=== track_sequencer ===
==> track_sequencer/logic_types.png <==
(4 px per µm)
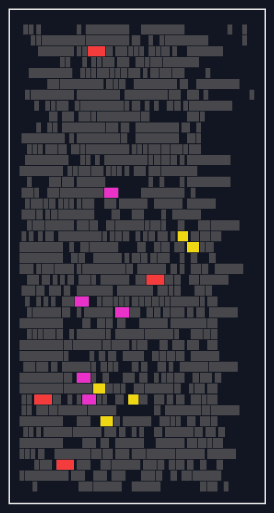

<file path="config.mk">
export PLATFORM = sky130hd
export DESIGN_NAME = track_sequencer
export DESIGN_NICKNAME = d
export VERILOG_FILES = /design/src/rtl/track_sequencer.sv
export SDC_FILE = /design/constraint.sdc
export NUM_CORES = 1
export LEC_CHECK = 0
export CORE_ASPECT_RATIO = 2
export CORE_MARGIN = 2
export CORE_UTILIZATION = 60
export DETAILED_ROUTE_END_ITERATION = 12
export PLACE_DENSITY = 0.86
export SLEW_MARGIN = 25
export SYNTH_ARGS = -nofsm -noshare
export SYNTH_HDL_FRONTEND = slang
export SYNTH_SLANG_ARGS = --single-unit
</file>
<file path="constraint.sdc">
create_clock -name clk -period 5.8 [get_ports clk]
set_input_delay 1.16 -clock clk [delete_from_list [all_inputs] [get_ports clk]]
set_output_delay 1.16 -clock clk [all_outputs]
set_load 0.005 [all_outputs]
</file>
<file path="src/rtl/track_sequencer.sv">
// Playback controller for the PWM music player: debounces play/next buttons and
// sequences tracks through an IDLE/START/PLAYING/PAUSED/GAP state machine.
module track_sequencer #(
    parameter int NUM_TRACKS      = 4,
    parameter int TRACK_STRIDE    = 1024,
    parameter int ADDR_WIDTH      = 12,
    parameter int DEBOUNCE_CYCLES = 1000000,
    parameter int GAP_CYCLES      = 25000000,
    parameter bit LOOP            = 1'b1,
    localparam int IDX_W          = (NUM_TRACKS > 1) ? $clog2(NUM_TRACKS) : 1
) (
    input  logic                  clk,
    input  logic                  reset,
    input  logic                  btn_play,
    input  logic                  btn_next,
    input  logic                  player_done,
    output logic                  track_start,
    output logic [ADDR_WIDTH-1:0] track_base,
    output logic                  player_enable,
    output logic [IDX_W-1:0]      track_index,
    output logic [3:0]            led
);

    localparam int DB_W  = ($clog2(DEBOUNCE_CYCLES + 1) > 0) ? $clog2(DEBOUNCE_CYCLES + 1) : 1;
    localparam int GAP_W = ($clog2(GAP_CYCLES + 1) > 0) ? $clog2(GAP_CYCLES + 1) : 1;
    localparam logic [DB_W-1:0]  DB_LAST  = DB_W'(DEBOUNCE_CYCLES - 1);
    localparam logic [GAP_W-1:0] GAP_LAST = GAP_W'(GAP_CYCLES - 1);
    localparam logic [IDX_W-1:0] IDX_LAST = IDX_W'(NUM_TRACKS - 1);

    typedef enum logic [2:0] {
        IDLE,
        START,
        PLAYING,
        PAUSED,
        GAP
    } state_t;

    // Button input path; bit 0 = play, bit 1 = next.
    logic [1:0]      btn_raw;
    logic [1:0]      sync1;
    logic [1:0]      sync2;
    logic [1:0]      level;
    logic [1:0]      press;
    logic [DB_W-1:0] db_cnt [2];

    assign btn_raw = {btn_next, btn_play};

    always_ff @(posedge clk) begin
        if (reset) begin
            sync1 <= '0;
            sync2 <= '0;
            level <= '0;
            press <= '0;
            for (int unsigned i = 0; i < 2; i++) begin
                db_cnt[i] <= '0;
            end
        end else begin
            sync1 <= btn_raw;
            sync2 <= sync1;
            for (int unsigned i = 0; i < 2; i++) begin
                press[i] <= 1'b0;
                if (sync2[i] != level[i]) begin
                    if (db_cnt[i] == DB_LAST) begin
                        db_cnt[i] <= '0;
                        level[i]  <= sync2[i];
                        press[i]  <= sync2[i];
                    end else begin
                        db_cnt[i] <= db_cnt[i] + DB_W'(1);
                    end
                end else begin
                    db_cnt[i] <= '0;
                end
            end
        end
    end

    logic play_evt;
    logic next_evt;

    assign play_evt = press[0];
    assign next_evt = press[1];

    function automatic logic [IDX_W-1:0] advance(input logic [IDX_W-1:0] idx);
        if (idx == IDX_LAST) begin
            return '0;
        end
        return idx + IDX_W'(1);
    endfunction

    function automatic logic [3:0] led_of(input state_t s);
        case (s)
            IDLE:          return 4'b0001;
            START,
            PLAYING:       return 4'b0010;
            PAUSED:        return 4'b0100;
            GAP:           return 4'b1000;
            default:       return 4'b0001;
        endcase
    endfunction

    state_t                state;
    state_t                state_n;
    logic [IDX_W-1:0]      idx_n;
    logic [GAP_W-1:0]      gap_cnt;
    logic [GAP_W-1:0]      gap_n;
    logic [ADDR_WIDTH-1:0] base_n;

    // Transition logic; outputs are registered from the next state so they
    // change on the same edge as state, index and base.
    always_comb begin
        state_n = state;
        idx_n   = track_index;
        gap_n   = gap_cnt;
        case (state)
            IDLE: begin
                if (next_evt) begin
                    idx_n = advance(track_index);
                end else if (play_evt) begin
                    state_n = START;
                end
            end
            START: begin
                state_n = PLAYING;
            end
            PLAYING: begin
                if (next_evt) begin
                    idx_n   = advance(track_index);
                    state_n = START;
                end else if (player_done) begin
                    gap_n   = '0;
                    state_n = GAP;
                end else if (play_evt) begin
                    state_n = PAUSED;
                end
            end
            PAUSED: begin
                if (next_evt) begin
                    idx_n   = advance(track_index);
                    state_n = START;
                end else if (play_evt) begin
                    state_n = PLAYING;
                end
            end
            GAP: begin
                if (next_evt) begin
                    idx_n   = advance(track_index);
                    state_n = START;
                end else if (gap_cnt == GAP_LAST) begin
                    if (!LOOP && (track_index == IDX_LAST)) begin
                        idx_n   = '0;
                        state_n = IDLE;
                    end else begin
                        idx_n   = advance(track_index);
                        state_n = START;
                    end
                end else if (play_evt) begin
                    state_n = IDLE;
                end else begin
                    gap_n = gap_cnt + GAP_W'(1);
                end
            end
            default: begin
                state_n = IDLE;
            end
        endcase
        base_n = ADDR_WIDTH'(idx_n) * ADDR_WIDTH'(TRACK_STRIDE);
    end

    always_ff @(posedge clk) begin
        if (reset) begin
            state         <= IDLE;
            track_index   <= '0;
            gap_cnt       <= '0;
            track_base    <= '0;
            track_start   <= 1'b0;
            player_enable <= 1'b0;
            led           <= 4'b0001;
        end else begin
            state         <= state_n;
            track_index   <= idx_n;
            gap_cnt       <= gap_n;
            track_base    <= base_n;
            track_start   <= (state_n == START);
            player_enable <= (state_n == START) || (state_n == PLAYING);
            led           <= led_of(state_n);
        end
    end

endmodule

</file>
=== des_key_schedule_seq ===
===== config.mk =====
export PLATFORM = sky130hd
export DESIGN_NAME = des_key_schedule_seq
export DESIGN_NICKNAME = d
export VERILOG_FILES = /design/src/rtl/des_key_schedule_seq.sv
export SDC_FILE = /design/constraint.sdc
export NUM_CORES = 1
export LEC_CHECK = 0
export ABC_AREA = 1
export CAP_MARGIN = 30
export CORE_AREA = 8 8 316 318
export CTS_CLUSTER_DIAMETER = 200
export DETAILED_ROUTE_END_ITERATION = 10
export DIE_AREA = 0 0 324 326
export SYNTH_ARGS = -nofsm -noshare
export SYNTH_HDL_FRONTEND = slang
export SYNTH_SLANG_ARGS = --single-unit
export TNS_END_PERCENT = 5

===== constraint.sdc =====
create_clock -name clk -period 2.3 [get_ports clk]
set_input_delay 0.23 -clock clk [delete_from_list [all_inputs] [get_ports clk]]
set_output_delay 0.23 -clock clk [all_outputs]
set_load 0.02 [all_outputs]

===== src/rtl/des_key_schedule_seq.sv =====
// Iterative DES key schedule: expands a 64-bit key into sixteen 48-bit round
// subkeys, one per clock, and holds the complete set in registers for a
// downstream combinational Feistel network. keys_valid qualifies the set;
// decrypt stores the subkeys in reversed order.
module des_key_schedule_seq (
  input  logic        clk,
  input  logic        rst_n,
  input  logic [63:0] key_in,
  input  logic        decrypt,
  input  logic        start,
  output logic        busy,
  output logic        keys_valid,
  output logic [47:0] subkey_0,
  output logic [47:0] subkey_1,
  output logic [47:0] subkey_2,
  output logic [47:0] subkey_3,
  output logic [47:0] subkey_4,
  output logic [47:0] subkey_5,
  output logic [47:0] subkey_6,
  output logic [47:0] subkey_7,
  output logic [47:0] subkey_8,
  output logic [47:0] subkey_9,
  output logic [47:0] subkey_10,
  output logic [47:0] subkey_11,
  output logic [47:0] subkey_12,
  output logic [47:0] subkey_13,
  output logic [47:0] subkey_14,
  output logic [47:0] subkey_15
);

  // Permuted choice 1: DES bit numbers (1 = MSB of the 64-bit key).
  localparam int PC1_TABLE [56] = '{
    57, 49, 41, 33, 25, 17,  9,
     1, 58, 50, 42, 34, 26, 18,
    10,  2, 59, 51, 43, 35, 27,
    19, 11,  3, 60, 52, 44, 36,
    63, 55, 47, 39, 31, 23, 15,
     7, 62, 54, 46, 38, 30, 22,
    14,  6, 61, 53, 45, 37, 29,
    21, 13,  5, 28, 20, 12,  4
  };

  // Permuted choice 2: DES bit numbers (1 = MSB of the 56-bit C||D).
  localparam int PC2_TABLE [48] = '{
    14, 17, 11, 24,  1,  5,
     3, 28, 15,  6, 21, 10,
    23, 19, 12,  4, 26,  8,
    16,  7, 27, 20, 13,  2,
    41, 52, 31, 37, 47, 55,
    30, 40, 51, 45, 33, 48,
    44, 49, 39, 56, 34, 53,
    46, 42, 50, 36, 29, 32
  };

  typedef enum logic [1:0] {
    IDLE = 2'd0,
    GEN  = 2'd1,
    DONE = 2'd2
  } state_t;

  function automatic logic [55:0] pc1(input logic [63:0] key);
    logic [55:0] cd;
    cd = '0;
    for (int i = 0; i < 56; i++) begin
      cd[6'(55 - i)] = key[6'(64 - PC1_TABLE[6'(i)])];
    end
    return cd;
  endfunction

  function automatic logic [47:0] pc2(input logic [55:0] cd);
    logic [47:0] k;
    k = '0;
    for (int i = 0; i < 48; i++) begin
      k[6'(47 - i)] = cd[6'(56 - PC2_TABLE[6'(i)])];
    end
    return k;
  endfunction

  state_t      state;
  state_t      state_next;
  logic [3:0]  round;
  logic [27:0] c_reg;
  logic [27:0] d_reg;
  logic        dec_r;
  logic [47:0] subkeys [16];

  logic        accept;
  logic        one_shift;
  logic [27:0] c_rot;
  logic [27:0] d_rot;
  logic [3:0]  slot;
  logic [47:0] round_key;
  logic [55:0] key_pc1;

  // A start is honoured only while no generation is running.
  assign accept = start && (state != GEN);

  // Round datapath: rotate C/D by this round's amount and form the subkey.
  always_comb begin
    // NOTE: combinational blocks use blocking '=' and assign every output
    // before any branch, so no storage (latch) can be inferred.
    one_shift = (round == 4'd0) || (round == 4'd1) ||
                (round == 4'd8) || (round == 4'd15);
    c_rot     = one_shift ? {c_reg[26:0], c_reg[27]} : {c_reg[25:0], c_reg[27:26]};
    d_rot     = one_shift ? {d_reg[26:0], d_reg[27]} : {d_reg[25:0], d_reg[27:26]};
    slot      = dec_r ? ~round : round;
    round_key = pc2({c_rot, d_rot});
    key_pc1   = pc1(key_in);
  end

  // Next-state logic: IDLE/DONE wait for start, GEN runs sixteen rounds.
  always_comb begin
    state_next = state;
    case (state)
      IDLE:    if (start) state_next = GEN;
      GEN:     if (round == 4'd15) state_next = DONE;
      DONE:    if (start) state_next = GEN;
      default: state_next = IDLE;
    endcase
  end

  // State register.
  always_ff @(posedge clk or negedge rst_n) begin
    // NOTE: clocked blocks use non-blocking '<=' so every register samples
    // pre-edge values regardless of statement order.
    if (!rst_n) state <= IDLE;
    else        state <= state_next;
  end

  // Key state: load on accepted start, then one rotation and subkey per clock.
  always_ff @(posedge clk or negedge rst_n) begin
    if (!rst_n) begin
      round <= 4'd0;
      c_reg <= '0;
      d_reg <= '0;
      dec_r <= 1'b0;
      // NOTE: the subkey bank is deliberately reset so the network never sees
      // stale key material after reset; this keeps it in flops, not RAM.
      for (int i = 0; i < 16; i++) subkeys[i] <= '0;
    end else if (accept) begin
      c_reg <= key_pc1[55:28];
      d_reg <= key_pc1[27:0];
      dec_r <= decrypt;
      round <= 4'd0;
    end else if (state == GEN) begin
      c_reg         <= c_rot;
      d_reg         <= d_rot;
      subkeys[slot] <= round_key;
      round         <= round + 4'd1;
    end
  end

  assign busy       = (state == GEN);
  assign keys_valid = (state == DONE);

  assign subkey_0  = subkeys[0];
  assign subkey_1  = subkeys[1];
  assign subkey_2  = subkeys[2];
  assign subkey_3  = subkeys[3];
  assign subkey_4  = subkeys[4];
  assign subkey_5  = subkeys[5];
  assign subkey_6  = subkeys[6];
  assign subkey_7  = subkeys[7];
  assign subkey_8  = subkeys[8];
  assign subkey_9  = subkeys[9];
  assign subkey_10 = subkeys[10];
  assign subkey_11 = subkeys[11];
  assign subkey_12 = subkeys[12];
  assign subkey_13 = subkeys[13];
  assign subkey_14 = subkeys[14];
  assign subkey_15 = subkeys[15];

endmodule


=== uart_tx_arbiter ===
### src/rtl/uart_pkg.sv
// Shared UART package: arbiter FSM encoding, requester-count limits,
// the default data width shared with the uart top, and an index-width helper.
package uart_pkg;

    // Arbiter FSM encoding
    typedef enum logic {
        ARB_IDLE = 1'b0,
        ARB_LOCK = 1'b1
    } arb_state_t;

    // Legal range for the number of arbiter requesters
    localparam int ARB_NREQ_MIN = 2;
    localparam int ARB_NREQ_MAX = 8;

    // Data width shared with the uart core
    localparam int UART_DBITS = 8;

    // Width of an index into n items (at least one bit)
    function automatic int idx_width(input int n);
        return (n > 1) ? $clog2(n) : 1;
    endfunction

endpackage

### src/rtl/uart_rr_pick.sv
// Combinational round-robin picker: grants the first set request strictly
// above ptr, wrapping to the lowest set request when none lies above it.
module uart_rr_pick
    import uart_pkg::*;
#(
    parameter int NREQ = 4,
    parameter int PW   = idx_width(NREQ)
) (
    input  logic [NREQ-1:0] req,
    input  logic [PW-1:0]   ptr,
    output logic [NREQ-1:0] gnt,
    output logic [PW-1:0]   idx,
    output logic            any
);

    localparam logic [NREQ-1:0] ONE = {{(NREQ-1){1'b0}}, 1'b1};

    // Mask of requester positions holding index bit b set, used to encode idx
    function automatic logic [NREQ-1:0] bit_sel(input int b);
        logic [NREQ-1:0] r;
        r = '0;
        for (int i = 0; i < NREQ; i++) begin
            r[i] = 1'((i >> b) & 1);
        end
        return r;
    endfunction

    logic [NREQ-1:0] above_ptr;
    logic [NREQ-1:0] masked;
    logic [NREQ-1:0] pick_src;
    logic [NREQ-1:0] lowest;

    // Positions strictly after the pointer get first chance
    generate
        for (genvar gi = 0; gi < NREQ; gi++) begin : g_mask
            assign above_ptr[gi] = (PW'(gi) > ptr);
        end
    endgenerate

    assign masked   = req & above_ptr;
    assign pick_src = (|masked) ? masked : req;
    // Isolate the lowest set bit of the chosen request set
    assign lowest   = pick_src & (~pick_src + ONE);

    assign gnt = lowest;
    assign any = |req;

    // One-hot to binary encoding of the winner
    generate
        for (genvar gi = 0; gi < PW; gi++) begin : g_idx
            assign idx[gi] = |(lowest & bit_sel(gi));
        end
    endgenerate

endmodule

### src/rtl/uart_tx_arbiter.sv
// Round-robin, packet-locking arbiter sharing the UART TX write port among
// NREQ requesters. A grant is held until the owner writes a byte flagged last.
// Optional feature macro: UART_ARB_TIMEOUT_EN -- forces release of a locked
// packet whose owner stays idle for TIMEOUT cycles and pulses o_timeout.
module uart_tx_arbiter
    import uart_pkg::*;
#(
    parameter int NREQ    = 4,
    parameter int DBITS   = UART_DBITS,
    parameter int TIMEOUT = 1024
) (
    input  logic                  i_clk,
    input  logic                  i_rst_n,
    input  logic [NREQ-1:0]       i_req_valid,
    input  logic [NREQ*DBITS-1:0] i_req_data,
    input  logic [NREQ-1:0]       i_req_last,
    output logic [NREQ-1:0]       o_req_ready,
    output logic                  o_wr_uart,
    output logic [DBITS-1:0]      o_wr_data,
    input  logic                  i_tx_full,
    output logic [NREQ-1:0]       o_grant,
    output logic                  o_busy,
    output logic                  o_timeout
);

    localparam int PW = idx_width(NREQ);

    generate
        if (NREQ < ARB_NREQ_MIN || NREQ > ARB_NREQ_MAX) begin : g_bad_nreq
            $error("uart_tx_arbiter: NREQ out of range");
        end
        if (TIMEOUT < 2) begin : g_bad_timeout
            $error("uart_tx_arbiter: TIMEOUT must be at least 2");
        end
    endgenerate

    arb_state_t      state_reg, state_next;
    logic [NREQ-1:0] grant_reg, grant_next;
    logic [PW-1:0]   gidx_reg,  gidx_next;
    logic [PW-1:0]   ptr_reg,   ptr_next;

    logic [NREQ-1:0] pick_gnt;
    logic [PW-1:0]   pick_idx;
    logic            pick_any;

    logic            valid_g;
    logic            last_g;
    logic            xfer;

    uart_rr_pick #(
        .NREQ (NREQ)
    ) u_pick (
        .req (i_req_valid),
        .ptr (ptr_reg),
        .gnt (pick_gnt),
        .idx (pick_idx),
        .any (pick_any)
    );

    // Owner's handshake signals selected through the one-hot grant
    assign valid_g = |(i_req_valid & grant_reg);
    assign last_g  = |(i_req_last & grant_reg);
    assign o_busy  = (state_reg == ARB_LOCK);
    assign xfer    = o_busy & valid_g & ~i_tx_full;

    assign o_grant     = grant_reg;
    assign o_req_ready = (o_busy && !i_tx_full) ? grant_reg : '0;
    assign o_wr_uart   = xfer;

    // AND-OR data mux; yields zero whenever nothing is granted
    always_comb begin
        o_wr_data = '0;
        for (int i = 0; i < NREQ; i++) begin
            o_wr_data = o_wr_data | ({DBITS{grant_reg[i]}} & i_req_data[i*DBITS +: DBITS]);
        end
    end

`ifdef UART_ARB_TIMEOUT_EN
    localparam int TW = idx_width(TIMEOUT);

    logic [TW-1:0] tcnt_reg, tcnt_next;
    logic          timeout_pulse;

    assign o_timeout = timeout_pulse;
`else
    assign o_timeout = 1'b0;
`endif

    // State, grant, pointer (and idle counter) registers
    always_ff @(posedge i_clk or negedge i_rst_n) begin
        if (!i_rst_n) begin
            state_reg <= ARB_IDLE;
            grant_reg <= '0;
            gidx_reg  <= '0;
            ptr_reg   <= PW'(NREQ - 1);
`ifdef UART_ARB_TIMEOUT_EN
            tcnt_reg  <= '0;
`endif
        end else begin
            state_reg <= state_next;
            grant_reg <= grant_next;
            gidx_reg  <= gidx_next;
            ptr_reg   <= ptr_next;
`ifdef UART_ARB_TIMEOUT_EN
            tcnt_reg  <= tcnt_next;
`endif
        end
    end

    // Next-state logic: arbitrate in IDLE, hold the grant in LOCK until last byte
    always_comb begin
        state_next = state_reg;
        grant_next = grant_reg;
        gidx_next  = gidx_reg;
        ptr_next   = ptr_reg;
`ifdef UART_ARB_TIMEOUT_EN
        tcnt_next     = tcnt_reg;
        timeout_pulse = 1'b0;
`endif
        case (state_reg)
            ARB_IDLE: begin
                if (pick_any) begin
                    state_next = ARB_LOCK;
                    grant_next = pick_gnt;
                    gidx_next  = pick_idx;
`ifdef UART_ARB_TIMEOUT_EN
                    tcnt_next  = '0;
`endif
                end
            end
            ARB_LOCK: begin
                if (xfer) begin
`ifdef UART_ARB_TIMEOUT_EN
                    tcnt_next = '0;
`endif
                    if (last_g) begin
                        state_next = ARB_IDLE;
                        grant_next = '0;
                        ptr_next   = gidx_reg;
                    end
                end
`ifdef UART_ARB_TIMEOUT_EN
                // Only cycles where the owner has nothing to send count as idle;
                // full-FIFO stalls with valid held high leave the counter alone.
                else if (!valid_g) begin
                    if (tcnt_reg == TW'(TIMEOUT - 1)) begin
                        timeout_pulse = 1'b1;
                        state_next    = ARB_IDLE;
                        grant_next    = '0;
                        ptr_next      = gidx_reg;
                        tcnt_next     = '0;
                    end else begin
                        tcnt_next = tcnt_reg + TW'(1);
                    end
                end
`endif
            end
            default: begin
                state_next = ARB_IDLE;
                grant_next = '0;
            end
        endcase
    end

endmodule

### config.mk
export PLATFORM = sky130hd
export DESIGN_NAME = uart_tx_arbiter
export DESIGN_NICKNAME = d
export VERILOG_FILES = /design/src/rtl/uart_pkg.sv /design/src/rtl/uart_rr_pick.sv /design/src/rtl/uart_tx_arbiter.sv
export SDC_FILE = /design/constraint.sdc
export NUM_CORES = 1
export LEC_CHECK = 0
export CAP_MARGIN = 20
export CORE_ASPECT_RATIO = 1.4
export CORE_MARGIN = 1.5
export CORE_UTILIZATION = 34
export DETAILED_ROUTE_END_ITERATION = 7
export PLACE_DENSITY = 0.88
export SLEW_MARGIN = 10
export SYNTH_ARGS = -nofsm -noshare
export SYNTH_HDL_FRONTEND = slang
export SYNTH_SLANG_ARGS = --single-unit
### constraint.sdc
create_clock -name i_clk -period 3.5 [get_ports i_clk]
set_input_delay 0.7 -clock i_clk [delete_from_list [all_inputs] [get_ports i_clk]]
set_output_delay 0.7 -clock i_clk [all_outputs]
set_load 0.02 [all_outputs]
==> track_sequencer/clocks.png <==
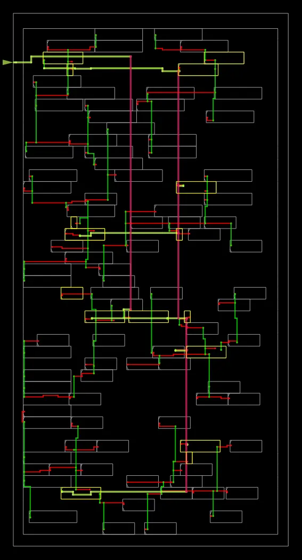
sequential cell count of the final layout: 84
Clock Sinks: 84

Notes on track_sequencer/logic_types.png above:
colour	family	cells
magenta	mux cells	5
red	fa/ha/maj cells	4
yellow	non-inverting ao/oa cells	5

==> flow_results.xml, track_sequencer <==
<?xml version="1.0" encoding="UTF-8"?>
<metrics>
  <group name="synthesis">
    <metric name="ys_async_sr_fraction" unit="%">0</metric>
    <metric name="ys_area" unit="mm²">0.00426</metric>
    <metric name="library_cell_occupying_the_most_area_in_the_post_synthesis_netlist" unit="">sky130_fd_sc_hd__edfxtp_1</metric>
    <metric name="netlist_top_cells_area" unit="">sky130_fd_sc_hd__edfxtp_1 (28%), sky130_fd_sc_hd__dfxtp_1 (21%), sky130_fd_sc_hd__nor2_1 (5.6%)</metric>
  </group>
  <group name="power_and_ir_drop">
    <metric name="power.net_switching" unit="W">0.000248</metric>
    <metric name="leakagePower" unit="nW">1.65</metric>
    <metric name="irDropWorstVdd" unit="V">0.000222</metric>
  </group>
  <group name="final_timing">
    <metric name="finClkSkew" unit="ns">0.00546</metric>
    <metric name="final_critical_path_setup_slack" unit="ns">2.89</metric>
    <metric name="setup_violation_total_in_the_final_timing_report" unit="">0</metric>
    <metric name="grt_setup_unrepaired" unit="">false</metric>
  </group>
  <group name="clock_tree">
    <metric name="post_cts_hold_fix_buffer_tally" unit="">0</metric>
    <metric name="num_cts_buffers" unit="">9</metric>
  </group>
  <group name="floorplanning">
    <metric name="design.portCount" unit="">25</metric>
  </group>
  <group name="layout">
    <metric name="synthesis_to_layout_area_growth" unit="%">12.8</metric>
    <metric name="n_fill_cell" unit="">548</metric>
  </group>
  <group name="routing">
    <metric name="top_layer_used" unit="">met4</metric>
    <metric name="wl_met2" unit="µm">4730</metric>
  </group>
  <group name="outcome">
    <metric name="run_status" unit="">finished, final reports clean</metric>
  </group>
  <group name="place">
    <metric name="io_buffers" unit="">14</metric>
  </group>
  <group name="global_routing">
    <metric name="grtUsageMet3" unit="%">5.10</metric>
  </group>
</metrics>
==> track_sequencer: stage by stage <==
stage | total power [W] | area (µm²) | std cells | hold slack (ns)
after floorplan | 0.000688 | 4440 | 496 | 0.414
after global placement | 0.000692 | 4520 | 574 | 0.418
after detailed placement | 0.000694 | 4520 | 574 | 0.449
after CTS | 0.00123 | 4810 | 590 | 0.457
after global routing | 0.00126 | 4810 | 590 | 0.468
final | 0.00122 | 4810 | 590 | 0.456
==> track_sequencer: worst max-delay path: stages <==
cell and delay, ns:
sky130_fd_sc_hd__clkdlybuf4s50_1 0.54, sky130_fd_sc_hd__nand3b_4 0.10, sky130_fd_sc_hd__a221oi_2 0.30, sky130_fd_sc_hd__o21ai_2 0.12, sky130_fd_sc_hd__buf_4 0.26, sky130_fd_sc_hd__or4_1 0.53, sky130_fd_sc_hd__a21oi_1 0.16
==> track_sequencer: state kept, by name, indices dropped and copies added, names as in the netlist <==
name / cells
db_cnt: 40
gap_cnt: 25
led: 4
state: 3
level: 2
press: 2
sync1: 2
sync2: 2
track_index: 2
player_enable: 1
track_start: 1
==> des_key_schedule_seq/wires.png <==
(1 px per µm)
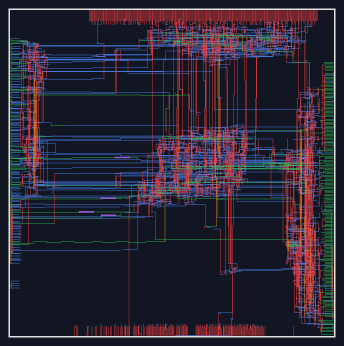
colour	layer	wire length
red	metal 2	24.7 mm
green	metal 3	5,530 µm
blue	metal 1	22.2 mm
orange	metal 4	1,650 µm
purple	metal 5	55.2 µm

==> des_key_schedule_seq/io_fan.png <==
(1.5 px per µm)
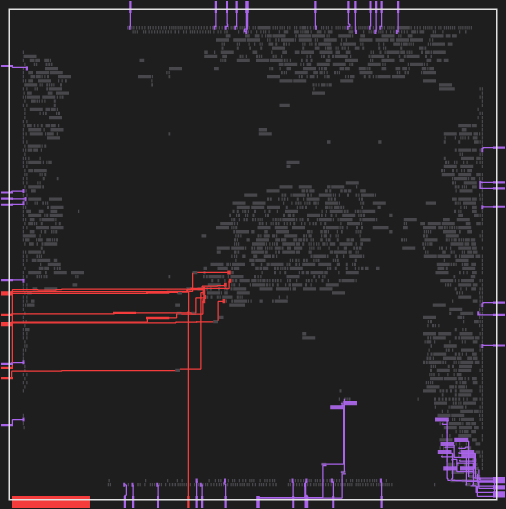
colour	port	direction	edge	end cells	buffers	wire
red	key_in	input	57 bottom, 7 left	8	8	1,260 µm
purple	subkey_1	output	15 right, 13 top, 13 bottom, 7 left	48	10	1,090 µm

==> flow_results.xml, des_key_schedule_seq <==
<?xml version="1.0" encoding="UTF-8"?>
<metrics>
  <group name="outcome">
    <metric name="run_status" unit="">finished, final reports clean</metric>
  </group>
  <group name="setup_path">
    <metric name="reg2reg_setup_slack" unit="ns">0.11</metric>
    <metric name="cpMaxStageDelayCell" unit="">sky130_fd_sc_hd__clkdlybuf4s50_1</metric>
  </group>
  <group name="clock_tree">
    <metric name="htree_levels" unit="">1</metric>
  </group>
  <group name="place">
    <metric name="detailed_place.area" unit="mm²">0.0155</metric>
  </group>
  <group name="synthesis">
    <metric name="ys_area" unit="mm²">0.0143</metric>
  </group>
  <group name="power_and_ir_drop">
    <metric name="intPower" unit="W">0.0135</metric>
  </group>
  <group name="routing">
    <metric name="vias" unit="">10336</metric>
    <metric name="drt-initial-drc-count" unit="">735</metric>
    <metric name="wl_met2" unit="µm">24700</metric>
  </group>
  <group name="layout">
    <metric name="drive_gt1_share" unit="%">8.24</metric>
    <metric name="finish.net_count" unit="">2026</metric>
  </group>
  <group name="global_routing">
    <metric name="grtUsageMet3" unit="%">2.29</metric>
    <metric name="gr-max-usage-layer" unit="">met2</metric>
  </group>
  <group name="floorplanning">
    <metric name="design.portCount" unit="">838</metric>
    <metric name="core-area" unit="mm²">0.0944</metric>
  </group>
  <group name="final_timing">
    <metric name="period_needed" unit="ns">2.24</metric>
  </group>
</metrics>
## des_key_schedule_seq: logic make-up after synthesis
kind of cell               synth area share (%)
adders and majority gates                 0.262
other                                    0.0261
DFF                                        38.9
buffers and inverters                      36.8
AOI/OAI and AO/OA                          2.22
xor gates and xnor gates                  0.419
and+or+nand+nor                            21.3
muxes                                    0.0785
## des_key_schedule_seq: final cells by class
class	count	area [µm²]	share of cell area (%)
Multi-Input combinational cell	1384	5800	34.9
Timing Repair Buffer	233	2300	13.8
Inverter	83	317	1.90
Clock inverter	12	166	1.00
Clock buffer	43	870	5.23
Sequential cell	223	5580	33.6
Antenna cell	6	15.0	0.0903
Tap cell	1265	1580	9.52
## des_key_schedule_seq: power groups by stage
stage	Clock, W	Combinational, W	Sequential, W
5_1_grt	0.00527	0.0167	0.00692
2_1_floorplan	0	0.00787	0.00799
6_report	0.00495	0.0154	0.00671
3_3_place_gp	0	0.0153	0.00677
3_5_place_dp	0	0.0154	0.00678
4_1_cts	0.00515	0.0155	0.00674
## des_key_schedule_seq: what timing repair did
action	in CTS	in global routing
endpoints found under the setup margin	13	69
resized	3	8
hold endpoints to repair	60	0
hold buffers	1	0
buffers inserted	0	0
==> uart_tx_arbiter/clocks.png <==
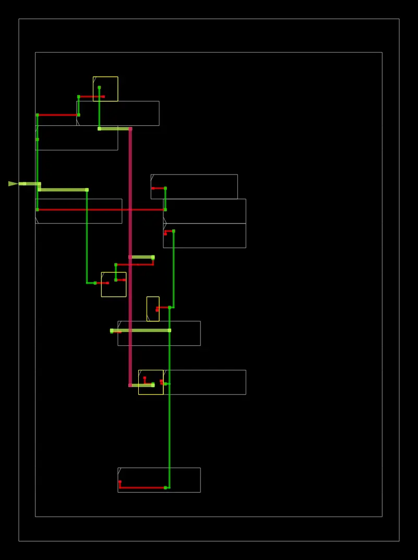
Max Clock Skew: 0.00679 ns
Clock Sinks: 9
power dissipated in the clock network: 0.0000851 W

==> flow_results.xml, uart_tx_arbiter <==
<?xml version="1.0" encoding="UTF-8"?>
<metrics>
  <group name="synthesis">
    <metric name="netlist_top_cells_area" unit="">sky130_fd_sc_hd__dfrtp_1 (24%), sky130_fd_sc_hd__a22oi_1 (18%), sky130_fd_sc_hd__nand2_1 (7.6%)</metric>
  </group>
  <group name="floorplanning">
    <metric name="floorplan.core_util" unit="%">37.0</metric>
    <metric name="fp.dieArea" unit="mm²">0.00246</metric>
  </group>
  <group name="layout">
    <metric name="regArea" unit="µm²">228</metric>
    <metric name="final-instance-count-excl-fill" unit="">168</metric>
    <metric name="postLayoutCoreUtil" unit="%">68.3</metric>
  </group>
  <group name="clock_tree">
    <metric name="post_cts_hold_fix_buffer_tally" unit="">0</metric>
    <metric name="clk-insertion-delay-late" unit="ns">0.28</metric>
  </group>
  <group name="outcome">
    <metric name="run_status" unit="">finished, final reports clean</metric>
  </group>
  <group name="place">
    <metric name="place.detailed.hpwl" unit="µm">2170</metric>
  </group>
  <group name="setup_path">
    <metric name="crit_path_frequent_cell" unit="">sky130_fd_sc_hd__clkdlybuf4s50_1</metric>
    <metric name="end_kind" unit="">output pin</metric>
    <metric name="worstPathCellList" unit="">clkdlybuf4s50_1, a22oi_2, a21boi_2, clkdlybuf4s50_1</metric>
  </group>
  <group name="global_routing">
    <metric name="grt_util_all_layers" unit="%">23.8</metric>
  </group>
  <group name="routing">
    <metric name="drt_wl_total" unit="µm">2840</metric>
  </group>
</metrics>
-- uart_tx_arbiter: cell usage in the layout, fill, tap and decap left out, types with 2 or more instances in the layout --
cell type,netlist,final
sky130_fd_sc_hd__o32ai_1,2,2
sky130_fd_sc_hd__o21ai_1,4,4
sky130_fd_sc_hd__nand2b_1,2,2
sky130_fd_sc_hd__a22oi_2,2,2
sky130_fd_sc_hd__dfrtp_1,7,7
sky130_fd_sc_hd__o21ai_0,3,3
sky130_fd_sc_hd__nand2_1,15,15
sky130_fd_sc_hd__a22oi_1,18,18
sky130_fd_sc_hd__a21oi_1,3,3
sky130_fd_sc_hd__inv_1,3,3
sky130_fd_sc_hd__clkbuf_4,0,3
sky130_fd_sc_hd__o22ai_1,2,2
sky130_fd_sc_hd__and2_1,4,4
sky130_fd_sc_hd__clkdlybuf4s50_1,0,60
sky130_fd_sc_hd__dfstp_2,2,2
sky130_fd_sc_hd__mux2_4,2,2
sky130_fd_sc_hd__nor2_1,2,2
-- uart_tx_arbiter: logic make-up after synthesis --
family | synth area share, %
buf+inv | 5.76
fa+ha+maj | 1.53
compound gates | 40.0
other cells | 0.508
simple gates | 17.3
flops | 30.8
mux | 4.07

=== branch_resolve_ctrl ===
==> branch_resolve_ctrl/logic_types.png <==
(2 px per µm)
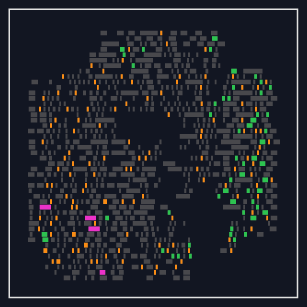

--- src/rtl/branch_resolve_ctrl.sv ---
// ID-stage BEQ/BNE resolution: hazard detection against EX/MEM, operand forwarding,
// single-comparator resolve with a one-cycle result pulse and a sticky stall watchdog.
module branch_resolve_ctrl #(
    parameter int unsigned WIDTH      = 32,
    parameter int unsigned REG_ADDR_W = 5,
    parameter int unsigned MAX_STALL  = 2
) (
    input  logic                  clk__i,
    input  logic                  rst_n__i,
    input  logic                  branch_valid__i,
    input  logic                  branch_ne__i,
    input  logic [REG_ADDR_W-1:0] rs_addr__i,
    input  logic [REG_ADDR_W-1:0] rt_addr__i,
    input  logic [WIDTH-1:0]      rs_data__i,
    input  logic [WIDTH-1:0]      rt_data__i,
    input  logic                  ex_wr_en__i,
    input  logic                  ex_is_load__i,
    input  logic [REG_ADDR_W-1:0] ex_wr_addr__i,
    input  logic                  mem_wr_en__i,
    input  logic                  mem_is_load__i,
    input  logic [REG_ADDR_W-1:0] mem_wr_addr__i,
    input  logic [WIDTH-1:0]      mem_fwd_data__i,
    input  logic                  flush__i,
    output logic                  stall__o,
    output logic                  resolved__o,
    output logic                  taken__o,
    output logic                  stall_err__o
);

    localparam int unsigned       CNT_W   = $clog2(MAX_STALL + 2);
    localparam logic [CNT_W-1:0]  CNT_MAX = CNT_W'(MAX_STALL + 1);

    typedef enum logic [1:0] {
        IDLE  = 2'd0,
        STALL = 2'd1,
        DONE  = 2'd2
    } state_e;

    state_e           state_q, state_d;
    logic             resolved_q, resolved_d;
    logic             taken_q, taken_d;
    logic             stall_err_q, stall_err_d;
    logic [CNT_W-1:0] stall_cnt_q, stall_cnt_d;

    logic             ex_hz_rs, ex_hz_rt, mem_ld_hz_rs, mem_ld_hz_rt;
    logic             mem_fwd_rs, mem_fwd_rt, hazard, stall_c, taken_c;
    logic [WIDTH-1:0] op_a, op_b;

    // Any EX writer stalls one cycle whether ALU or load; load-ness only matters in MEM.
    logic unused_ex_is_load;
    assign unused_ex_is_load = ex_is_load__i;

    // Hazard detection and operand select; r0 never hazards, EX shadows MEM.
    always_comb begin
        ex_hz_rs     = (|rs_addr__i) & ex_wr_en__i & (ex_wr_addr__i == rs_addr__i);
        ex_hz_rt     = (|rt_addr__i) & ex_wr_en__i & (ex_wr_addr__i == rt_addr__i);
        mem_ld_hz_rs = (|rs_addr__i) & mem_wr_en__i & mem_is_load__i & (mem_wr_addr__i == rs_addr__i);
        mem_ld_hz_rt = (|rt_addr__i) & mem_wr_en__i & mem_is_load__i & (mem_wr_addr__i == rt_addr__i);
        mem_fwd_rs   = (|rs_addr__i) & mem_wr_en__i & ~mem_is_load__i
                       & (mem_wr_addr__i == rs_addr__i) & ~ex_hz_rs;
        mem_fwd_rt   = (|rt_addr__i) & mem_wr_en__i & ~mem_is_load__i
                       & (mem_wr_addr__i == rt_addr__i) & ~ex_hz_rt;
        hazard       = ex_hz_rs | ex_hz_rt | mem_ld_hz_rs | mem_ld_hz_rt;
        op_a         = mem_fwd_rs ? mem_fwd_data__i : rs_data__i;
        op_b         = mem_fwd_rt ? mem_fwd_data__i : rt_data__i;
        taken_c      = (op_a == op_b) ^ branch_ne__i;
        stall_c      = branch_valid__i & hazard & ~flush__i;
    end

    assign stall__o = stall_c & rst_n__i;

    // Next state, result latch and watchdog.
    always_comb begin
        state_d     = state_q;
        resolved_d  = 1'b0;
        taken_d     = taken_q;
        stall_cnt_d = '0;
        stall_err_d = stall_err_q;

        if (flush__i) begin
            state_d = IDLE;
        end else begin
            unique case (state_q)
                // A new branch is evaluated identically in every state, giving back-to-back resolves.
                IDLE, STALL, DONE: begin
                    if (!branch_valid__i) begin
                        state_d = IDLE;
                    end else if (hazard) begin
                        state_d = STALL;
                    end else begin
                        state_d    = DONE;
                        resolved_d = 1'b1;
                        taken_d    = taken_c;
                    end
                end
                default: state_d = IDLE;
            endcase
        end

        if (stall_c) begin
            stall_cnt_d = (stall_cnt_q == CNT_MAX) ? stall_cnt_q : stall_cnt_q + CNT_W'(1);
        end
        if (stall_cnt_d == CNT_MAX) begin
            stall_err_d = 1'b1;
        end
    end

    always_ff @(posedge clk__i or negedge rst_n__i) begin
        if (!rst_n__i) begin
            state_q     <= IDLE;
            resolved_q  <= 1'b0;
            taken_q     <= 1'b0;
            stall_err_q <= 1'b0;
            stall_cnt_q <= '0;
        end else begin
            state_q     <= state_d;
            resolved_q  <= resolved_d;
            taken_q     <= taken_d;
            stall_err_q <= stall_err_d;
            stall_cnt_q <= stall_cnt_d;
        end
    end

    assign resolved__o  = resolved_q;
    assign taken__o     = taken_q;
    assign stall_err__o = stall_err_q;

endmodule

--- config.mk ---
export PLATFORM = sky130hd
export DESIGN_NAME = branch_resolve_ctrl
export DESIGN_NICKNAME = d
export VERILOG_FILES = /design/src/rtl/branch_resolve_ctrl.sv
export SDC_FILE = /design/constraint.sdc
export NUM_CORES = 1
export LEC_CHECK = 0
export ABC_AREA = 1
export CAP_MARGIN = 20
export CELL_PAD_IN_SITES_DETAIL_PLACEMENT = 1
export CELL_PAD_IN_SITES_GLOBAL_PLACEMENT = 2
export CORE_MARGIN = 8
export CORE_UTILIZATION = 19
export CTS_CLUSTER_DIAMETER = 50
export DETAILED_ROUTE_END_ITERATION = 10
export PLACE_DENSITY = 0.87
export SETUP_SLACK_MARGIN = 0.05
export SLEW_MARGIN = 5
export SYNTH_ARGS = -nofsm -noshare
export SYNTH_HDL_FRONTEND = slang
export SYNTH_SLANG_ARGS = --single-unit
--- constraint.sdc ---
create_clock -name clk__i -period 2.01 [get_ports clk__i]
set_input_delay 0.402 -clock clk__i [delete_from_list [all_inputs] [get_ports clk__i]]
set_output_delay 0.402 -clock clk__i [all_outputs]
set_load 0.02 [all_outputs]
=== pulse_channels ===
<file path="src/rtl/pulse_channels.sv">
// Multi-channel button front end: each channel is synchronised, debounced and edge-qualified
// into a fixed-length pulse; a shared counter tallies every accepted event.
module pulse_channels #(
  parameter int N_CH         = 4,
  parameter int SYNC_STAGES  = 2,
  parameter int DEBOUNCE_CYC = 4,
  parameter int PULSE_LEN    = 1,
  parameter int CNT_W        = 8
) (
  input  logic             clk_pi,
  input  logic             rst_n_pi,
  input  logic [N_CH-1:0]  button_pi,
  input  logic [1:0]       mode_pi,
  output logic [N_CH-1:0]  pulse_po,
  output logic [N_CH-1:0]  busy_po,
  output logic [CNT_W-1:0] event_cnt_po
);

  localparam logic [1:0] MODE_RISE = 2'b00;
  localparam logic [1:0] MODE_FALL = 2'b01;
  localparam logic [1:0] MODE_BOTH = 2'b10;

  localparam int DW = (DEBOUNCE_CYC > 1) ? $clog2(DEBOUNCE_CYC) : 1;
  localparam int PW = $clog2(N_CH + 1);
  localparam logic [DW-1:0] DCNT_LAST = DW'(DEBOUNCE_CYC - 1);
  localparam logic [7:0]    PLEN_LOAD = 8'(PULSE_LEN - 1);

  typedef enum logic {
    ST_IDLE  = 1'b0,
    ST_PULSE = 1'b1
  } state_t;

  logic [N_CH-1:0]  start_s;
  logic [N_CH-1:0]  pulse_s;
  logic [PW-1:0]    start_cnt_s;
  logic [CNT_W-1:0] event_cnt_r;

  for (genvar ch = 0; ch < N_CH; ch++) begin : g_ch
    logic [SYNC_STAGES-1:0] sync_r;
    logic                   sync_s;
    logic                   deb_r;
    logic [DW-1:0]          dcnt_r;
    logic                   flip_s;
    logic                   qual_s;
    state_t                 state_r;
    state_t                 state_nxt_s;
    logic [7:0]             plen_r;
    logic [7:0]             plen_nxt_s;
    logic                   ch_start_s;
    logic                   ch_pulse_s;

    assign sync_s = sync_r[SYNC_STAGES-1];

    // Synchroniser shift chain for the raw button level
    always_ff @(posedge clk_pi or negedge rst_n_pi) begin
      if (!rst_n_pi) begin
        sync_r <= {SYNC_STAGES{1'b0}};
      end else begin
        sync_r <= {sync_r[SYNC_STAGES-2:0], button_pi[ch]};
      end
    end

    // Debouncer: deb follows sync only after DEBOUNCE_CYC consecutive differing cycles
    always_ff @(posedge clk_pi or negedge rst_n_pi) begin
      if (!rst_n_pi) begin
        deb_r  <= 1'b0;
        dcnt_r <= {DW{1'b0}};
      end else if (sync_s == deb_r) begin
        dcnt_r <= {DW{1'b0}};
      end else if (dcnt_r == DCNT_LAST) begin
        deb_r  <= sync_s;
        dcnt_r <= {DW{1'b0}};
      end else begin
        dcnt_r <= dcnt_r + DW'(1);
      end
    end

    // The edge is qualified in the very cycle deb flips, so the pulse rises with deb
    assign flip_s = (sync_s != deb_r) && (dcnt_r == DCNT_LAST);

    // Edge qualification against the run-time polarity select
    always_comb begin
      qual_s = 1'b0;
      case (mode_pi)
        MODE_RISE: qual_s = flip_s && sync_s;
        MODE_FALL: qual_s = flip_s && !sync_s;
        MODE_BOTH: qual_s = flip_s;
        default:   qual_s = 1'b0;
      endcase
    end

    // Channel FSM state and pulse length register
    always_ff @(posedge clk_pi or negedge rst_n_pi) begin
      if (!rst_n_pi) begin
        state_r <= ST_IDLE;
        plen_r  <= 8'd0;
      end else begin
        state_r <= state_nxt_s;
        plen_r  <= plen_nxt_s;
      end
    end

    // Channel FSM next state; edges outside IDLE are simply dropped
    always_comb begin
      state_nxt_s = state_r;
      plen_nxt_s  = plen_r;
      ch_start_s  = 1'b0;
      case (state_r)
        ST_IDLE: begin
          if (qual_s) begin
            state_nxt_s = ST_PULSE;
            plen_nxt_s  = PLEN_LOAD;
            ch_start_s  = 1'b1;
          end else begin
            state_nxt_s = ST_IDLE;
          end
        end
        ST_PULSE: begin
          if (plen_r == 8'd0) begin
            state_nxt_s = ST_IDLE;
          end else begin
            plen_nxt_s = plen_r - 8'd1;
          end
        end
        default: begin
          state_nxt_s = ST_IDLE;
          plen_nxt_s  = 8'd0;
        end
      endcase
    end

    // Channel FSM output decode straight from the state flop
    always_comb begin
      ch_pulse_s = (state_r == ST_PULSE);
    end

    assign start_s[ch] = ch_start_s;
    assign pulse_s[ch] = ch_pulse_s;
  end

  // Number of channels starting a pulse this cycle
  always_comb begin
    start_cnt_s = {PW{1'b0}};
    for (int i = 0; i < N_CH; i++) begin
      start_cnt_s = start_cnt_s + PW'(start_s[i]);
    end
  end

  // Shared event counter, wrapping naturally at its width
  always_ff @(posedge clk_pi or negedge rst_n_pi) begin
    if (!rst_n_pi) begin
      event_cnt_r <= {CNT_W{1'b0}};
    end else begin
      event_cnt_r <= event_cnt_r + CNT_W'(start_cnt_s);
    end
  end

  assign pulse_po     = pulse_s;
  assign busy_po      = pulse_s;
  assign event_cnt_po = event_cnt_r;

endmodule

</file>
<file path="config.mk">
export PLATFORM = sky130hd
export DESIGN_NAME = pulse_channels
export DESIGN_NICKNAME = d
export VERILOG_FILES = /design/src/rtl/pulse_channels.sv
export SDC_FILE = /design/constraint.sdc
export NUM_CORES = 1
export LEC_CHECK = 0
export CELL_PAD_IN_SITES_DETAIL_PLACEMENT = 1
export CELL_PAD_IN_SITES_GLOBAL_PLACEMENT = 1
export CORE_UTILIZATION = 45
export DETAILED_ROUTE_END_ITERATION = 10
export PLACE_DENSITY = 0.8
export SLEW_MARGIN = 20
export SYNTH_ARGS = -nofsm -noshare
export SYNTH_HDL_FRONTEND = slang
export SYNTH_SLANG_ARGS = --single-unit
</file>
<file path="constraint.sdc">
create_clock -name clk_pi -period 3.36 [get_ports clk_pi]
set_input_delay 0.336 -clock clk_pi [delete_from_list [all_inputs] [get_ports clk_pi]]
set_output_delay 0.336 -clock clk_pi [all_outputs]
set_load 0.03 [all_outputs]
</file>
==> branch_resolve_ctrl/io_fan.png <==
(3 px per µm)
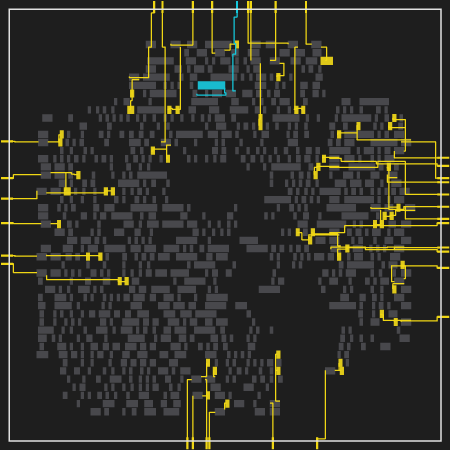
colour	port	direction	edge	end cells	buffers	wire
yellow	rs_data__i	input	12 right, 8 top, 6 bottom, 6 left	54	32	1,110 µm
cyan	taken__o	output	top	1	1	42.8 µm

About branch_resolve_ctrl/logic_types.png:
colour	family	cells	most used
orange	inv cells	123	inv_1
magenta	xor and xnor cells	4	xnor2_2
green	aoi and oai cells	53	o21ai_1
Comb area share: 43.5%
most frequent standard cell in the layout excluding fill and tap cells: sky130_fd_sc_hd__nand2_1

==> flow_results.xml, branch_resolve_ctrl <==
<?xml version="1.0" encoding="UTF-8"?>
<metrics>
  <group name="outcome">
    <metric name="run_status" unit="">finished with violations</metric>
    <metric name="violations" unit="">negative setup slack</metric>
  </group>
  <group name="routing">
    <metric name="top_layer_used" unit="">met5</metric>
    <metric name="detail_route.vias_per_cell" unit="">4.34</metric>
  </group>
  <group name="synthesis">
    <metric name="synthDominantCellAreaShare" unit="%">43.2</metric>
    <metric name="synth.net_count" unit="">815</metric>
    <metric name="synth_flops" unit="">6</metric>
    <metric name="ys_area" unit="mm²">0.00309</metric>
    <metric name="synth.cellmix.xorXnorShare" unit="%">1.14</metric>
  </group>
  <group name="floorplanning">
    <metric name="placement_rows" unit="">46</metric>
    <metric name="core-area" unit="mm²">0.0159</metric>
  </group>
  <group name="final_timing">
    <metric name="setup_violation_total_in_the_final_timing_report" unit="">2</metric>
    <metric name="max_clock_freq" unit="MHz">418</metric>
    <metric name="final_critical_path_setup_slack" unit="ns">-0.383</metric>
  </group>
  <group name="clock_tree">
    <metric name="clock_tree_from_tritoncts" unit="">yes</metric>
    <metric name="cts_num_sinks" unit="">6</metric>
  </group>
  <group name="place">
    <metric name="io_buffers" unit="">127</metric>
  </group>
  <group name="power_and_ir_drop">
    <metric name="pwr-share-comb" unit="%">64.7</metric>
  </group>
</metrics>
-- branch_resolve_ctrl: path summary, 6_finish.rpt --
| path | cells past startpoint | end | startpoint | slack [ns] |
|---|---|---|---|---|
| min in group asynchronous | 2 | state_q[0] | rst_n__i | 0.49 |
| max in group asynchronous | 2 | stall_err__o | rst_n__i | 1.40 |
| worst max register to register | 5 | taken__o | state_q[1] | 1.08 |
| worst min register to register | 1 | state_q[0] | state_q[0] | 0.46 |
| worst max-delay path | 21 | taken__o | ex_wr_addr__i[0] | -0.38 |
| worst min-delay path | 1 | state_q[0] | state_q[0] | 0.46 |
-- branch_resolve_ctrl: placed cells by master, fill, tap and decap left out, drive strengths merged --
master,instances
nand4,6
inv,122
clkdlybuf4s50,103
nand3b,1
dfrtp,6
clkbuf,13
a21oi,4
o21bai,1
clkdlybuf4s15,2
nor2,29
clkinv,1
o21ai,47
nand2,358
buf,89
dlygate4sd2,4
o22ai,1
xnor2,4
nand3,83
-- branch_resolve_ctrl: routing by layer --
metal | vias up | GRT usage (%)
met4 | 2 | 1.83
met2 | 108 | 24.3
met3 | 14 | 2.49
met1 | 2144 | 18.9
li1 | 2460 | -
met5 | - | 0
==> pulse_channels/wires.png <==
(4 px per µm)
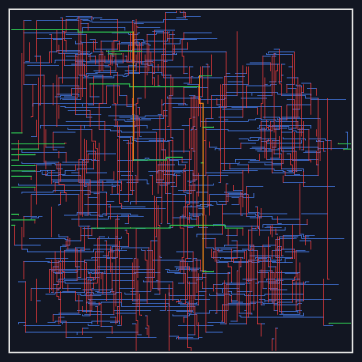
colour	layer	wire length
red	metal 2	3,140 µm
green	metal 3	201 µm
orange	metal 4	81.8 µm
blue	metal 1	3,120 µm

==> flow_results.xml, pulse_channels <==
<?xml version="1.0" encoding="UTF-8"?>
<metrics>
  <group name="outcome">
    <metric name="run_status" unit="">finished, final reports clean</metric>
  </group>
  <group name="final_timing">
    <metric name="timing.final.hold_violations" unit="">0</metric>
  </group>
  <group name="clock_tree">
    <metric name="cts_num_sinks" unit="">64</metric>
    <metric name="clock_tree_from_tritoncts" unit="">yes</metric>
    <metric name="num_cts_buffers" unit="">9</metric>
  </group>
  <group name="setup_path">
    <metric name="worst_path_bufs_invs" unit="">1</metric>
    <metric name="crit_path_frequent_cell" unit="">sky130_fd_sc_hd__fa_1</metric>
  </group>
  <group name="global_routing">
    <metric name="grt_pass1_vias" unit="">2414</metric>
  </group>
  <group name="floorplanning">
    <metric name="core-area" unit="mm²">0.00676</metric>
  </group>
  <group name="routing">
    <metric name="vias" unit="">2189</metric>
    <metric name="wl_met2" unit="µm">3140</metric>
  </group>
  <group name="power_and_ir_drop">
    <metric name="p_per_area" unit="mW/mm²">729</metric>
  </group>
  <group name="place">
    <metric name="place_inst" unit="">381</metric>
    <metric name="place.detailed.hpwl" unit="µm">4670</metric>
    <metric name="globalplace.congestion" unit="">0.773</metric>
  </group>
  <group name="layout">
    <metric name="finish.net_count" unit="">336</metric>
    <metric name="postLayoutCoreUtil" unit="%">54.0</metric>
  </group>
</metrics>
pulse_channels: registers in the layout, summed over array words and instances (netlist names):
signal and cells:
event_cnt_po 8, g_ch.ch_pulse_s 4, g_ch.dcnt_r 8, g_ch.deb_r 4
g_ch.plen_r 32, g_ch.sync_r 8
pulse_channels: metal layers:
metal  vias to the layer above  global-route usage, %
met4                         0                   5.91
met2                        28                   32.8
li1                       1044                      -
met5                         -                      0
met3                         8                   5.84
met1                      1109                   26.2
pulse_channels: cell type report:
| cell class | instances | area [µm²] | area share [%] |
|---|---|---|---|
| sequential | 64 | 1600 | 43.9 |
| inverter | 21 | 78.8 | 2.16 |
| clock buffer | 12 | 165 | 4.52 |
| multi-input combinational | 186 | 1390 | 37.9 |
| clock inverter | 3 | 40.0 | 1.10 |
| tap | 80 | 100 | 2.74 |
| timing repair buffer | 30 | 280 | 7.68 |
pulse_channels: cells by family (layout without fill, tap and decap cells):
kind of cell	count (synthesis)	count (layout)	synth area share, %
adder cells (fa/ha/maj)	16	16	7.11
AND-OR/OR-AND	39	39	8.02
AND/OR/NAND/NOR	99	99	19.6
XOR/XNOR	22	22	6.15
multiplexers	10	10	3.35
buffers and inverters	31	66	4.71
flip-flops	64	64	51.1

=== mem_bus_arbiter ===
<file path="src/rtl/sam_bus_pkg.sv">
// sam_bus_pkg: shared encodings for the SAM memory bus arbiter.
package sam_bus_pkg;
    typedef logic [1:0] state_t;
    localparam state_t ST_IDLE   = 2'd0;
    localparam state_t ST_ACCESS = 2'd1;
    localparam state_t ST_DONE   = 2'd2;
    localparam logic REQ_CPU = 1'b0;
    localparam logic REQ_IO  = 1'b1;
    localparam int DEF_AW = 12;
    localparam int DEF_DW = 16;
endpackage

</file>
<file path="src/rtl/rr_arb2.sv">
// rr_arb2: two-way round-robin picker; a tie goes to the requester not granted last.
module rr_arb2
    import sam_bus_pkg::*;
(
    input  logic clk,
    input  logic reset,
    input  logic i_req_cpu,
    input  logic i_req_io,
    input  logic i_en,
    output logic o_valid,
    output logic o_grant
);
    logic r_last;
    assign o_valid = i_req_cpu | i_req_io;
    assign o_grant = (i_req_cpu & i_req_io) ? ~r_last : i_req_io;
    always_ff @(posedge clk or posedge reset)
        if (reset) r_last <= REQ_IO;
        else if (i_en && o_valid) r_last <= o_grant;
endmodule

</file>
<file path="src/rtl/mem_bus_arbiter.sv">
// mem_bus_arbiter: shares one fixed-latency memory port between the CPU datapath and an I/O requester.
module mem_bus_arbiter
    import sam_bus_pkg::*;
#(
    parameter int AW      = DEF_AW,
    parameter int DW      = DEF_DW,
    parameter int MEM_LAT = 2
) (
    input  logic          clk,
    input  logic          reset,
    input  logic          cpu_req,
    input  logic          cpu_we,
    input  logic [AW-1:0] cpu_addr,
    input  logic [DW-1:0] cpu_wdata,
    output logic [DW-1:0] cpu_rdata,
    output logic          cpu_ack,
    output logic          cpu_wait,
    input  logic          io_req,
    input  logic          io_we,
    input  logic [AW-1:0] io_addr,
    input  logic [DW-1:0] io_wdata,
    output logic [DW-1:0] io_rdata,
    output logic          io_ack,
    output logic          mem_en,
    output logic          mem_we,
    output logic [AW-1:0] mem_addr,
    output logic [DW-1:0] mem_wdata,
    input  logic [DW-1:0] mem_rdata
);
    localparam logic [3:0] LAT_M1 = 4'(MEM_LAT - 1);
    state_t     r_state;
    logic [3:0] r_cnt;
    logic       r_id, r_we;
    logic       w_valid, w_grant, w_we;
    assign w_we     = w_grant ? io_we : cpu_we;
    assign cpu_wait = cpu_req & ~cpu_ack;
    rr_arb2 u_arb (
        .clk       (clk),
        .reset     (reset),
        .i_req_cpu (cpu_req),
        .i_req_io  (io_req),
        .i_en      (r_state == ST_IDLE),
        .o_valid   (w_valid),
        .o_grant   (w_grant)
    );
    always_ff @(posedge clk or posedge reset) begin
        if (reset) begin
            r_state   <= ST_IDLE;
            r_cnt     <= '0;
            r_id      <= REQ_CPU;
            r_we      <= 1'b0;
            mem_en    <= 1'b0;
            mem_we    <= 1'b0;
            mem_addr  <= '0;
            mem_wdata <= '0;
            cpu_ack   <= 1'b0;
            io_ack    <= 1'b0;
            cpu_rdata <= '0;
            io_rdata  <= '0;
        end else begin
            mem_we  <= 1'b0;
            cpu_ack <= 1'b0;
            io_ack  <= 1'b0;
            case (r_state)
                ST_IDLE: if (w_valid) begin
                    r_state   <= ST_ACCESS;
                    r_id      <= w_grant;
                    r_we      <= w_we;
                    r_cnt     <= LAT_M1;
                    mem_en    <= 1'b1;
                    mem_we    <= w_we;
                    mem_addr  <= w_grant ? io_addr : cpu_addr;
                    mem_wdata <= w_grant ? io_wdata : cpu_wdata;
                end
                // memory data is valid in the last access cycle, so capture it as we leave ACCESS
                ST_ACCESS: if (r_cnt == 4'd0) begin
                    r_state <= ST_DONE;
                    mem_en  <= 1'b0;
                    cpu_ack <= r_id == REQ_CPU;
                    io_ack  <= r_id == REQ_IO;
                    if (!r_we && r_id == REQ_CPU) cpu_rdata <= mem_rdata;
                    if (!r_we && r_id == REQ_IO) io_rdata <= mem_rdata;
                end else r_cnt <= r_cnt - 4'd1;
                default: r_state <= ST_IDLE;
            endcase
        end
    end
endmodule

</file>
<file path="config.mk">
export PLATFORM = sky130hd
export DESIGN_NAME = mem_bus_arbiter
export DESIGN_NICKNAME = d
export VERILOG_FILES = /design/src/rtl/sam_bus_pkg.sv /design/src/rtl/rr_arb2.sv /design/src/rtl/mem_bus_arbiter.sv
export SDC_FILE = /design/constraint.sdc
export NUM_CORES = 1
export LEC_CHECK = 0
export CORE_UTILIZATION = 42
export DETAILED_ROUTE_END_ITERATION = 12
export GPL_TIMING_DRIVEN = 0
export PLACE_DENSITY = 0.81
export SKIP_CTS_REPAIR_TIMING = 1
export SYNTH_ARGS = -nofsm -noshare
export SYNTH_HDL_FRONTEND = slang
export SYNTH_SLANG_ARGS = --single-unit
</file>
<file path="constraint.sdc">
create_clock -name clk -period 3.2 [get_ports clk]
set_input_delay 0.96 -clock clk [delete_from_list [all_inputs] [get_ports clk]]
set_output_delay 0.96 -clock clk [all_outputs]
set_load 0.03 [all_outputs]
</file>
=== reaction_timer_ctrl ===
$ cat src/rtl/rtd_pkg.sv
// Shared types and constants for the reaction-timer display sequencer.
package rtd_pkg;

  localparam int RT_TIME_W = 13;

  typedef enum logic [2:0] {
    IDLE,
    RWAIT,
    REACT,
    SHOW,
    EARLY,
    SLOW
  } rt_state_t;

  typedef enum logic [1:0] {
    DISP_BLANK,
    DISP_TIME,
    DISP_EARLY,
    DISP_SLOW
  } disp_sel_t;

endpackage

$ cat src/rtl/reaction_timer_ctrl_ms_timebase.sv
// Millisecond timebase: free prescaler producing one ms step, plus a saturating ms counter.
module ms_timebase #(
  parameter int TIME_W     = 13,
  parameter int MS_TICKS   = 100000,
  parameter int TIMEOUT_MS = 5000
) (
  input  logic              clk,
  input  logic              reset,
  input  logic              clear,
  input  logic              enable,
  output logic [TIME_W-1:0] ms_cnt
);

  localparam int PRE_W = (MS_TICKS > 1) ? $clog2(MS_TICKS) : 1;
  localparam logic [PRE_W-1:0]  PRE_LAST = PRE_W'(MS_TICKS - 1);
  localparam logic [TIME_W-1:0] MS_SAT   = TIME_W'(TIMEOUT_MS);

  logic [PRE_W-1:0] presc;
  logic             ms_tick;

  assign ms_tick = enable && (presc == PRE_LAST);

  always_ff @(posedge clk) begin
    if (reset || clear) begin
      presc  <= '0;
      ms_cnt <= '0;
    end else if (enable) begin
      presc <= ms_tick ? '0 : presc + PRE_W'(1);
      // Hold at the timeout value so the FSM compare can never be skipped by a wrap.
      if (ms_tick && (ms_cnt != MS_SAT)) begin
        ms_cnt <= ms_cnt + TIME_W'(1);
      end
    end
  end

endmodule

$ cat src/rtl/reaction_timer_ctrl.sv
// Reaction-timer sequencer: random wait, stimulus LED, ms measurement and display select.
// Optional best-time tracking is enabled with the RT_BEST_TIME_EN macro.
//
//  state | meaning
//  IDLE  | after reset, waiting for start
//  RWAIT | random wait running in the Counter (start_rwait high)
//  REACT | LED lit, measuring ms until stop or timeout
//  SHOW  | valid reaction time displayed
//  EARLY | stop pressed before the LED lit
//  SLOW  | no stop within TIMEOUT_MS
module reaction_timer_ctrl
  import rtd_pkg::*;
#(
  parameter int TIME_W     = RT_TIME_W,
  parameter int MS_TICKS   = 100000,
  parameter int TIMEOUT_MS = 5000
) (
  input  logic              clk,
  input  logic              reset,
  input  logic              start,
  input  logic              stop,
  input  logic              rwait_done,
  output logic              start_rwait,
  output logic              led,
  output logic [TIME_W-1:0] rt_ms,
  output logic              rt_valid,
  output logic [1:0]        disp_sel
`ifdef RT_BEST_TIME_EN
  ,
  output logic [TIME_W-1:0] best_ms
`endif
);

  if (TIMEOUT_MS >= (2 ** TIME_W)) begin : g_timeout_range
    $error("TIMEOUT_MS does not fit in TIME_W bits");
  end

  rt_state_t         state;
  rt_state_t         state_nxt;
  disp_sel_t         disp_code;
  logic [TIME_W-1:0] ms_cnt;
  logic              timeout;
  logic              react_entry;
  logic              show_entry;
  logic              restart;

  assign timeout     = (ms_cnt == TIME_W'(TIMEOUT_MS));
  assign react_entry = (state == RWAIT) && !stop && rwait_done;
  assign show_entry  = (state == REACT) && stop;
  assign restart     = ((state == SHOW) || (state == EARLY) || (state == SLOW)) && start;

  always_comb begin
    state_nxt = state;
    case (state)
      IDLE:  if (start) state_nxt = RWAIT;
      RWAIT: begin
        if (stop)            state_nxt = EARLY;
        else if (rwait_done) state_nxt = REACT;
      end
      REACT: begin
        if (stop)         state_nxt = SHOW;
        else if (timeout) state_nxt = SLOW;
      end
      SHOW, EARLY, SLOW: if (start) state_nxt = RWAIT;
      default: state_nxt = IDLE;
    endcase
  end

  always_ff @(posedge clk) begin
    if (reset) begin
      state <= IDLE;
    end else begin
      state <= state_nxt;
    end
  end

  ms_timebase #(
    .TIME_W    (TIME_W),
    .MS_TICKS  (MS_TICKS),
    .TIMEOUT_MS(TIMEOUT_MS)
  ) u_timebase (
    .clk   (clk),
    .reset (reset),
    .clear (react_entry),
    .enable(state == REACT),
    .ms_cnt(ms_cnt)
  );

  always_ff @(posedge clk) begin
    if (reset) begin
      rt_ms    <= '0;
      rt_valid <= 1'b0;
    end else if (show_entry) begin
      rt_ms    <= ms_cnt;
      rt_valid <= 1'b1;
    end else if (restart) begin
      rt_valid <= 1'b0;
    end
  end

`ifdef RT_BEST_TIME_EN
  always_ff @(posedge clk) begin
    if (reset) begin
      best_ms <= '1;
    end else if (show_entry && (ms_cnt < best_ms)) begin
      best_ms <= ms_cnt;
    end
  end
`endif

  always_comb begin
    disp_code = DISP_BLANK;
    case (state)
      SHOW:    disp_code = DISP_TIME;
      EARLY:   disp_code = DISP_EARLY;
      SLOW:    disp_code = DISP_SLOW;
      default: disp_code = DISP_BLANK;
    endcase
  end

  assign disp_sel    = disp_code;
  assign start_rwait = (state == RWAIT);
  assign led         = (state == REACT);

endmodule

$ cat config.mk
export PLATFORM = sky130hd
export DESIGN_NAME = reaction_timer_ctrl
export DESIGN_NICKNAME = d
export VERILOG_FILES = /design/src/rtl/rtd_pkg.sv /design/src/rtl/reaction_timer_ctrl_ms_timebase.sv /design/src/rtl/reaction_timer_ctrl.sv
export SDC_FILE = /design/constraint.sdc
export NUM_CORES = 1
export LEC_CHECK = 0
export CAP_MARGIN = 40
export CORE_MARGIN = 2
export CORE_UTILIZATION = 35
export CTS_CLUSTER_DIAMETER = 150
export CTS_CLUSTER_SIZE = 8
export DETAILED_ROUTE_END_ITERATION = 8
export SYNTH_ARGS = -nofsm -noshare
export SYNTH_HDL_FRONTEND = slang
export SYNTH_SLANG_ARGS = --single-unit
$ cat constraint.sdc
create_clock -name clk -period 1.8 [get_ports clk]
set_clock_uncertainty 0.15 [all_clocks]
set_input_delay 0.27 -clock clk [delete_from_list [all_inputs] [get_ports clk]]
set_output_delay 0.27 -clock clk [all_outputs]
set_load 0.01 [all_outputs]
=== serial_adder ===
--- src/rtl/serial_adder.sv ---
// serial_adder: digit-serial adder computing {cy,out} = A + B + C, DIGIT_W bits per clock, LSB digit first.
// Ports:
//   clk    - rising-edge clock
//   rst_n  - asynchronous active-low reset
//   start  - request; accepted only while idle
//   A, B   - WIDTH-bit operands, latched on accept
//   C      - carry-in, latched on accept
//   busy   - high while an addition is running
//   done   - one-cycle pulse when out/cy carry a fresh result
//   out    - sum modulo 2^WIDTH, held until the next completion
//   cy     - carry-out (bit WIDTH of the sum)
//   ovf    - signed overflow, present only when SERIAL_ADDER_OVF_EN is defined
module serial_adder #(
  parameter int WIDTH   = 8,
  parameter int DIGIT_W = 1
) (
  input  logic             clk,
  input  logic             rst_n,
  input  logic             start,
  input  logic [WIDTH-1:0] A,
  input  logic [WIDTH-1:0] B,
  input  logic             C,
  output logic             busy,
  output logic             done,
  output logic [WIDTH-1:0] out,
  output logic             cy
`ifdef SERIAL_ADDER_OVF_EN
  ,
  output logic             ovf
`endif
);
  localparam int NDIG = WIDTH / DIGIT_W;
  localparam int CW = NDIG > 1 ? $clog2(NDIG) : 1;
  localparam logic [CW-1:0] LAST = CW'(NDIG - 1);
  if (WIDTH < 1 || DIGIT_W < 1 || WIDTH % DIGIT_W != 0) begin : g_bad_width
    $error("serial_adder: WIDTH must be a positive multiple of DIGIT_W");
  end
  typedef enum logic {IDLE, RUN} state_t;
  state_t state, state_n;
  logic [WIDTH-1:0] a_sh, b_sh, sum_sh, sum_n;
  logic [CW-1:0] cnt;
  logic carry, last, accept;
  logic [DIGIT_W:0] dsum;
  always_ff @(posedge clk or negedge rst_n)
    if (!rst_n) state <= IDLE;
    else state <= state_n;
  always_comb begin
    accept  = state == IDLE && start;
    last    = state == RUN && cnt == LAST;
    state_n = accept ? RUN : last ? IDLE : state;
    busy    = state == RUN;
    dsum    = {1'b0, a_sh[DIGIT_W-1:0]} + {1'b0, b_sh[DIGIT_W-1:0]} + {{DIGIT_W{1'b0}}, carry};
    // new digit enters at the top; after NDIG shifts the LSB digit sits at bit 0
    sum_n   = WIDTH'({dsum[DIGIT_W-1:0], sum_sh} >> DIGIT_W);
  end
  always_ff @(posedge clk or negedge rst_n)
    if (!rst_n) begin
      a_sh   <= '0;
      b_sh   <= '0;
      sum_sh <= '0;
      carry  <= 1'b0;
      cnt    <= '0;
      done   <= 1'b0;
      out    <= '0;
      cy     <= 1'b0;
    end else begin
      done <= last;
      if (accept) begin
        a_sh   <= A;
        b_sh   <= B;
        carry  <= C;
        cnt    <= '0;
        sum_sh <= '0;
      end else if (state == RUN) begin
        a_sh   <= a_sh >> DIGIT_W;
        b_sh   <= b_sh >> DIGIT_W;
        carry  <= dsum[DIGIT_W];
        cnt    <= cnt + 1'b1;
        sum_sh <= sum_n;
      end
      if (last) begin
        out <= sum_n;
        cy  <= dsum[DIGIT_W];
      end
    end
`ifdef SERIAL_ADDER_OVF_EN
  // on the last digit the operand MSBs sit at bit DIGIT_W-1; carry into the MSB is recovered from its sum bit
  always_ff @(posedge clk or negedge rst_n)
    if (!rst_n) ovf <= 1'b0;
    else if (last) ovf <= dsum[DIGIT_W-1] ^ a_sh[DIGIT_W-1] ^ b_sh[DIGIT_W-1] ^ dsum[DIGIT_W];
`endif
endmodule
--- config.mk ---
export PLATFORM = sky130hd
export DESIGN_NAME = serial_adder
export DESIGN_NICKNAME = d
export VERILOG_FILES = /design/src/rtl/serial_adder.sv
export SDC_FILE = /design/constraint.sdc
export NUM_CORES = 1
export LEC_CHECK = 0
export ABC_AREA = 0
export ABC_CLOCK_PERIOD_IN_PS = 1400
export CAP_MARGIN = 40
export CORE_MARGIN = 8
export CORE_UTILIZATION = 40
export CTS_CLUSTER_DIAMETER = 40
export DETAILED_ROUTE_END_ITERATION = 16
export PLACE_DENSITY_LB_ADDON = 0.2
export SYNTH_ARGS = -nofsm -noshare
export SYNTH_HDL_FRONTEND = slang
export SYNTH_SLANG_ARGS = --single-unit
export TNS_END_PERCENT = 1
--- constraint.sdc ---
create_clock -name clk -period 1.4 [get_ports clk]
set_clock_uncertainty 0.15 [all_clocks]
set_input_delay 0.28 -clock clk [delete_from_list [all_inputs] [get_ports clk]]
set_output_delay 0.28 -clock clk [all_outputs]
set_load 0.01 [all_outputs]

==> notes/layouts.md <==
Pictures saved along the way, in no particular order.

Register map, names as in the netlist.
(3 px per µm)
Plate I
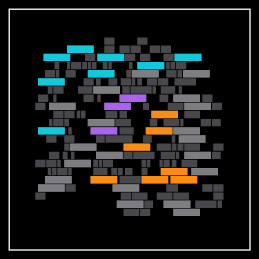
Plate II
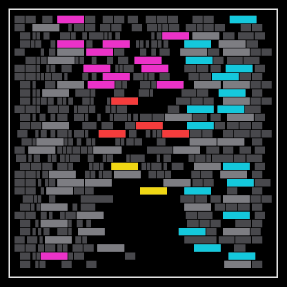
Plate III
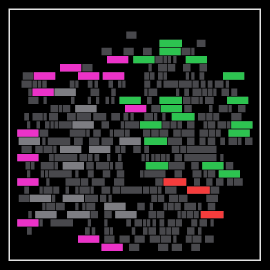
The one with the fewest sequential cells is Plate I.
The one with the most sequential cells is Plate II.
Plate I: serial_adder
Plate III: reaction_timer_ctrl
Plate II: mem_bus_arbiter

Key to Plate I:
colour	name in the netlist	flops
orange	sum_sh	7
purple	cnt	3
cyan	b_sh	8
not coloured	20

==> serial_adder/wires.png <==
(4 px per µm)
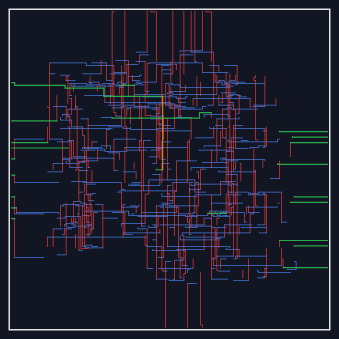
colour	layer	wire length
red	metal 2	1,500 µm
orange	metal 4	18.4 µm
blue	metal 1	1,340 µm
green	metal 3	206 µm

==> flow_results.xml, serial_adder <==
<?xml version="1.0" encoding="UTF-8"?>
<metrics>
  <group name="outcome">
    <metric name="run_status" unit="">finished with violations</metric>
    <metric name="violations" unit="">negative setup slack</metric>
  </group>
  <group name="synthesis">
    <metric name="ys_async_sr_fraction" unit="%">100</metric>
    <metric name="synth.cellmix.xorXnorShare" unit="%">0</metric>
    <metric name="yosysMostFrequentCell" unit="">sky130_fd_sc_hd__dfrtp_1</metric>
    <metric name="synth_simple_gate_area_share" unit="%">7.01</metric>
    <metric name="synth.comb.largest_family" unit="">multiplexers</metric>
    <metric name="synth_cell_types" unit="">17</metric>
  </group>
  <group name="final_timing">
    <metric name="maxSlewViolCount" unit="">0</metric>
    <metric name="setup_violation_total_in_the_final_timing_report" unit="">9</metric>
    <metric name="relSlewSlack" unit="%">82.6</metric>
    <metric name="final_critical_path_setup_slack" unit="ns">-0.0516</metric>
    <metric name="grt_setup_unrepaired" unit="">true</metric>
  </group>
  <group name="clock_tree">
    <metric name="clock_tree.root_cell" unit="">sky130_fd_sc_hd__clkbuf_8</metric>
  </group>
  <group name="setup_path">
    <metric name="critPathArrivalTime" unit="ns">1.47</metric>
    <metric name="critical_path_maximum_fanout" unit="">5</metric>
  </group>
  <group name="layout">
    <metric name="mi_logic_area" unit="µm²">667</metric>
    <metric name="finish.instance_area" unit="mm²">0.00217</metric>
  </group>
  <group name="floorplanning">
    <metric name="fp.dieArea" unit="mm²">0.00636</metric>
  </group>
  <group name="global_routing">
    <metric name="grt_pass1_wl" unit="µm">5210</metric>
    <metric name="grt_util_all_layers" unit="%">10.5</metric>
  </group>
  <group name="run">
    <metric name="max_cap_violations" unit="">0</metric>
  </group>
</metrics>
-- serial_adder: worst max-delay path, cell delays in order, from the launching register on --
cell,delay (ns)
sky130_fd_sc_hd__dfrtp_1,0.40
sky130_fd_sc_hd__ha_2,0.19
sky130_fd_sc_hd__ha_4,0.19
sky130_fd_sc_hd__nand2_4,0.11
sky130_fd_sc_hd__mux2_4,0.30
-- serial_adder: power by group --
group	leakage [nW]	switching, W	internal (W)
sequential	0.495	0.000270	0.00155
clock	0.0482	0.000357	0.000397
combinational	0.505	0.000736	0.000942
-- serial_adder: state kept, by name (all words and copies together), names as in the netlist --
| register | cells |
|---|---|
| a_sh | 8 |
| carry | 1 |
| cy | 1 |
| out | 8 |
| busy | 1 |
| sum_sh | 7 |
| done | 1 |
| b_sh | 8 |
| cnt | 3 |
-- serial_adder: final timing paths --
check                              from  endpoint  slack [ns]  depth (start not counted)
worst max register to register   cnt[1]    out[0]       -0.05                          4
worst min-delay path              rst_n    out[0]        0.33                          3
min in group clk                a_sh[6]   a_sh[5]        0.34                          2
worst max-delay path             cnt[1]    out[0]       -0.05                          4
worst min register to register  a_sh[6]   a_sh[5]        0.34                          2
max in group asynchronous         rst_n   a_sh[4]        0.57                          3
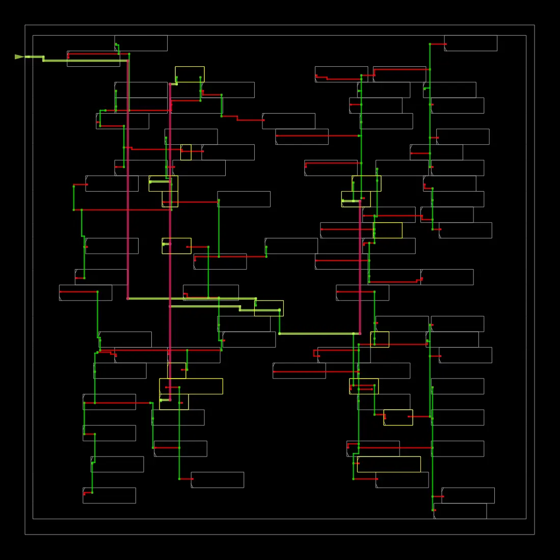
(mem_bus_arbiter/clocks.png)
clock buffer count: 10
Late-Pin Clk Latency: 0.34 ns
Max Clock Skew: 0.00878 ns
sequential cell count of the final layout: 73

==> flow_results.xml, mem_bus_arbiter <==
<?xml version="1.0" encoding="UTF-8"?>
<metrics>
  <group name="place">
    <metric name="place.detailed.hpwl" unit="µm">5940</metric>
    <metric name="globalplace.congestion" unit="">0.778</metric>
  </group>
  <group name="final_timing">
    <metric name="finalCritPeriodShare" unit="%">91.9</metric>
    <metric name="grt_setup_unrepaired" unit="">false</metric>
  </group>
  <group name="layout">
    <metric name="layout_top_cell_excl_fill_tap" unit="">sky130_fd_sc_hd__clkdlybuf4s50_1</metric>
    <metric name="final-instance-count-excl-fill" unit="">538</metric>
    <metric name="postLayoutCoreUtil" unit="%">68.2</metric>
    <metric name="n_fill_cell" unit="">543</metric>
  </group>
  <group name="floorplanning">
    <metric name="core-area" unit="mm²">0.00725</metric>
    <metric name="design.portCount" unit="">143</metric>
    <metric name="floorplan.core_util" unit="%">43.7</metric>
  </group>
  <group name="min_path">
    <metric name="hp-class" unit="">flip-flop to flip-flop</metric>
  </group>
  <group name="routing">
    <metric name="wl_met2" unit="µm">3710</metric>
    <metric name="drc" unit="">0</metric>
    <metric name="met3RoutedLength" unit="µm">843</metric>
  </group>
  <group name="power_and_ir_drop">
    <metric name="dominant_power_group" unit="">combinational cells</metric>
    <metric name="share_clk_of_total_power" unit="%">15.6</metric>
    <metric name="p_per_area" unit="mW/mm²">1060</metric>
  </group>
  <group name="clock_tree">
    <metric name="cts_num_sinks" unit="">73</metric>
  </group>
  <group name="synthesis">
    <metric name="ys_area" unit="mm²">0.00317</metric>
  </group>
  <group name="outcome">
    <metric name="run_status" unit="">finished, final reports clean</metric>
  </group>
  <group name="setup_path">
    <metric name="worstSetupStartpointType" unit="">input port</metric>
  </group>
  <group name="global_routing">
    <metric name="grtUsageMet3" unit="%">7.56</metric>
  </group>
</metrics>
[mem_bus_arbiter: logic make-up after synthesis]
family	after synthesis	share of synthesized area, %
mux	36	13.9
buf+inv	26	4.11
flops	73	57.7
fa+ha+maj	1	0.395
compound gates	70	13.0
simple gates	75	10.9
[mem_bus_arbiter: state kept, by name, summed over array words and instances (netlist names)]
| signal | cells |
|---|---|
| io_ack | 1 |
| cpu_rdata | 16 |
| r_we | 1 |
| r_id | 1 |
| r_cnt | 4 |
| mem_addr | 12 |
| mem_wdata | 16 |
| mem_we | 1 |
| cpu_ack | 1 |
| r_state | 2 |
| mem_en | 1 |
| io_rdata | 16 |
| u_arb.r_last | 1 |
[mem_bus_arbiter: layout make-up]
class,count,area [µm²],area share [%]
multi-input combinational,182,1210,24.5
sequential,73,1830,37.0
tap,99,124,2.50
clock buffer,10,138,2.78
inverter,6,25.0,0.506
clock inverter,6,90.1,1.82
buffer,20,108,2.18
timing repair buffer,142,1420,28.8
[mem_bus_arbiter: worst max-delay path, delay by kind of cell]
family | cells | cell delay (ns)
buffers and inverters | 2 | 0.87
AND/OR/NAND/NOR | 1 | 0.15
==> reaction_timer_ctrl/wires.png <==
(4 px per µm)
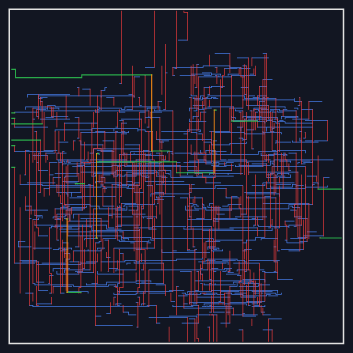
colour	layer	wire length
red	metal 2	2,670 µm
orange	metal 4	74.1 µm
blue	metal 1	2,640 µm
green	metal 3	113 µm

==> reaction_timer_ctrl/io_fan.png <==
(6 px per µm)
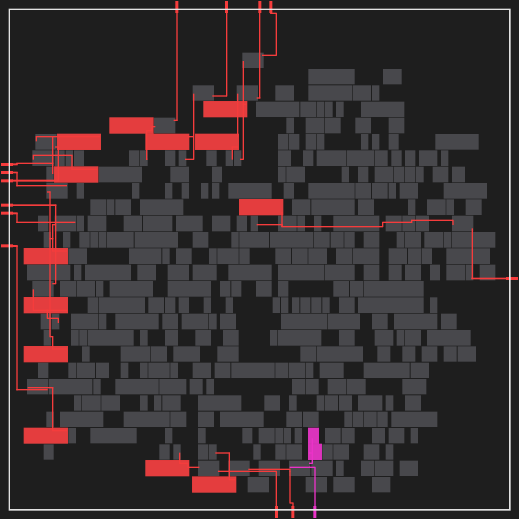
colour	port	direction	edge	end cells	buffers	wire
red	rt_ms	output	6 left, 4 top, 2 bottom, 1 right	13	13	390 µm
magenta	rwait_done	input	bottom	2	1	15.8 µm
IO Pins: 23
# port buffers: 22

==> flow_results.xml, reaction_timer_ctrl <==
<?xml version="1.0" encoding="UTF-8"?>
<metrics>
  <group name="final_timing">
    <metric name="setup_violation_total_in_the_final_timing_report" unit="">1</metric>
    <metric name="relSlewSlack" unit="%">71.6</metric>
    <metric name="finalCritPeriodShare" unit="%">101</metric>
    <metric name="final_critical_path_setup_slack" unit="ns">-0.0231</metric>
  </group>
  <group name="setup_path">
    <metric name="cpMaxStageDelayCell" unit="">sky130_fd_sc_hd__or4b_1</metric>
    <metric name="worstSetupStartpointType" unit="">flip-flop</metric>
    <metric name="timing.setup.critical_path_class" unit="">flip-flop to flip-flop</metric>
  </group>
  <group name="run">
    <metric name="openroad.warnings" unit="">30</metric>
    <metric name="max_cap_violations" unit="">0</metric>
  </group>
  <group name="global_routing">
    <metric name="antenna_violations_before_repair" unit="">0</metric>
    <metric name="grt_pass1_vias" unit="">1956</metric>
  </group>
  <group name="layout">
    <metric name="synthesis_to_layout_area_growth" unit="%">41.7</metric>
    <metric name="final.signal_buffer_count" unit="">71</metric>
    <metric name="layout_top_cell_excl_fill_tap" unit="">sky130_fd_sc_hd__buf_4</metric>
    <metric name="mi_logic_area" unit="mm²">0.00130</metric>
  </group>
  <group name="routing">
    <metric name="drc" unit="">0</metric>
    <metric name="drt.antenna.violating_nets" unit="">0</metric>
  </group>
  <group name="clock_tree">
    <metric name="cts_max_path_buffers" unit="">2</metric>
  </group>
  <group name="min_path">
    <metric name="hp-class" unit="">flip-flop to flip-flop</metric>
  </group>
  <group name="outcome">
    <metric name="violations" unit="">negative setup slack</metric>
    <metric name="run_status" unit="">finished with violations</metric>
  </group>
  <group name="power_and_ir_drop">
    <metric name="comb-power" unit="W">0.000569</metric>
  </group>
</metrics>
[reaction_timer_ctrl: metrics by stage]
step                      total power, W  hold slack [ns]
after floorplan                  0.00143            0.294
after global routing             0.00254            0.337
after CTS                        0.00243            0.310
after global placement           0.00168            0.296
final                            0.00243            0.306
after detailed placement         0.00169            0.296
[reaction_timer_ctrl: layer usage]
layer / routed length, µm / vias up / global-route usage, %
met2: 2670 / 21 / 26.0
met1: 2640 / 949 / 20.6
met5: 0 / - / 0
li1: - / 1059 / -
met3: 113 / 9 / 3.28
met4: 74 / 0 / 5.07
[reaction_timer_ctrl: flip-flops by register name (all words and copies together) (netlist names)]
name / cells
rt_ms: 13
rt_valid: 1
state: 3
u_timebase.ms_cnt: 13
u_timebase.presc: 17
[reaction_timer_ctrl: logic make-up (layout without fill, tap and decap cells)]
logic type / after synthesis / in the layout
xor+xnor: 26 / 26
simple gates: 141 / 141
fa+ha+maj: 3 / 3
buf+inv: 21 / 88
mux: 1 / 1
compound gates: 35 / 35
flops: 47 / 47
[reaction_timer_ctrl: worst min-delay path: cells and delay by family (launching register included)]
kind	cells	cell delay, ns
and+or+nand+nor	1	0.05
AOI/OAI and AO/OA	1	0.05
DFF	1	0.31

=== hamming_secded_rx ===
`src/rtl/hamming_secded_rx_pkg.sv`:
```
// Shared definitions for the SECDED serial receiver: code geometry and error class.
package hamming_secded_rx_pkg;

    typedef enum logic [1:0] {
        NONE   = 2'd0,
        SINGLE = 2'd1,
        DOUBLE = 2'd2
    } err_class_e;

    // Hamming codeword length for r parity bits.
    function automatic int calc_n(input int r);
        return (1 << r) - 1;
    endfunction

    // Data bits carried by a codeword with r parity bits.
    function automatic int calc_k(input int r);
        return calc_n(r) - r;
    endfunction

endpackage

```
`src/rtl/hamming_secded_rx_decode.sv`:
```
// Combinational SECDED decode of one frame: syndrome, overall parity,
// single-bit correction and data extraction.
// Frame layout: frame[F-1] is codeword position 1, frame[1] is position N,
// frame[0] is the overall parity bit p0.
module secded_decode
    import hamming_secded_rx_pkg::*;
#(
    parameter  int R = 3,
    localparam int N = calc_n(R),
    localparam int K = calc_k(R),
    localparam int F = N + 1
) (
    input  logic [F-1:0] frame,
    output logic [K-1:0] data,
    output logic [R-1:0] syndrome,
    output err_class_e   err_class
);

    logic [N:1] cw;
    logic       parity;
    logic       flip;

    // Re-index the frame by codeword position.
    always_comb begin
        cw = '0;
        for (int i = 1; i <= N; i++) begin
            cw[i] = frame[F-i];
        end
    end

    // Syndrome is the XOR of the indices of all set positions; parity covers p0 too.
    always_comb begin
        syndrome = '0;
        for (int i = 1; i <= N; i++) begin
            if (cw[i]) begin
                syndrome = syndrome ^ R'(i);
            end
        end
        parity = ^frame;
    end

    // Classify; a nonzero syndrome with even parity means two errors, left uncorrected.
    always_comb begin
        flip      = 1'b0;
        err_class = NONE;
        if (parity) begin
            err_class = SINGLE;
            flip      = (syndrome != '0);
        end else if (syndrome != '0) begin
            err_class = DOUBLE;
        end
    end

    // Gather non-power-of-two positions MSB-first, applying the correction on the way.
    always_comb begin
        int j;
        j    = K - 1;
        data = '0;
        for (int i = 1; i <= N; i++) begin
            if ((i & (i - 1)) != 0) begin
                data[j] = cw[i] ^ (flip && (syndrome == R'(i)));
                j--;
            end
        end
    end

endmodule

```
`src/rtl/hamming_secded_rx.sv`:
```
// Serial SECDED receiver: deserialises frames, decodes them, and presents
// corrected words through a valid/ready output with one frame of buffering
// in front of the output register, plus saturating error counters.
module hamming_secded_rx
    import hamming_secded_rx_pkg::*;
#(
    parameter  int R  = 3,
    parameter  int CW = 16,
    localparam int N  = calc_n(R),
    localparam int K  = calc_k(R),
    localparam int F  = N + 1
) (
    input  logic          clk,
    input  logic          rst,
    input  logic          data_in,
    input  logic          strobe_in,
    input  logic          out_ready,
    input  logic          cnt_clr,
    output logic [K-1:0]  data_out,
    output logic          out_valid,
    output logic [R-1:0]  syndrome,
    output logic          err_single,
    output logic          err_double,
    output logic          overrun,
    output logic [CW-1:0] corr_cnt,
    output logic [CW-1:0] uncorr_cnt
);

    localparam int BW = $clog2(F);

    logic [BW-1:0] bit_cnt;
    logic [F-2:0]  shift_q;
    logic [F-1:0]  frame_q;
    logic          frame_vld;
    logic          last_bit;

    logic [K-1:0]  dec_data, res_data;
    logic [R-1:0]  dec_syn, res_syn;
    err_class_e    dec_cls, res_cls;
    logic          res_vld;

    logic          res_to_out;
    logic          res_free;
    logic          drop;

    assign last_bit   = (bit_cnt == BW'(F - 1));
    // The pending result moves on when the output is empty or handing its word over now.
    assign res_to_out = res_vld & (~out_valid | out_ready);
    assign res_free   = ~res_vld | res_to_out;
    assign drop       = frame_vld & ~res_free;

    // Shift in strobed bits; the counter wraps as the last frame bit arrives.
    always_ff @(posedge clk or posedge rst) begin
        if (rst) begin
            bit_cnt <= '0;
            shift_q <= '0;
        end else if (strobe_in) begin
            shift_q <= {shift_q[F-3:0], data_in};
            bit_cnt <= last_bit ? '0 : bit_cnt + BW'(1);
        end
    end

    // Capture the complete frame (including the bit arriving now) for decoding.
    always_ff @(posedge clk or posedge rst) begin
        if (rst) begin
            frame_q   <= '0;
            frame_vld <= 1'b0;
        end else begin
            frame_vld <= strobe_in & last_bit;
            if (strobe_in && last_bit) begin
                frame_q <= {shift_q, data_in};
            end
        end
    end

    secded_decode #(.R(R)) u_decode (
        .frame     (frame_q),
        .data      (dec_data),
        .syndrome  (dec_syn),
        .err_class (dec_cls)
    );

    // Result buffer: holds one decoded frame while the output register is stalled.
    always_ff @(posedge clk or posedge rst) begin
        if (rst) begin
            res_vld  <= 1'b0;
            res_data <= '0;
            res_syn  <= '0;
            res_cls  <= NONE;
        end else if (frame_vld && res_free) begin
            res_vld  <= 1'b1;
            res_data <= dec_data;
            res_syn  <= dec_syn;
            res_cls  <= dec_cls;
        end else if (res_to_out) begin
            res_vld  <= 1'b0;
        end
    end

    // Output register with valid/ready handover; overrun flags a frame dropped this cycle.
    always_ff @(posedge clk or posedge rst) begin
        if (rst) begin
            out_valid  <= 1'b0;
            data_out   <= '0;
            syndrome   <= '0;
            err_single <= 1'b0;
            err_double <= 1'b0;
            overrun    <= 1'b0;
        end else begin
            overrun <= drop;
            if (res_to_out) begin
                out_valid  <= 1'b1;
                data_out   <= res_data;
                syndrome   <= res_syn;
                err_single <= (res_cls == SINGLE);
                err_double <= (res_cls == DOUBLE);
            end else if (out_valid && out_ready) begin
                out_valid  <= 1'b0;
            end
        end
    end

    // Saturating error counters; clear wins over any increment in the same cycle.
    always_ff @(posedge clk or posedge rst) begin
        if (rst) begin
            corr_cnt   <= '0;
            uncorr_cnt <= '0;
        end else if (cnt_clr) begin
            corr_cnt   <= '0;
            uncorr_cnt <= '0;
        end else begin
            if (res_to_out && res_cls == SINGLE && corr_cnt != {CW{1'b1}}) begin
                corr_cnt <= corr_cnt + CW'(1);
            end
            if ((drop || (res_to_out && res_cls == DOUBLE)) && uncorr_cnt != {CW{1'b1}}) begin
                uncorr_cnt <= uncorr_cnt + CW'(1);
            end
        end
    end

endmodule

```
`config.mk`:
```
export PLATFORM = sky130hd
export DESIGN_NAME = hamming_secded_rx
export DESIGN_NICKNAME = d
export VERILOG_FILES = /design/src/rtl/hamming_secded_rx_pkg.sv /design/src/rtl/hamming_secded_rx_decode.sv /design/src/rtl/hamming_secded_rx.sv
export SDC_FILE = /design/constraint.sdc
export NUM_CORES = 1
export LEC_CHECK = 0
export ABC_AREA = 1
export CAP_MARGIN = 10
export CELL_PAD_IN_SITES_DETAIL_PLACEMENT = 0
export CELL_PAD_IN_SITES_GLOBAL_PLACEMENT = 2
export CORE_MARGIN = 2
export CORE_UTILIZATION = 32
export DETAILED_ROUTE_END_ITERATION = 10
export GPL_TIMING_DRIVEN = 0
export PLACE_DENSITY = 0.84
export SYNTH_ARGS = -nofsm -noshare
export SYNTH_HDL_FRONTEND = slang
export SYNTH_HIERARCHICAL = 1
export SYNTH_SLANG_ARGS = --single-unit
```
`constraint.sdc`:
```
create_clock -name clk -period 2.92 [get_ports clk]
set_input_delay 0.584 -clock clk [delete_from_list [all_inputs] [get_ports clk]]
set_output_delay 0.584 -clock clk [all_outputs]
set_load 0.05 [all_outputs]
```
=== pattern_stream_sched ===
File: src/rtl/pattern_stream_sched.sv
// pattern_stream_sched
//
// Two requesters offer WIDTH-bit job words. A round-robin arbiter accepts one
// word at a time. The word is shifted MSB first, one bit per clock, through a
// single Mealy detector that counts overlapping "010" (cnt_a) and "101"
// (cnt_b) hits. After the last bit the counts are presented on the result port
// until the consumer takes them. Then the block returns to IDLE.
//
// Handshake: a transfer happens on a rising clock edge where valid and ready
// are both high. The producer holds valid and its data stable until that edge.
// The req*_ready outputs depend combinationally on state and the valid inputs.
// res_valid comes from a register and does not depend on res_ready.
//
// Ports
//   clock, reset_n          clock; asynchronous active-low reset
//   req0_valid/data/ready   requester 0 job word handshake
//   req1_valid/data/ready   requester 1 job word handshake
//   res_valid, res_ready    result handshake
//   res_id                  requester that owns the result
//   res_cnt_a, res_cnt_b    saturating "010" / "101" hit counts
//   busy                    high whenever the FSM is not IDLE
//   dbg_state               current FSM state (0 IDLE, 1 SHIFT, 2 RESULT)
module pattern_stream_sched #(
    parameter int WIDTH = 8,
    parameter int CNT_W = 4
) (
    input  logic             clock,
    input  logic             reset_n,
    input  logic             req0_valid,
    input  logic [WIDTH-1:0] req0_data,
    output logic             req0_ready,
    input  logic             req1_valid,
    input  logic [WIDTH-1:0] req1_data,
    output logic             req1_ready,
    output logic             res_valid,
    output logic             res_id,
    output logic [CNT_W-1:0] res_cnt_a,
    output logic [CNT_W-1:0] res_cnt_b,
    input  logic             res_ready,
    output logic             busy,
    output logic [1:0]       dbg_state
);

    typedef enum logic [1:0] {
        ST_IDLE   = 2'd0,
        ST_SHIFT  = 2'd1,
        ST_RESULT = 2'd2
    } state_t;

    localparam int              BW       = $clog2(WIDTH + 1);
    localparam logic [BW-1:0]   LAST_BIT = BW'(WIDTH - 1);
    localparam logic [CNT_W-1:0] CNT_MAX = '1;

    state_t             r_state;
    state_t             w_state_nxt;
    logic [WIDTH-1:0]   r_data;
    logic               r_id;
    logic               r_last;
    logic [BW-1:0]      r_bit_cnt;
    logic [1:0]         r_hist;
    logic [CNT_W-1:0]   r_cnt_a;
    logic [CNT_W-1:0]   r_cnt_b;
    logic               r_res_id;
    logic [CNT_W-1:0]   r_res_cnt_a;
    logic [CNT_W-1:0]   r_res_cnt_b;

    logic               w_grant;
    logic               w_accept;
    logic               w_bit;
    logic               w_hit_a;
    logic               w_hit_b;
    logic [CNT_W-1:0]   w_cnt_a_nxt;
    logic [CNT_W-1:0]   w_cnt_b_nxt;

    // On a tie, grant the requester that was not served last. Otherwise grant
    // whichever requester is valid. The result is ignored when neither is valid.
    assign w_grant = (req0_valid && req1_valid) ? ~r_last : req1_valid;

    // Detector. The history holds the previous two bits of this job only. The
    // bit counter keeps the first two bits of a job from counting as hits.
    assign w_bit   = r_data[WIDTH-1];
    assign w_hit_a = (r_bit_cnt >= BW'(2)) && ({r_hist, w_bit} == 3'b010);
    assign w_hit_b = (r_bit_cnt >= BW'(2)) && ({r_hist, w_bit} == 3'b101);

    assign w_cnt_a_nxt = (w_hit_a && (r_cnt_a != CNT_MAX)) ? r_cnt_a + CNT_W'(1) : r_cnt_a;
    assign w_cnt_b_nxt = (w_hit_b && (r_cnt_b != CNT_MAX)) ? r_cnt_b + CNT_W'(1) : r_cnt_b;

    // Next-state and handshake logic
    always_comb begin
        w_state_nxt = r_state;
        req0_ready  = 1'b0;
        req1_ready  = 1'b0;
        w_accept    = 1'b0;
        case (r_state)
            ST_IDLE: begin
                req0_ready = req0_valid && !w_grant;
                req1_ready = req1_valid &&  w_grant;
                if (req0_valid || req1_valid) begin
                    w_accept    = 1'b1;
                    w_state_nxt = ST_SHIFT;
                end
            end
            ST_SHIFT: begin
                if (r_bit_cnt == LAST_BIT) begin
                    w_state_nxt = ST_RESULT;
                end
            end
            ST_RESULT: begin
                if (res_ready) begin
                    w_state_nxt = ST_IDLE;
                end
            end
            default: w_state_nxt = ST_IDLE;
        endcase
    end

    // State register
    always_ff @(posedge clock or negedge reset_n) begin
        if (!reset_n) begin
            r_state <= ST_IDLE;
        end else begin
            r_state <= w_state_nxt;
        end
    end

    // Datapath: job capture, serial shift, counting, result capture
    always_ff @(posedge clock or negedge reset_n) begin
        if (!reset_n) begin
            r_data      <= '0;
            r_id        <= 1'b0;
            r_last      <= 1'b1;   // requester 0 wins the first tie
            r_bit_cnt   <= '0;
            r_hist      <= '0;
            r_cnt_a     <= '0;
            r_cnt_b     <= '0;
            r_res_id    <= 1'b0;
            r_res_cnt_a <= '0;
            r_res_cnt_b <= '0;
        end else if (w_accept) begin
            r_data    <= w_grant ? req1_data : req0_data;
            r_id      <= w_grant;
            r_last    <= w_grant;
            r_bit_cnt <= '0;
            r_hist    <= '0;
            r_cnt_a   <= '0;
            r_cnt_b   <= '0;
        end else if (r_state == ST_SHIFT) begin
            r_data    <= {r_data[WIDTH-2:0], 1'b0};
            r_hist    <= {r_hist[0], w_bit};
            r_bit_cnt <= r_bit_cnt + BW'(1);
            r_cnt_a   <= w_cnt_a_nxt;
            r_cnt_b   <= w_cnt_b_nxt;
            // The result registers load the final counts together with the
            // last bit. They keep these values until the next job finishes.
            if (r_bit_cnt == LAST_BIT) begin
                r_res_id    <= r_id;
                r_res_cnt_a <= w_cnt_a_nxt;
                r_res_cnt_b <= w_cnt_b_nxt;
            end
        end
    end

    assign res_valid = (r_state == ST_RESULT);
    assign res_id    = r_res_id;
    assign res_cnt_a = r_res_cnt_a;
    assign res_cnt_b = r_res_cnt_b;
    assign busy      = (r_state != ST_IDLE);
    assign dbg_state = r_state;

endmodule

File: config.mk
export PLATFORM = sky130hd
export DESIGN_NAME = pattern_stream_sched
export DESIGN_NICKNAME = d
export VERILOG_FILES = /design/src/rtl/pattern_stream_sched.sv
export SDC_FILE = /design/constraint.sdc
export NUM_CORES = 1
export LEC_CHECK = 0
export CORE_ASPECT_RATIO = 0.9
export CORE_MARGIN = 2
export CORE_UTILIZATION = 35
export CTS_CLUSTER_SIZE = 40
export DETAILED_ROUTE_END_ITERATION = 12
export HOLD_SLACK_MARGIN = 0.12
export PLACE_DENSITY = 0.65
export SLEW_MARGIN = 20
export SYNTH_ARGS = -nofsm -noshare
export SYNTH_HDL_FRONTEND = slang
export SYNTH_SLANG_ARGS = --single-unit
File: constraint.sdc
create_clock -name clock -period 4.82 [get_ports clock]
set_input_delay 1.205 -clock clock [delete_from_list [all_inputs] [get_ports clock]]
set_output_delay 1.205 -clock clock [all_outputs]
set_load 0.02 [all_outputs]
=== serial_add_ctrl ===
[src/rtl/serial_add_ctrl.sv]
// serial_add_ctrl: handshake sequencer around a one-bit-per-clock adder.
// Optional subtract path is guarded by the SERIAL_ADD_SUB_EN macro.
//
// Ports:
//   clk        rising-edge clock
//   rst        synchronous active-low reset
//   in_valid   operands a, b, cin (and sub) are valid
//   in_ready   operands can be accepted (IDLE only)
//   a, b       WIDTH-bit augend and addend
//   cin        carry-in
//   sub        subtract request (only used with SERIAL_ADD_SUB_EN)
//   out_valid  result and cout are valid (DONE)
//   out_ready  consumer takes the result
//   result     WIDTH-bit sum, assembled LSB first
//   cout       final carry-out (with subtract: 1 = no borrow)
//   busy       operation in RUN or DONE
module serial_add_ctrl #(
    parameter int WIDTH = 8
) (
    input  logic             clk,
    input  logic             rst,
    input  logic             in_valid,
    output logic             in_ready,
    input  logic [WIDTH-1:0] a,
    input  logic [WIDTH-1:0] b,
    input  logic             cin,
    input  logic             sub,
    output logic             out_valid,
    input  logic             out_ready,
    output logic [WIDTH-1:0] result,
    output logic             cout,
    output logic             busy
);

    localparam int CW = $clog2(WIDTH);
    localparam logic [CW-1:0] LAST = CW'(WIDTH - 1);

    typedef enum logic [1:0] {
        IDLE = 2'd0,
        RUN  = 2'd1,
        DONE = 2'd2
    } state_t;

    state_t state;
    state_t state_nxt;

    logic [WIDTH-1:0] opa;
    logic [WIDTH-1:0] opb;
    logic             carry;
    logic [CW-1:0]    bitcnt;

    logic [WIDTH-1:0] b_load;
    logic             c_load;
    logic             accept;
    logic             last_bit;
    logic             s;
    logic             c_nxt;

`ifdef SERIAL_ADD_SUB_EN
    // a - b is formed as a + ~b + 1; cin has no meaning then.
    assign b_load = sub ? ~b : b;
    assign c_load = sub ? 1'b1 : cin;
`else
    logic unused_sub;
    assign unused_sub = sub;
    assign b_load     = b;
    assign c_load     = cin;
`endif

    assign accept   = (state == IDLE) && in_valid;
    assign last_bit = (bitcnt == LAST);

    // Full-adder bit slice on the current LSBs.
    assign s     = opa[0] ^ opb[0] ^ carry;
    assign c_nxt = (opa[0] & opb[0]) |
                   (opa[0] & carry)  |
                   (opb[0] & carry);

    // Handshake outputs decode from state only.
    assign in_ready  = (state == IDLE);
    assign out_valid = (state == DONE);
    assign busy      = (state != IDLE);

    always_ff @(posedge clk) begin
        if (!rst) begin
            state <= IDLE;
        end else begin
            state <= state_nxt;
        end
    end

    always_comb begin
        state_nxt = state;
        unique case (state)
            IDLE: begin
                if (in_valid) begin
                    state_nxt = RUN;
                end
            end
            RUN: begin
                if (last_bit) begin
                    state_nxt = DONE;
                end
            end
            DONE: begin
                if (out_ready) begin
                    state_nxt = IDLE;
                end
            end
            default: begin
                state_nxt = IDLE;
            end
        endcase
    end

    always_ff @(posedge clk) begin
        if (!rst) begin
            opa    <= '0;
            opb    <= '0;
            carry  <= 1'b0;
            bitcnt <= '0;
            result <= '0;
            cout   <= 1'b0;
        end else if (accept) begin
            opa    <= a;
            opb    <= b_load;
            carry  <= c_load;
            bitcnt <= '0;
            result <= '0;
            cout   <= 1'b0;
        end else if (state == RUN) begin
            carry  <= c_nxt;
            opa    <= {1'b0, opa[WIDTH-1:1]};
            opb    <= {1'b0, opb[WIDTH-1:1]};
            result <= {s, result[WIDTH-1:1]};
            // Hold at the last index so the counter never wraps.
            if (last_bit) begin
                cout <= c_nxt;
            end else begin
                bitcnt <= bitcnt + 1'b1;
            end
        end
    end

endmodule

[config.mk]
export PLATFORM = sky130hd
export DESIGN_NAME = serial_add_ctrl
export DESIGN_NICKNAME = d
export VERILOG_FILES = /design/src/rtl/serial_add_ctrl.sv
export SDC_FILE = /design/constraint.sdc
export NUM_CORES = 1
export LEC_CHECK = 0
export CAP_MARGIN = 10
export CORE_MARGIN = 1.5
export CORE_UTILIZATION = 47
export CTS_CLUSTER_DIAMETER = 30
export DETAILED_ROUTE_END_ITERATION = 6
export GPL_ROUTABILITY_DRIVEN = 1
export PLACE_DENSITY = 0.77
export SYNTH_ARGS = -nofsm -noshare
export SYNTH_HDL_FRONTEND = slang
export SYNTH_SLANG_ARGS = --single-unit
[constraint.sdc]
create_clock -name clk -period 1.5 [get_ports clk]
set_input_delay 0.3 -clock clk [delete_from_list [all_inputs] [get_ports clk]]
set_output_delay 0.3 -clock clk [all_outputs]
set_load 0.005 [all_outputs]
=== griffin_host_ctrl ===
==> src/rtl/griffin_host_pkg.sv <==
// rtl/griffin_host_pkg.sv - shared types and constants for the griffin host sequencer
// Purpose: sequencer state encoding, counter width helper and default sizes.
// Ports: none (package).
package griffin_host_pkg;

  localparam int GRIFFIN_N_BITS     = 254;
  localparam int GRIFFIN_STATE_SIZE = 3;

  typedef enum logic [2:0] {IDLE, LOAD, KICK, WAIT, READ, DRAIN} state_t;

  // Counters must be able to hold the value n itself, not just n-1.
  function automatic int cnt_width(input int n);
    return $clog2(n + 1);
  endfunction

endpackage

==> src/rtl/griffin_host_obuf.sv <==
// rtl/griffin_host_obuf.sv - result word buffer between core read-out and downstream drain
// Purpose: STATE_SIZE-deep register buffer with a capture pointer and a drain pointer.
// Ports:
//   clk, reset      clock, synchronous active-high reset (pointers only)
//   clr             zero every entry and rewind both pointers
//   wr_en, wr_data  capture one word at wr_ptr
//   rd_adv          advance the drain pointer
//   wr_ptr          number of words captured since the last clr
//   rd_data         entry at the drain pointer
//   rd_last         drain pointer is on the final entry
module griffin_host_obuf
  import griffin_host_pkg::*;
#(
  parameter int N_BITS     = GRIFFIN_N_BITS,
  parameter int STATE_SIZE = GRIFFIN_STATE_SIZE
) (
  input  logic                             clk,
  input  logic                             reset,
  input  logic                             clr,
  input  logic                             wr_en,
  input  logic [N_BITS-1:0]                wr_data,
  input  logic                             rd_adv,
  output logic [cnt_width(STATE_SIZE)-1:0] wr_ptr,
  output logic [N_BITS-1:0]                rd_data,
  output logic                             rd_last
);

  localparam int CW = cnt_width(STATE_SIZE);

  logic [N_BITS-1:0] mem [STATE_SIZE];
  logic [CW-1:0]     rd_ptr;

  always_ff @(posedge clk) begin
    if (reset || clr) begin
      wr_ptr <= '0;
      rd_ptr <= '0;
    end else begin
      if (wr_en)  wr_ptr <= wr_ptr + CW'(1);
      if (rd_adv) rd_ptr <= rd_ptr + CW'(1);
    end
  end

  // Clearing up front means entries never reached by an early rd_done drain as zero.
  always_ff @(posedge clk) begin
    for (int i = 0; i < STATE_SIZE; i++) begin
      if (clr)                               mem[i] <= '0;
      else if (wr_en && wr_ptr == CW'(i))    mem[i] <= wr_data;
    end
  end

  always_comb begin
    rd_data = '0;
    for (int i = 0; i < STATE_SIZE; i++) begin
      if (rd_ptr == CW'(i)) rd_data = mem[i];
    end
  end

  assign rd_last = (rd_ptr == CW'(STATE_SIZE - 1));

endmodule

==> src/rtl/griffin_host_ctrl.sv <==
// rtl/griffin_host_ctrl.sv - host sequencer feeding one griffin_top permutation core
// Purpose: load STATE_SIZE words into the core, kick it, read the result back, and
//          stream the result downstream. Optional build macro: GRIFFIN_HOST_PERF_EN
//          adds perf_cycles (KICK+WAIT cycle count of the last permutation).
// Ports:
//   clk, reset                     clock, synchronous active-high reset
//   s_valid, s_ready, s_data       upstream input word stream
//   m_valid, m_ready, m_data, m_last  downstream result word stream
//   core_wr, core_enable, core_rd, core_inState    to griffin_top
//   core_outState, core_done, core_rd_done         from griffin_top
//   busy                           high outside IDLE
//   perf_cycles                    (GRIFFIN_HOST_PERF_EN only)
module griffin_host_ctrl
  import griffin_host_pkg::*;
#(
  parameter int N_BITS        = GRIFFIN_N_BITS,
  parameter int STATE_SIZE    = GRIFFIN_STATE_SIZE,
  parameter int ENABLE_CYCLES = 2
) (
  input  logic              clk,
  input  logic              reset,
  input  logic              s_valid,
  output logic              s_ready,
  input  logic [N_BITS-1:0] s_data,
  output logic              m_valid,
  input  logic              m_ready,
  output logic [N_BITS-1:0] m_data,
  output logic              m_last,
  output logic              core_wr,
  output logic              core_enable,
  output logic              core_rd,
  output logic [N_BITS-1:0] core_inState,
  input  logic [N_BITS-1:0] core_outState,
  input  logic              core_done,
  input  logic              core_rd_done,
  output logic              busy
`ifdef GRIFFIN_HOST_PERF_EN
  ,
  output logic [31:0]       perf_cycles
`endif
);

  localparam int CW = cnt_width(STATE_SIZE);
  localparam int EW = cnt_width(ENABLE_CYCLES);

  state_t            state, state_nx;
  logic [CW-1:0]     wcnt;
  logic [EW-1:0]     ecnt;
  logic              rd_started;
  logic [N_BITS-1:0] in_state_q;
  logic              cap_en;
  logic [CW-1:0]     ob_wr_ptr;
  logic [N_BITS-1:0] ob_rd_data;
  logic              ob_last;

  // The core needs one cycle after rd rises before outState is meaningful.
  assign cap_en       = (state == READ) && rd_started;
  assign core_inState = in_state_q;

  always_ff @(posedge clk) begin
    if (reset) state <= IDLE;
    else       state <= state_nx;
  end

  always_comb begin
    state_nx = state;
    case (state)
      IDLE:    if (s_valid)                    state_nx = LOAD;
      LOAD:    if (wcnt == CW'(STATE_SIZE))    state_nx = KICK;
      KICK:    if (ecnt == EW'(ENABLE_CYCLES - 1)) state_nx = WAIT;
      WAIT:    if (core_done)                  state_nx = READ;
      READ:    if (cap_en && (core_rd_done || ob_wr_ptr == CW'(STATE_SIZE - 1)))
                 state_nx = DRAIN;
      DRAIN:   if (m_ready && ob_last)         state_nx = IDLE;
      default:                                 state_nx = IDLE;
    endcase
  end

  always_comb begin
    s_ready     = 1'b0;
    core_wr     = 1'b0;
    core_enable = 1'b0;
    core_rd     = 1'b0;
    m_valid     = 1'b0;
    m_last      = 1'b0;
    m_data      = '0;
    busy        = (state != IDLE);
    case (state)
      IDLE:  s_ready = 1'b1;
      LOAD: begin
        core_wr = 1'b1;
        s_ready = (wcnt < CW'(STATE_SIZE));
      end
      KICK:  core_enable = 1'b1;
      READ:  core_rd = 1'b1;
      DRAIN: begin
        m_valid = 1'b1;
        m_data  = ob_rd_data;
        m_last  = ob_last;
      end
      default: ;
    endcase
  end

  always_ff @(posedge clk) begin
    if (reset) begin
      wcnt       <= '0;
      ecnt       <= '0;
      rd_started <= 1'b0;
      in_state_q <= '0;
    end else begin
      if (s_valid && s_ready) begin
        in_state_q <= s_data;
        wcnt       <= (state == IDLE) ? CW'(1) : wcnt + CW'(1);
      end
      ecnt       <= (state == KICK) ? ecnt + EW'(1) : '0;
      rd_started <= (state == READ);
    end
  end

  griffin_host_obuf #(
    .N_BITS     (N_BITS),
    .STATE_SIZE (STATE_SIZE)
  ) u_obuf (
    .clk     (clk),
    .reset   (reset),
    .clr     ((state == READ) && !rd_started),
    .wr_en   (cap_en),
    .wr_data (core_outState),
    .rd_adv  ((state == DRAIN) && m_ready),
    .wr_ptr  (ob_wr_ptr),
    .rd_data (ob_rd_data),
    .rd_last (ob_last)
  );

`ifdef GRIFFIN_HOST_PERF_EN
  logic [31:0] perf_cnt;

  // The done cycle itself is counted, so the snapshot takes perf_cnt+1.
  always_ff @(posedge clk) begin
    if (reset) begin
      perf_cnt    <= '0;
      perf_cycles <= '0;
    end else if (state == LOAD && state_nx == KICK) begin
      perf_cnt <= '0;
    end else if (state == KICK || state == WAIT) begin
      perf_cnt <= perf_cnt + 32'd1;
      if (state == WAIT && core_done) perf_cycles <= perf_cnt + 32'd1;
    end
  end
`endif

endmodule
==> config.mk <==
export PLATFORM = sky130hd
export DESIGN_NAME = griffin_host_ctrl
export DESIGN_NICKNAME = d
export VERILOG_FILES = /design/src/rtl/griffin_host_pkg.sv /design/src/rtl/griffin_host_obuf.sv /design/src/rtl/griffin_host_ctrl.sv
export SDC_FILE = /design/constraint.sdc
export NUM_CORES = 2
export LEC_CHECK = 0
export CAP_MARGIN = 20
export CORE_AREA = 2 2 396 398
export CTS_CLUSTER_SIZE = 16
export DETAILED_ROUTE_END_ITERATION = 8
export DIE_AREA = 0 0 398 400
export GPL_TIMING_DRIVEN = 0
export SYNTH_ARGS = -nofsm -noshare
export SYNTH_HDL_FRONTEND = slang
export SYNTH_HIERARCHICAL = 1
export SYNTH_SLANG_ARGS = --single-unit
==> constraint.sdc <==
create_clock -name clk -period 22.4 [get_ports clk]
set_clock_uncertainty 0.2 [all_clocks]
set_input_delay 5.6 -clock clk [delete_from_list [all_inputs] [get_ports clk]]
set_output_delay 5.6 -clock clk [all_outputs]
set_load 0.03 [all_outputs]

## Gallery

Register map, names as in the netlist.
(a)
(2 px per µm)
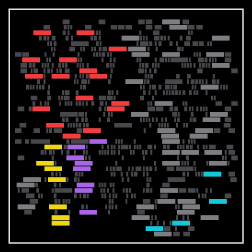
(b)
(4 px per µm)
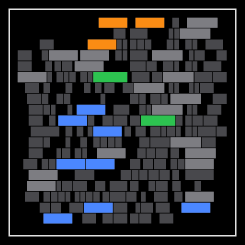
(c)
(1 px per µm)
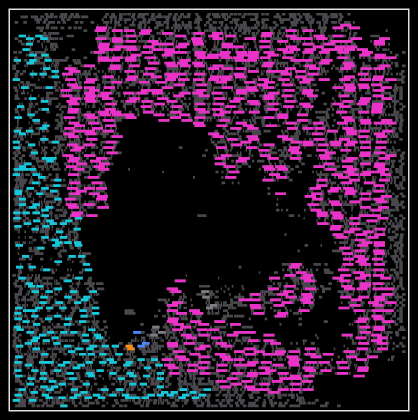
(d)
(3 px per µm)
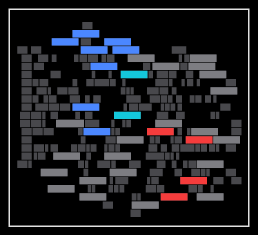
(a) is hamming_secded_rx.
(b) is serial_add_ctrl.
(d) is pattern_stream_sched.
(c) is griffin_host_ctrl.

==> griffin_host_ctrl/io_fan.png <==
(1 px per µm)
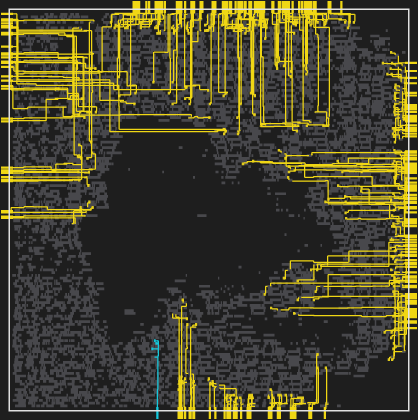
colour	port	direction	edge	end cells	buffers	wire
yellow	m_data	output	93 right, 92 top, 37 bottom, 32 left	254	254	15,600 µm
cyan	core_done	input	bottom	3	1	83.5 µm
IO Pins: 1,029
# port buffers: 1,028

==> flow_results.xml, griffin_host_ctrl <==
<?xml version="1.0" encoding="UTF-8"?>
<metrics>
  <group name="layout">
    <metric name="layout.non_clock_inverters" unit="">11</metric>
    <metric name="antennaDiodeCount" unit="">50</metric>
    <metric name="flops" unit="">1028</metric>
    <metric name="layout_top_cell_excl_fill_tap" unit="">sky130_fd_sc_hd__clkdlybuf4s50_1</metric>
  </group>
  <group name="power_and_ir_drop">
    <metric name="sequentialPower" unit="W">0.00223</metric>
    <metric name="clockNetworkPower" unit="W">0.00182</metric>
    <metric name="switching_share" unit="%">29.5</metric>
  </group>
  <group name="synthesis">
    <metric name="and_or_or_and_cells_area_fraction" unit="%">8.49</metric>
    <metric name="synthMuxAreaShare" unit="%">0.0897</metric>
    <metric name="netlist_top_cells_area" unit="">sky130_fd_sc_hd__edfxtp_1 (50%), sky130_fd_sc_hd__dfxtp_1 (12%), sky130_fd_sc_hd__a21oi_1 (8.3%)</metric>
    <metric name="seq_area_frac_synth" unit="%">61.2</metric>
  </group>
  <group name="setup_path">
    <metric name="critPathLaunch" unit="">u_obuf/rd_ptr[0]</metric>
    <metric name="worstSetupStartpointType" unit="">flip-flop</metric>
    <metric name="end_of_the_critical_path" unit="">m_data[9]</metric>
  </group>
  <group name="final_timing">
    <metric name="timing.final.hold_violations" unit="">0</metric>
    <metric name="grt_setup_unrepaired" unit="">false</metric>
    <metric name="period_needed" unit="ns">9.77</metric>
    <metric name="relSlewSlack" unit="%">40.1</metric>
  </group>
  <group name="outcome">
    <metric name="run_status" unit="">finished, final reports clean</metric>
  </group>
  <group name="clock_tree">
    <metric name="num_cts_buffers" unit="">114</metric>
  </group>
  <group name="min_path">
    <metric name="hp-class" unit="">flip-flop to flip-flop</metric>
  </group>
  <group name="routing">
    <metric name="drt.antenna.violating_nets" unit="">0</metric>
  </group>
</metrics>
griffin_host_ctrl: registers in the layout (all words and copies together), names as in the netlist:
signal / flops
u_obuf/mem: 762
core_inState: 254
state: 3
ecnt: 2
u_obuf/rd_ptr: 2
u_obuf/wr_ptr: 2
wcnt: 2
rd_started: 1
griffin_host_ctrl: stage by stage:
stage,setup slack (ns),util (%),total power [W]
global route,12.30,40.6,0.00521
global placement,8.07,38.0,0.00330
detailed placement,13.19,38.3,0.00326
floorplan,14.10,-,0.00278
CTS,12.36,40.6,0.00508
finish,12.63,40.7,0.00505
griffin_host_ctrl: critical path: stages, from the launching register on:
cell	delay [ns]
sky130_fd_sc_hd__dfxtp_1	0.34
sky130_fd_sc_hd__inv_1	0.08
sky130_fd_sc_hd__ha_1	0.52
sky130_fd_sc_hd__buf_2	0.54
sky130_fd_sc_hd__buf_2	0.35
sky130_fd_sc_hd__a21oi_1	0.06
sky130_fd_sc_hd__a21oi_1	0.17
sky130_fd_sc_hd__and2_1	0.15
sky130_fd_sc_hd__clkdlybuf4s50_1	1.03
==> hamming_secded_rx/wires.png <==
(3 px per µm)
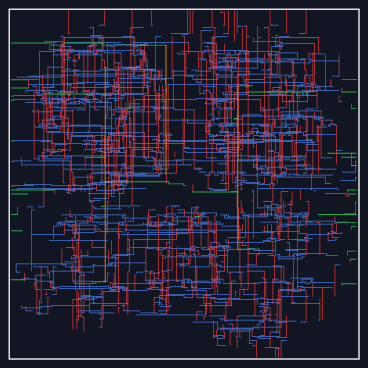
colour	layer	wire length
orange	metal 4	169 µm
green	metal 3	277 µm
blue	metal 1	4,990 µm
red	metal 2	4,230 µm
number of vias in the routed layout: 3,552
total detailed-routing wirelength: 9670 µm
GR Util All Layers: 15.6%
detail-routed net length per standard cell: 12.2 µm

==> hamming_secded_rx/clocks.png <==
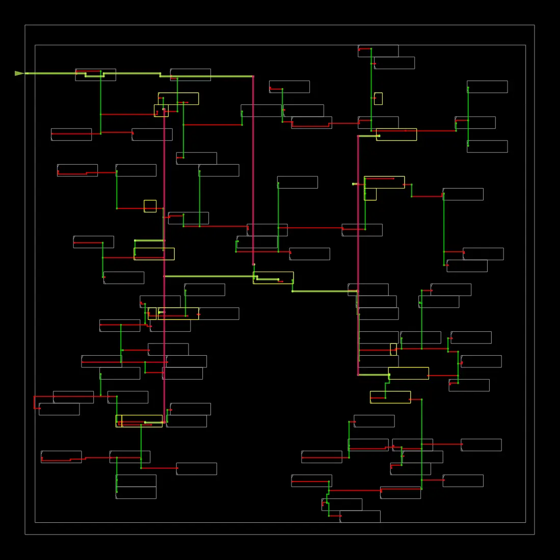
Clock Sinks: 72
sequential cell count of the final layout: 72

==> flow_results.xml, hamming_secded_rx <==
<?xml version="1.0" encoding="UTF-8"?>
<metrics>
  <group name="clock_tree">
    <metric name="clock_tree.root_cell" unit="">sky130_fd_sc_hd__clkbuf_16</metric>
  </group>
  <group name="setup_path">
    <metric name="critPathArrivalTime" unit="ns">1.71</metric>
    <metric name="worstPathCellList" unit="">clkdlybuf4s50_1</metric>
    <metric name="cell_depth_of_the_worst_setup_path" unit="">1</metric>
    <metric name="cpMaxStageDelayCell" unit="">sky130_fd_sc_hd__clkdlybuf4s50_1</metric>
  </group>
  <group name="synthesis">
    <metric name="synth_flops" unit="">72</metric>
    <metric name="adder_share" unit="%">1.24</metric>
    <metric name="library_cell_occupying_the_most_area_in_the_post_synthesis_netlist" unit="">sky130_fd_sc_hd__dfrtp_1</metric>
  </group>
  <group name="place">
    <metric name="post-place-ws" unit="ns">0.635</metric>
    <metric name="globalplace.congestion" unit="">0.809</metric>
  </group>
  <group name="outcome">
    <metric name="run_status" unit="">finished, final reports clean</metric>
  </group>
  <group name="layout">
    <metric name="n_fill_cell" unit="">1276</metric>
    <metric name="combAreaFraction" unit="%">37.7</metric>
    <metric name="drive_gt1_share" unit="%">6.88</metric>
  </group>
  <group name="routing">
    <metric name="routedLengthMet1" unit="µm">4990</metric>
  </group>
  <group name="final_timing">
    <metric name="timing.final.hold_violations" unit="">0</metric>
    <metric name="finalCritPeriodShare" unit="%">78.4</metric>
  </group>
  <group name="power_and_ir_drop">
    <metric name="leakagePower" unit="nW">2.55</metric>
  </group>
</metrics>
hamming_secded_rx: where the power goes:
part           switching (W)  internal, W
clock               0.000431     0.000574
combinational       0.000840     0.000461
sequential          0.000154      0.00120
hamming_secded_rx: worst min path at each step:
stage                  endpoint   startpoint
detailed placement  data_out[2]  res_data[2]
floorplan           data_out[0]  res_data[0]
finish              data_out[2]  res_data[2]
CTS                 data_out[2]  res_data[2]
global placement    syndrome[1]   res_syn[1]
global route        syndrome[1]   res_syn[1]
hamming_secded_rx: cells in the final DEF (no fill, tap or decap), drive strengths merged, types with 2 or more instances in the layout:
cell type / Yosys / final
nand3b: 3 / 3
xor2: 12 / 12
inv: 73 / 73
nand3: 56 / 56
o21ai: 25 / 25
clkbuf: 5 / 16
o21bai: 4 / 4
dfrtp: 72 / 72
ha: 4 / 4
mux2: 9 / 9
buf: 6 / 7
clkdlybuf4s50: 0 / 47
nor2: 47 / 47
clkinvlp: 0 / 2
a21oi: 5 / 5
nand4: 7 / 7
nand2: 232 / 232
clkinv: 0 / 3
hamming_secded_rx: registers in the layout, summed over array words and instances, names as in the netlist, 4 cells and up:
name        count
data_out        4
res_data        4
uncorr_cnt     16
corr_cnt       16
frame_q         8
shift_q         7
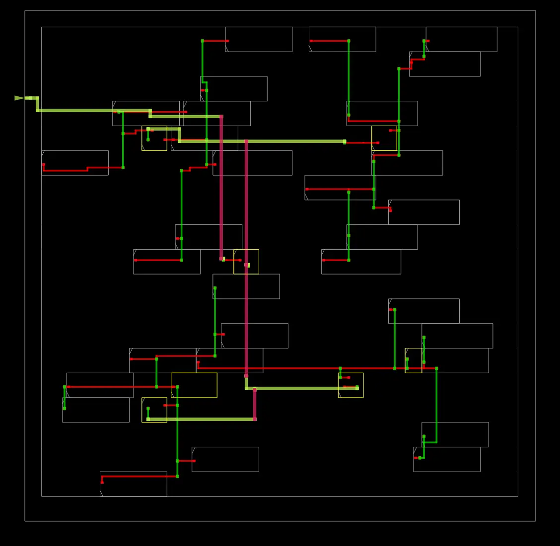
(serial_add_ctrl/clocks.png)
clock buffer count: 6
Clock Sinks: 31
Max Clock Skew: 0.00252 ns
Late-Pin Clk Latency: 0.33 ns

==> serial_add_ctrl/logic_types.png <==
(6 px per µm)
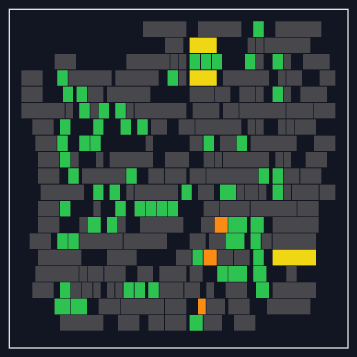
colour	family	cells	most used
yellow	fa/ha/maj cells	3	ha_1
green	aoi and oai cells	60	a21oi_1
orange	inv cells	3	inv_4
most frequent standard cell in the layout excluding fill and tap cells: sky130_fd_sc_hd__a21oi_1
Final Non-Filler Cells: 237
Comb area share: 34.5%

==> flow_results.xml, serial_add_ctrl <==
<?xml version="1.0" encoding="UTF-8"?>
<metrics>
  <group name="outcome">
    <metric name="run_status" unit="">finished, final reports clean</metric>
  </group>
  <group name="clock_tree">
    <metric name="htree_levels" unit="">2</metric>
    <metric name="clk_transition_reported_paths" unit="ns">0.09</metric>
  </group>
  <group name="synthesis">
    <metric name="dominantRegCellSynth" unit="">sky130_fd_sc_hd__dfxtp_1</metric>
    <metric name="synth.cellmix.xorXnorShare" unit="%">0.658</metric>
    <metric name="netlist_top_cells_area" unit="">sky130_fd_sc_hd__dfxtp_1 (47%), sky130_fd_sc_hd__a21oi_1 (13%), sky130_fd_sc_hd__nand2_1 (9.6%)</metric>
    <metric name="adder_share" unit="%">3.38</metric>
    <metric name="top_cells_by_count" unit="">sky130_fd_sc_hd__a21oi_1 (35), sky130_fd_sc_hd__nand2_1 (34), sky130_fd_sc_hd__dfxtp_1 (31), sky130_fd_sc_hd__o21ai_1 (10), sky130_fd_sc_hd__buf_2 (6)</metric>
    <metric name="synthCells" unit="">161</metric>
  </group>
  <group name="floorplanning">
    <metric name="placement_rows" unit="">19</metric>
  </group>
  <group name="routing">
    <metric name="vias" unit="">1295</metric>
  </group>
  <group name="global_routing">
    <metric name="antenna_violations_before_repair" unit="">0</metric>
    <metric name="gr-max-usage-layer" unit="">met2</metric>
  </group>
  <group name="layout">
    <metric name="regArea" unit="µm²">639</metric>
  </group>
  <group name="power_and_ir_drop">
    <metric name="intPower" unit="W">0.00124</metric>
  </group>
  <group name="setup_path">
    <metric name="crit_path_frequent_cell" unit="">sky130_fd_sc_hd__buf_4</metric>
  </group>
</metrics>
serial_add_ctrl: per-stage QoR:
step | setup slack [ns] | cells | hold WS, ns
global placement | -0.173 | 224 | 0.438
detailed placement | -0.190 | 224 | 0.445
finish | 0.0224 | 237 | 0.458
global route | -0.0182 | 237 | 0.474
floorplan | 0.228 | 161 | 0.431
CTS | -0.0305 | 233 | 0.457
serial_add_ctrl: state kept, by name, summed over array words and instances, names as in the netlist:
| register | flops |
|---|---|
| cout | 1 |
| opb | 8 |
| state | 2 |
| result | 8 |
| bitcnt | 3 |
| opa | 8 |
| carry | 1 |
serial_add_ctrl: worst max-delay path: cells and delay by family (launching register included):
kind,cells,cell delay (ns)
AND/OR/NAND/NOR,2,0.65
flip-flops,1,0.37
buffers and inverters,2,0.29
AND-OR/OR-AND,1,0.06
serial_add_ctrl: worst paths after layout:
path / from / endpoint / slack [ns] / depth (start not counted)
worst max-delay path: state[1] / result[5] / 0.02 / 5
worst min-delay path: opa[2] / opa[1] / 0.46 / 2
worst max register to register: state[1] / result[5] / 0.02 / 5
worst min register to register: opa[2] / opa[1] / 0.46 / 2
==> pattern_stream_sched/clocks.png <==
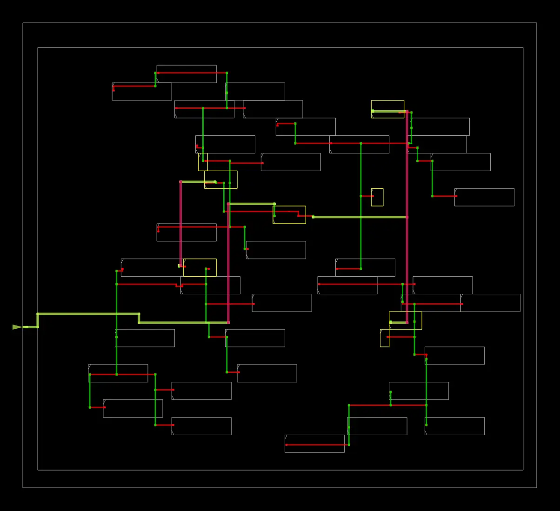
Num CTS Buffers: 5
Max Clock Skew: 0.00444 ns
Clock Sinks: 35

==> flow_results.xml, pattern_stream_sched <==
<?xml version="1.0" encoding="UTF-8"?>
<metrics>
  <group name="routing">
    <metric name="drc" unit="">0</metric>
    <metric name="vias" unit="">1450</metric>
    <metric name="drt-initial-drc-count" unit="">77</metric>
  </group>
  <group name="floorplanning">
    <metric name="placement_rows" unit="">24</metric>
  </group>
  <group name="synthesis">
    <metric name="seq_area_frac_synth" unit="%">49.0</metric>
    <metric name="synth.comb.largest_family" unit="">simple AND/OR/NAND/NOR gates</metric>
    <metric name="synth.cellmix.xorXnorShare" unit="%">1.47</metric>
    <metric name="netlist_area" unit="mm²">0.00179</metric>
  </group>
  <group name="outcome">
    <metric name="run_status" unit="">finished, final reports clean</metric>
  </group>
  <group name="global_routing">
    <metric name="gr-usage-met1" unit="%">21.8</metric>
    <metric name="grt_pass1_wl" unit="µm">6940</metric>
    <metric name="grt-ovfl-total" unit="">0</metric>
  </group>
  <group name="final_timing">
    <metric name="period_needed" unit="ns">4.15</metric>
    <metric name="relSlewSlack" unit="%">34.6</metric>
    <metric name="timing.final.hold_violations" unit="">0</metric>
  </group>
  <group name="clock_tree">
    <metric name="clock_tree.root_cell" unit="">sky130_fd_sc_hd__clkbuf_8</metric>
  </group>
  <group name="layout">
    <metric name="postLayoutCoreUtil" unit="%">46.5</metric>
    <metric name="final_cell_mix" unit="">sky130_fd_sc_hd__clkdlybuf4s50_1 (35), sky130_fd_sc_hd__dfrtp_1 (34), sky130_fd_sc_hd__nand2_1 (23), sky130_fd_sc_hd__o21ai_0 (16), sky130_fd_sc_hd__nand3_1 (13)</metric>
  </group>
  <group name="min_path">
    <metric name="hp-start" unit="">res_id</metric>
  </group>
  <group name="place">
    <metric name="place.detailed.hpwl" unit="µm">2720</metric>
  </group>
</metrics>
pattern_stream_sched: metal layers:
layer / vias up / wire length (µm)
li1: 731 / -
met1: 673 / 1920
met2: 39 / 1640
met3: 7 / 199
met4: 0 / 63
met5: - / 0
pattern_stream_sched: power by group through the flow:
stage          logic, W  registers [W]  clock network (W)
6_report       0.000508       0.000491           0.000204
5_1_grt        0.000582       0.000510           0.000227
4_1_cts        0.000516       0.000493           0.000212
3_5_place_dp   0.000515       0.000496                  0
3_3_place_gp   0.000503       0.000492                  0
2_1_floorplan  0.000325       0.000513                  0
pattern_stream_sched: cells in the mapped netlist, types with 4 or more instances:
master	instances
sky130_fd_sc_hd__nor2_1	8
sky130_fd_sc_hd__nand2_1	23
sky130_fd_sc_hd__o21ai_1	5
sky130_fd_sc_hd__a31oi_1	4
sky130_fd_sc_hd__a21o_1	4
sky130_fd_sc_hd__ha_1	4
sky130_fd_sc_hd__o31ai_1	4
sky130_fd_sc_hd__o21ai_0	16
sky130_fd_sc_hd__nand3_1	13
sky130_fd_sc_hd__dfrtp_1	34
sky130_fd_sc_hd__inv_1	4
sky130_fd_sc_hd__clkbuf_1	6
sky130_fd_sc_hd__a22oi_1	6
sky130_fd_sc_hd__mux2i_1	8


==> gallery <==
Logic cells by family.
picture 1
(4 px per µm)
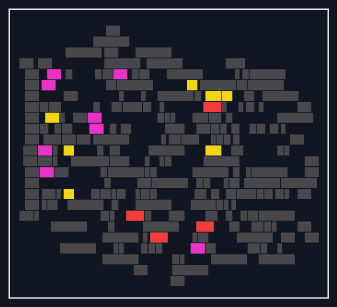
picture 2
(4 px per µm)
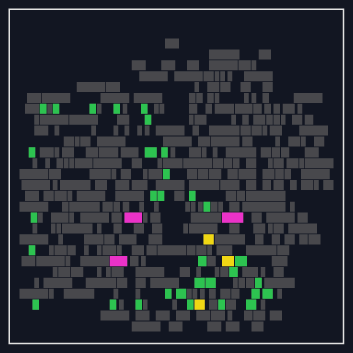
picture 3
(4 px per µm)
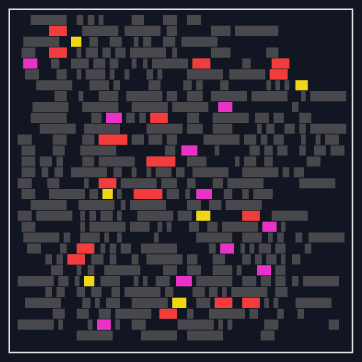
picture 4
(4 px per µm)
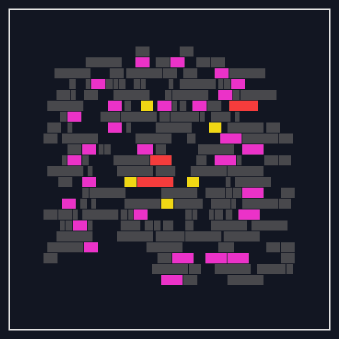
picture 5
(6 px per µm)
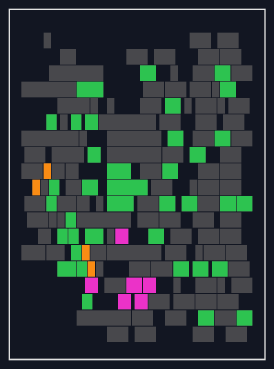
picture 6
(3 px per µm)
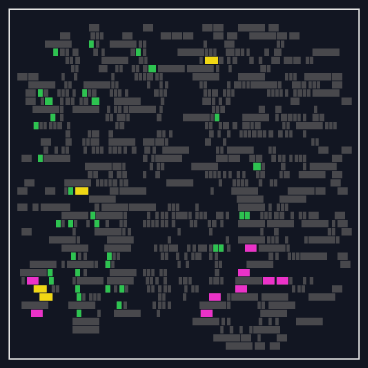
- largest die: picture 6
pattern_stream_sched: picture 1
serial_adder: picture 4
reaction_timer_ctrl: picture 2
hamming_secded_rx: picture 6
uart_tx_arbiter: picture 5
pulse_channels: picture 3


==> gallery <==
I/O nets highlighted.
image #1
(6 px per µm)
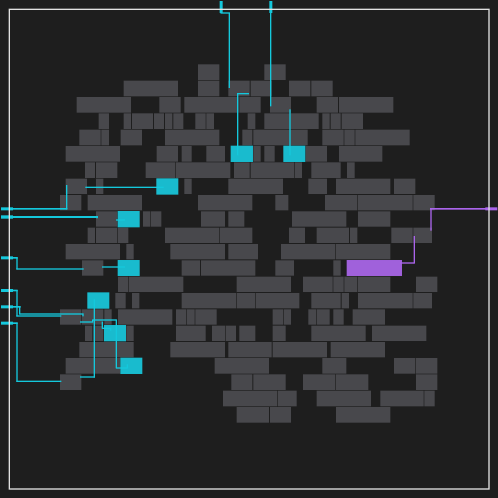
image #2
(6 px per µm)
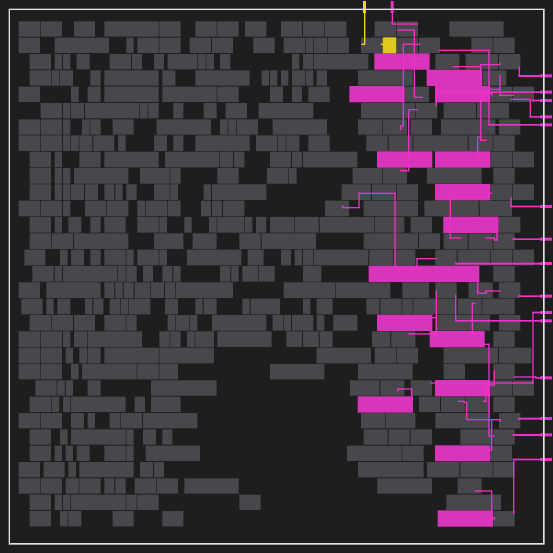
image #3
(6 px per µm)
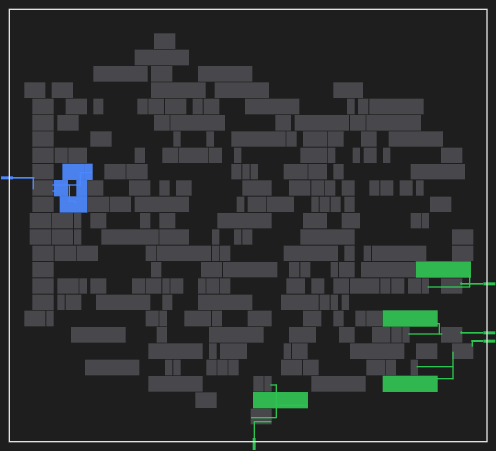
image #4
(4 px per µm)
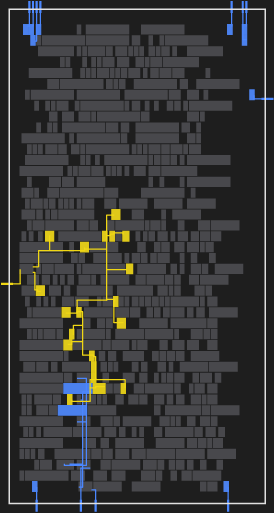
image #5
(8 px per µm)
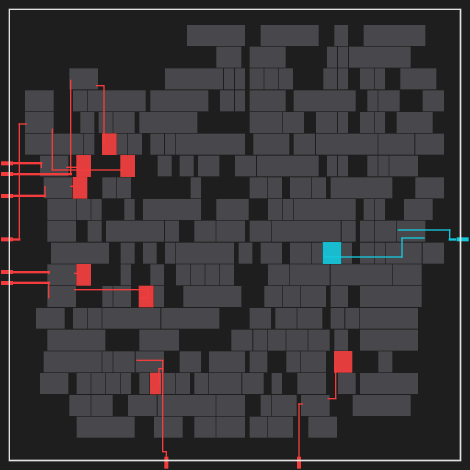
image #6
(6 px per µm)
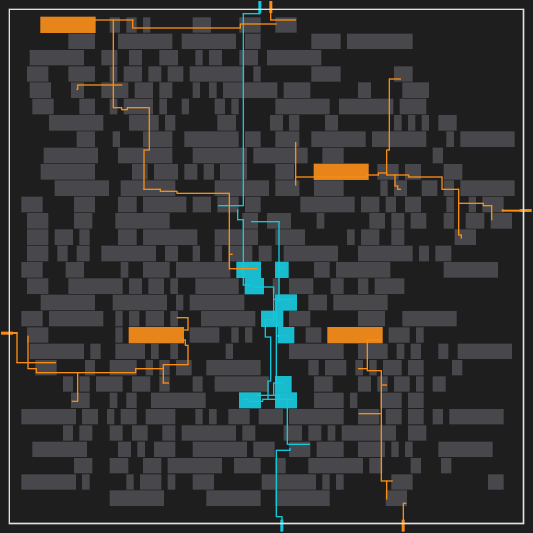
image #3 -> pattern_stream_sched
image #1 -> serial_adder
image #5 -> serial_add_ctrl
image #6 -> pulse_channels
image #4 -> track_sequencer
image #2 -> mem_bus_arbiter
- smallest die: image #5

Power and IR drop assume default switching activity.
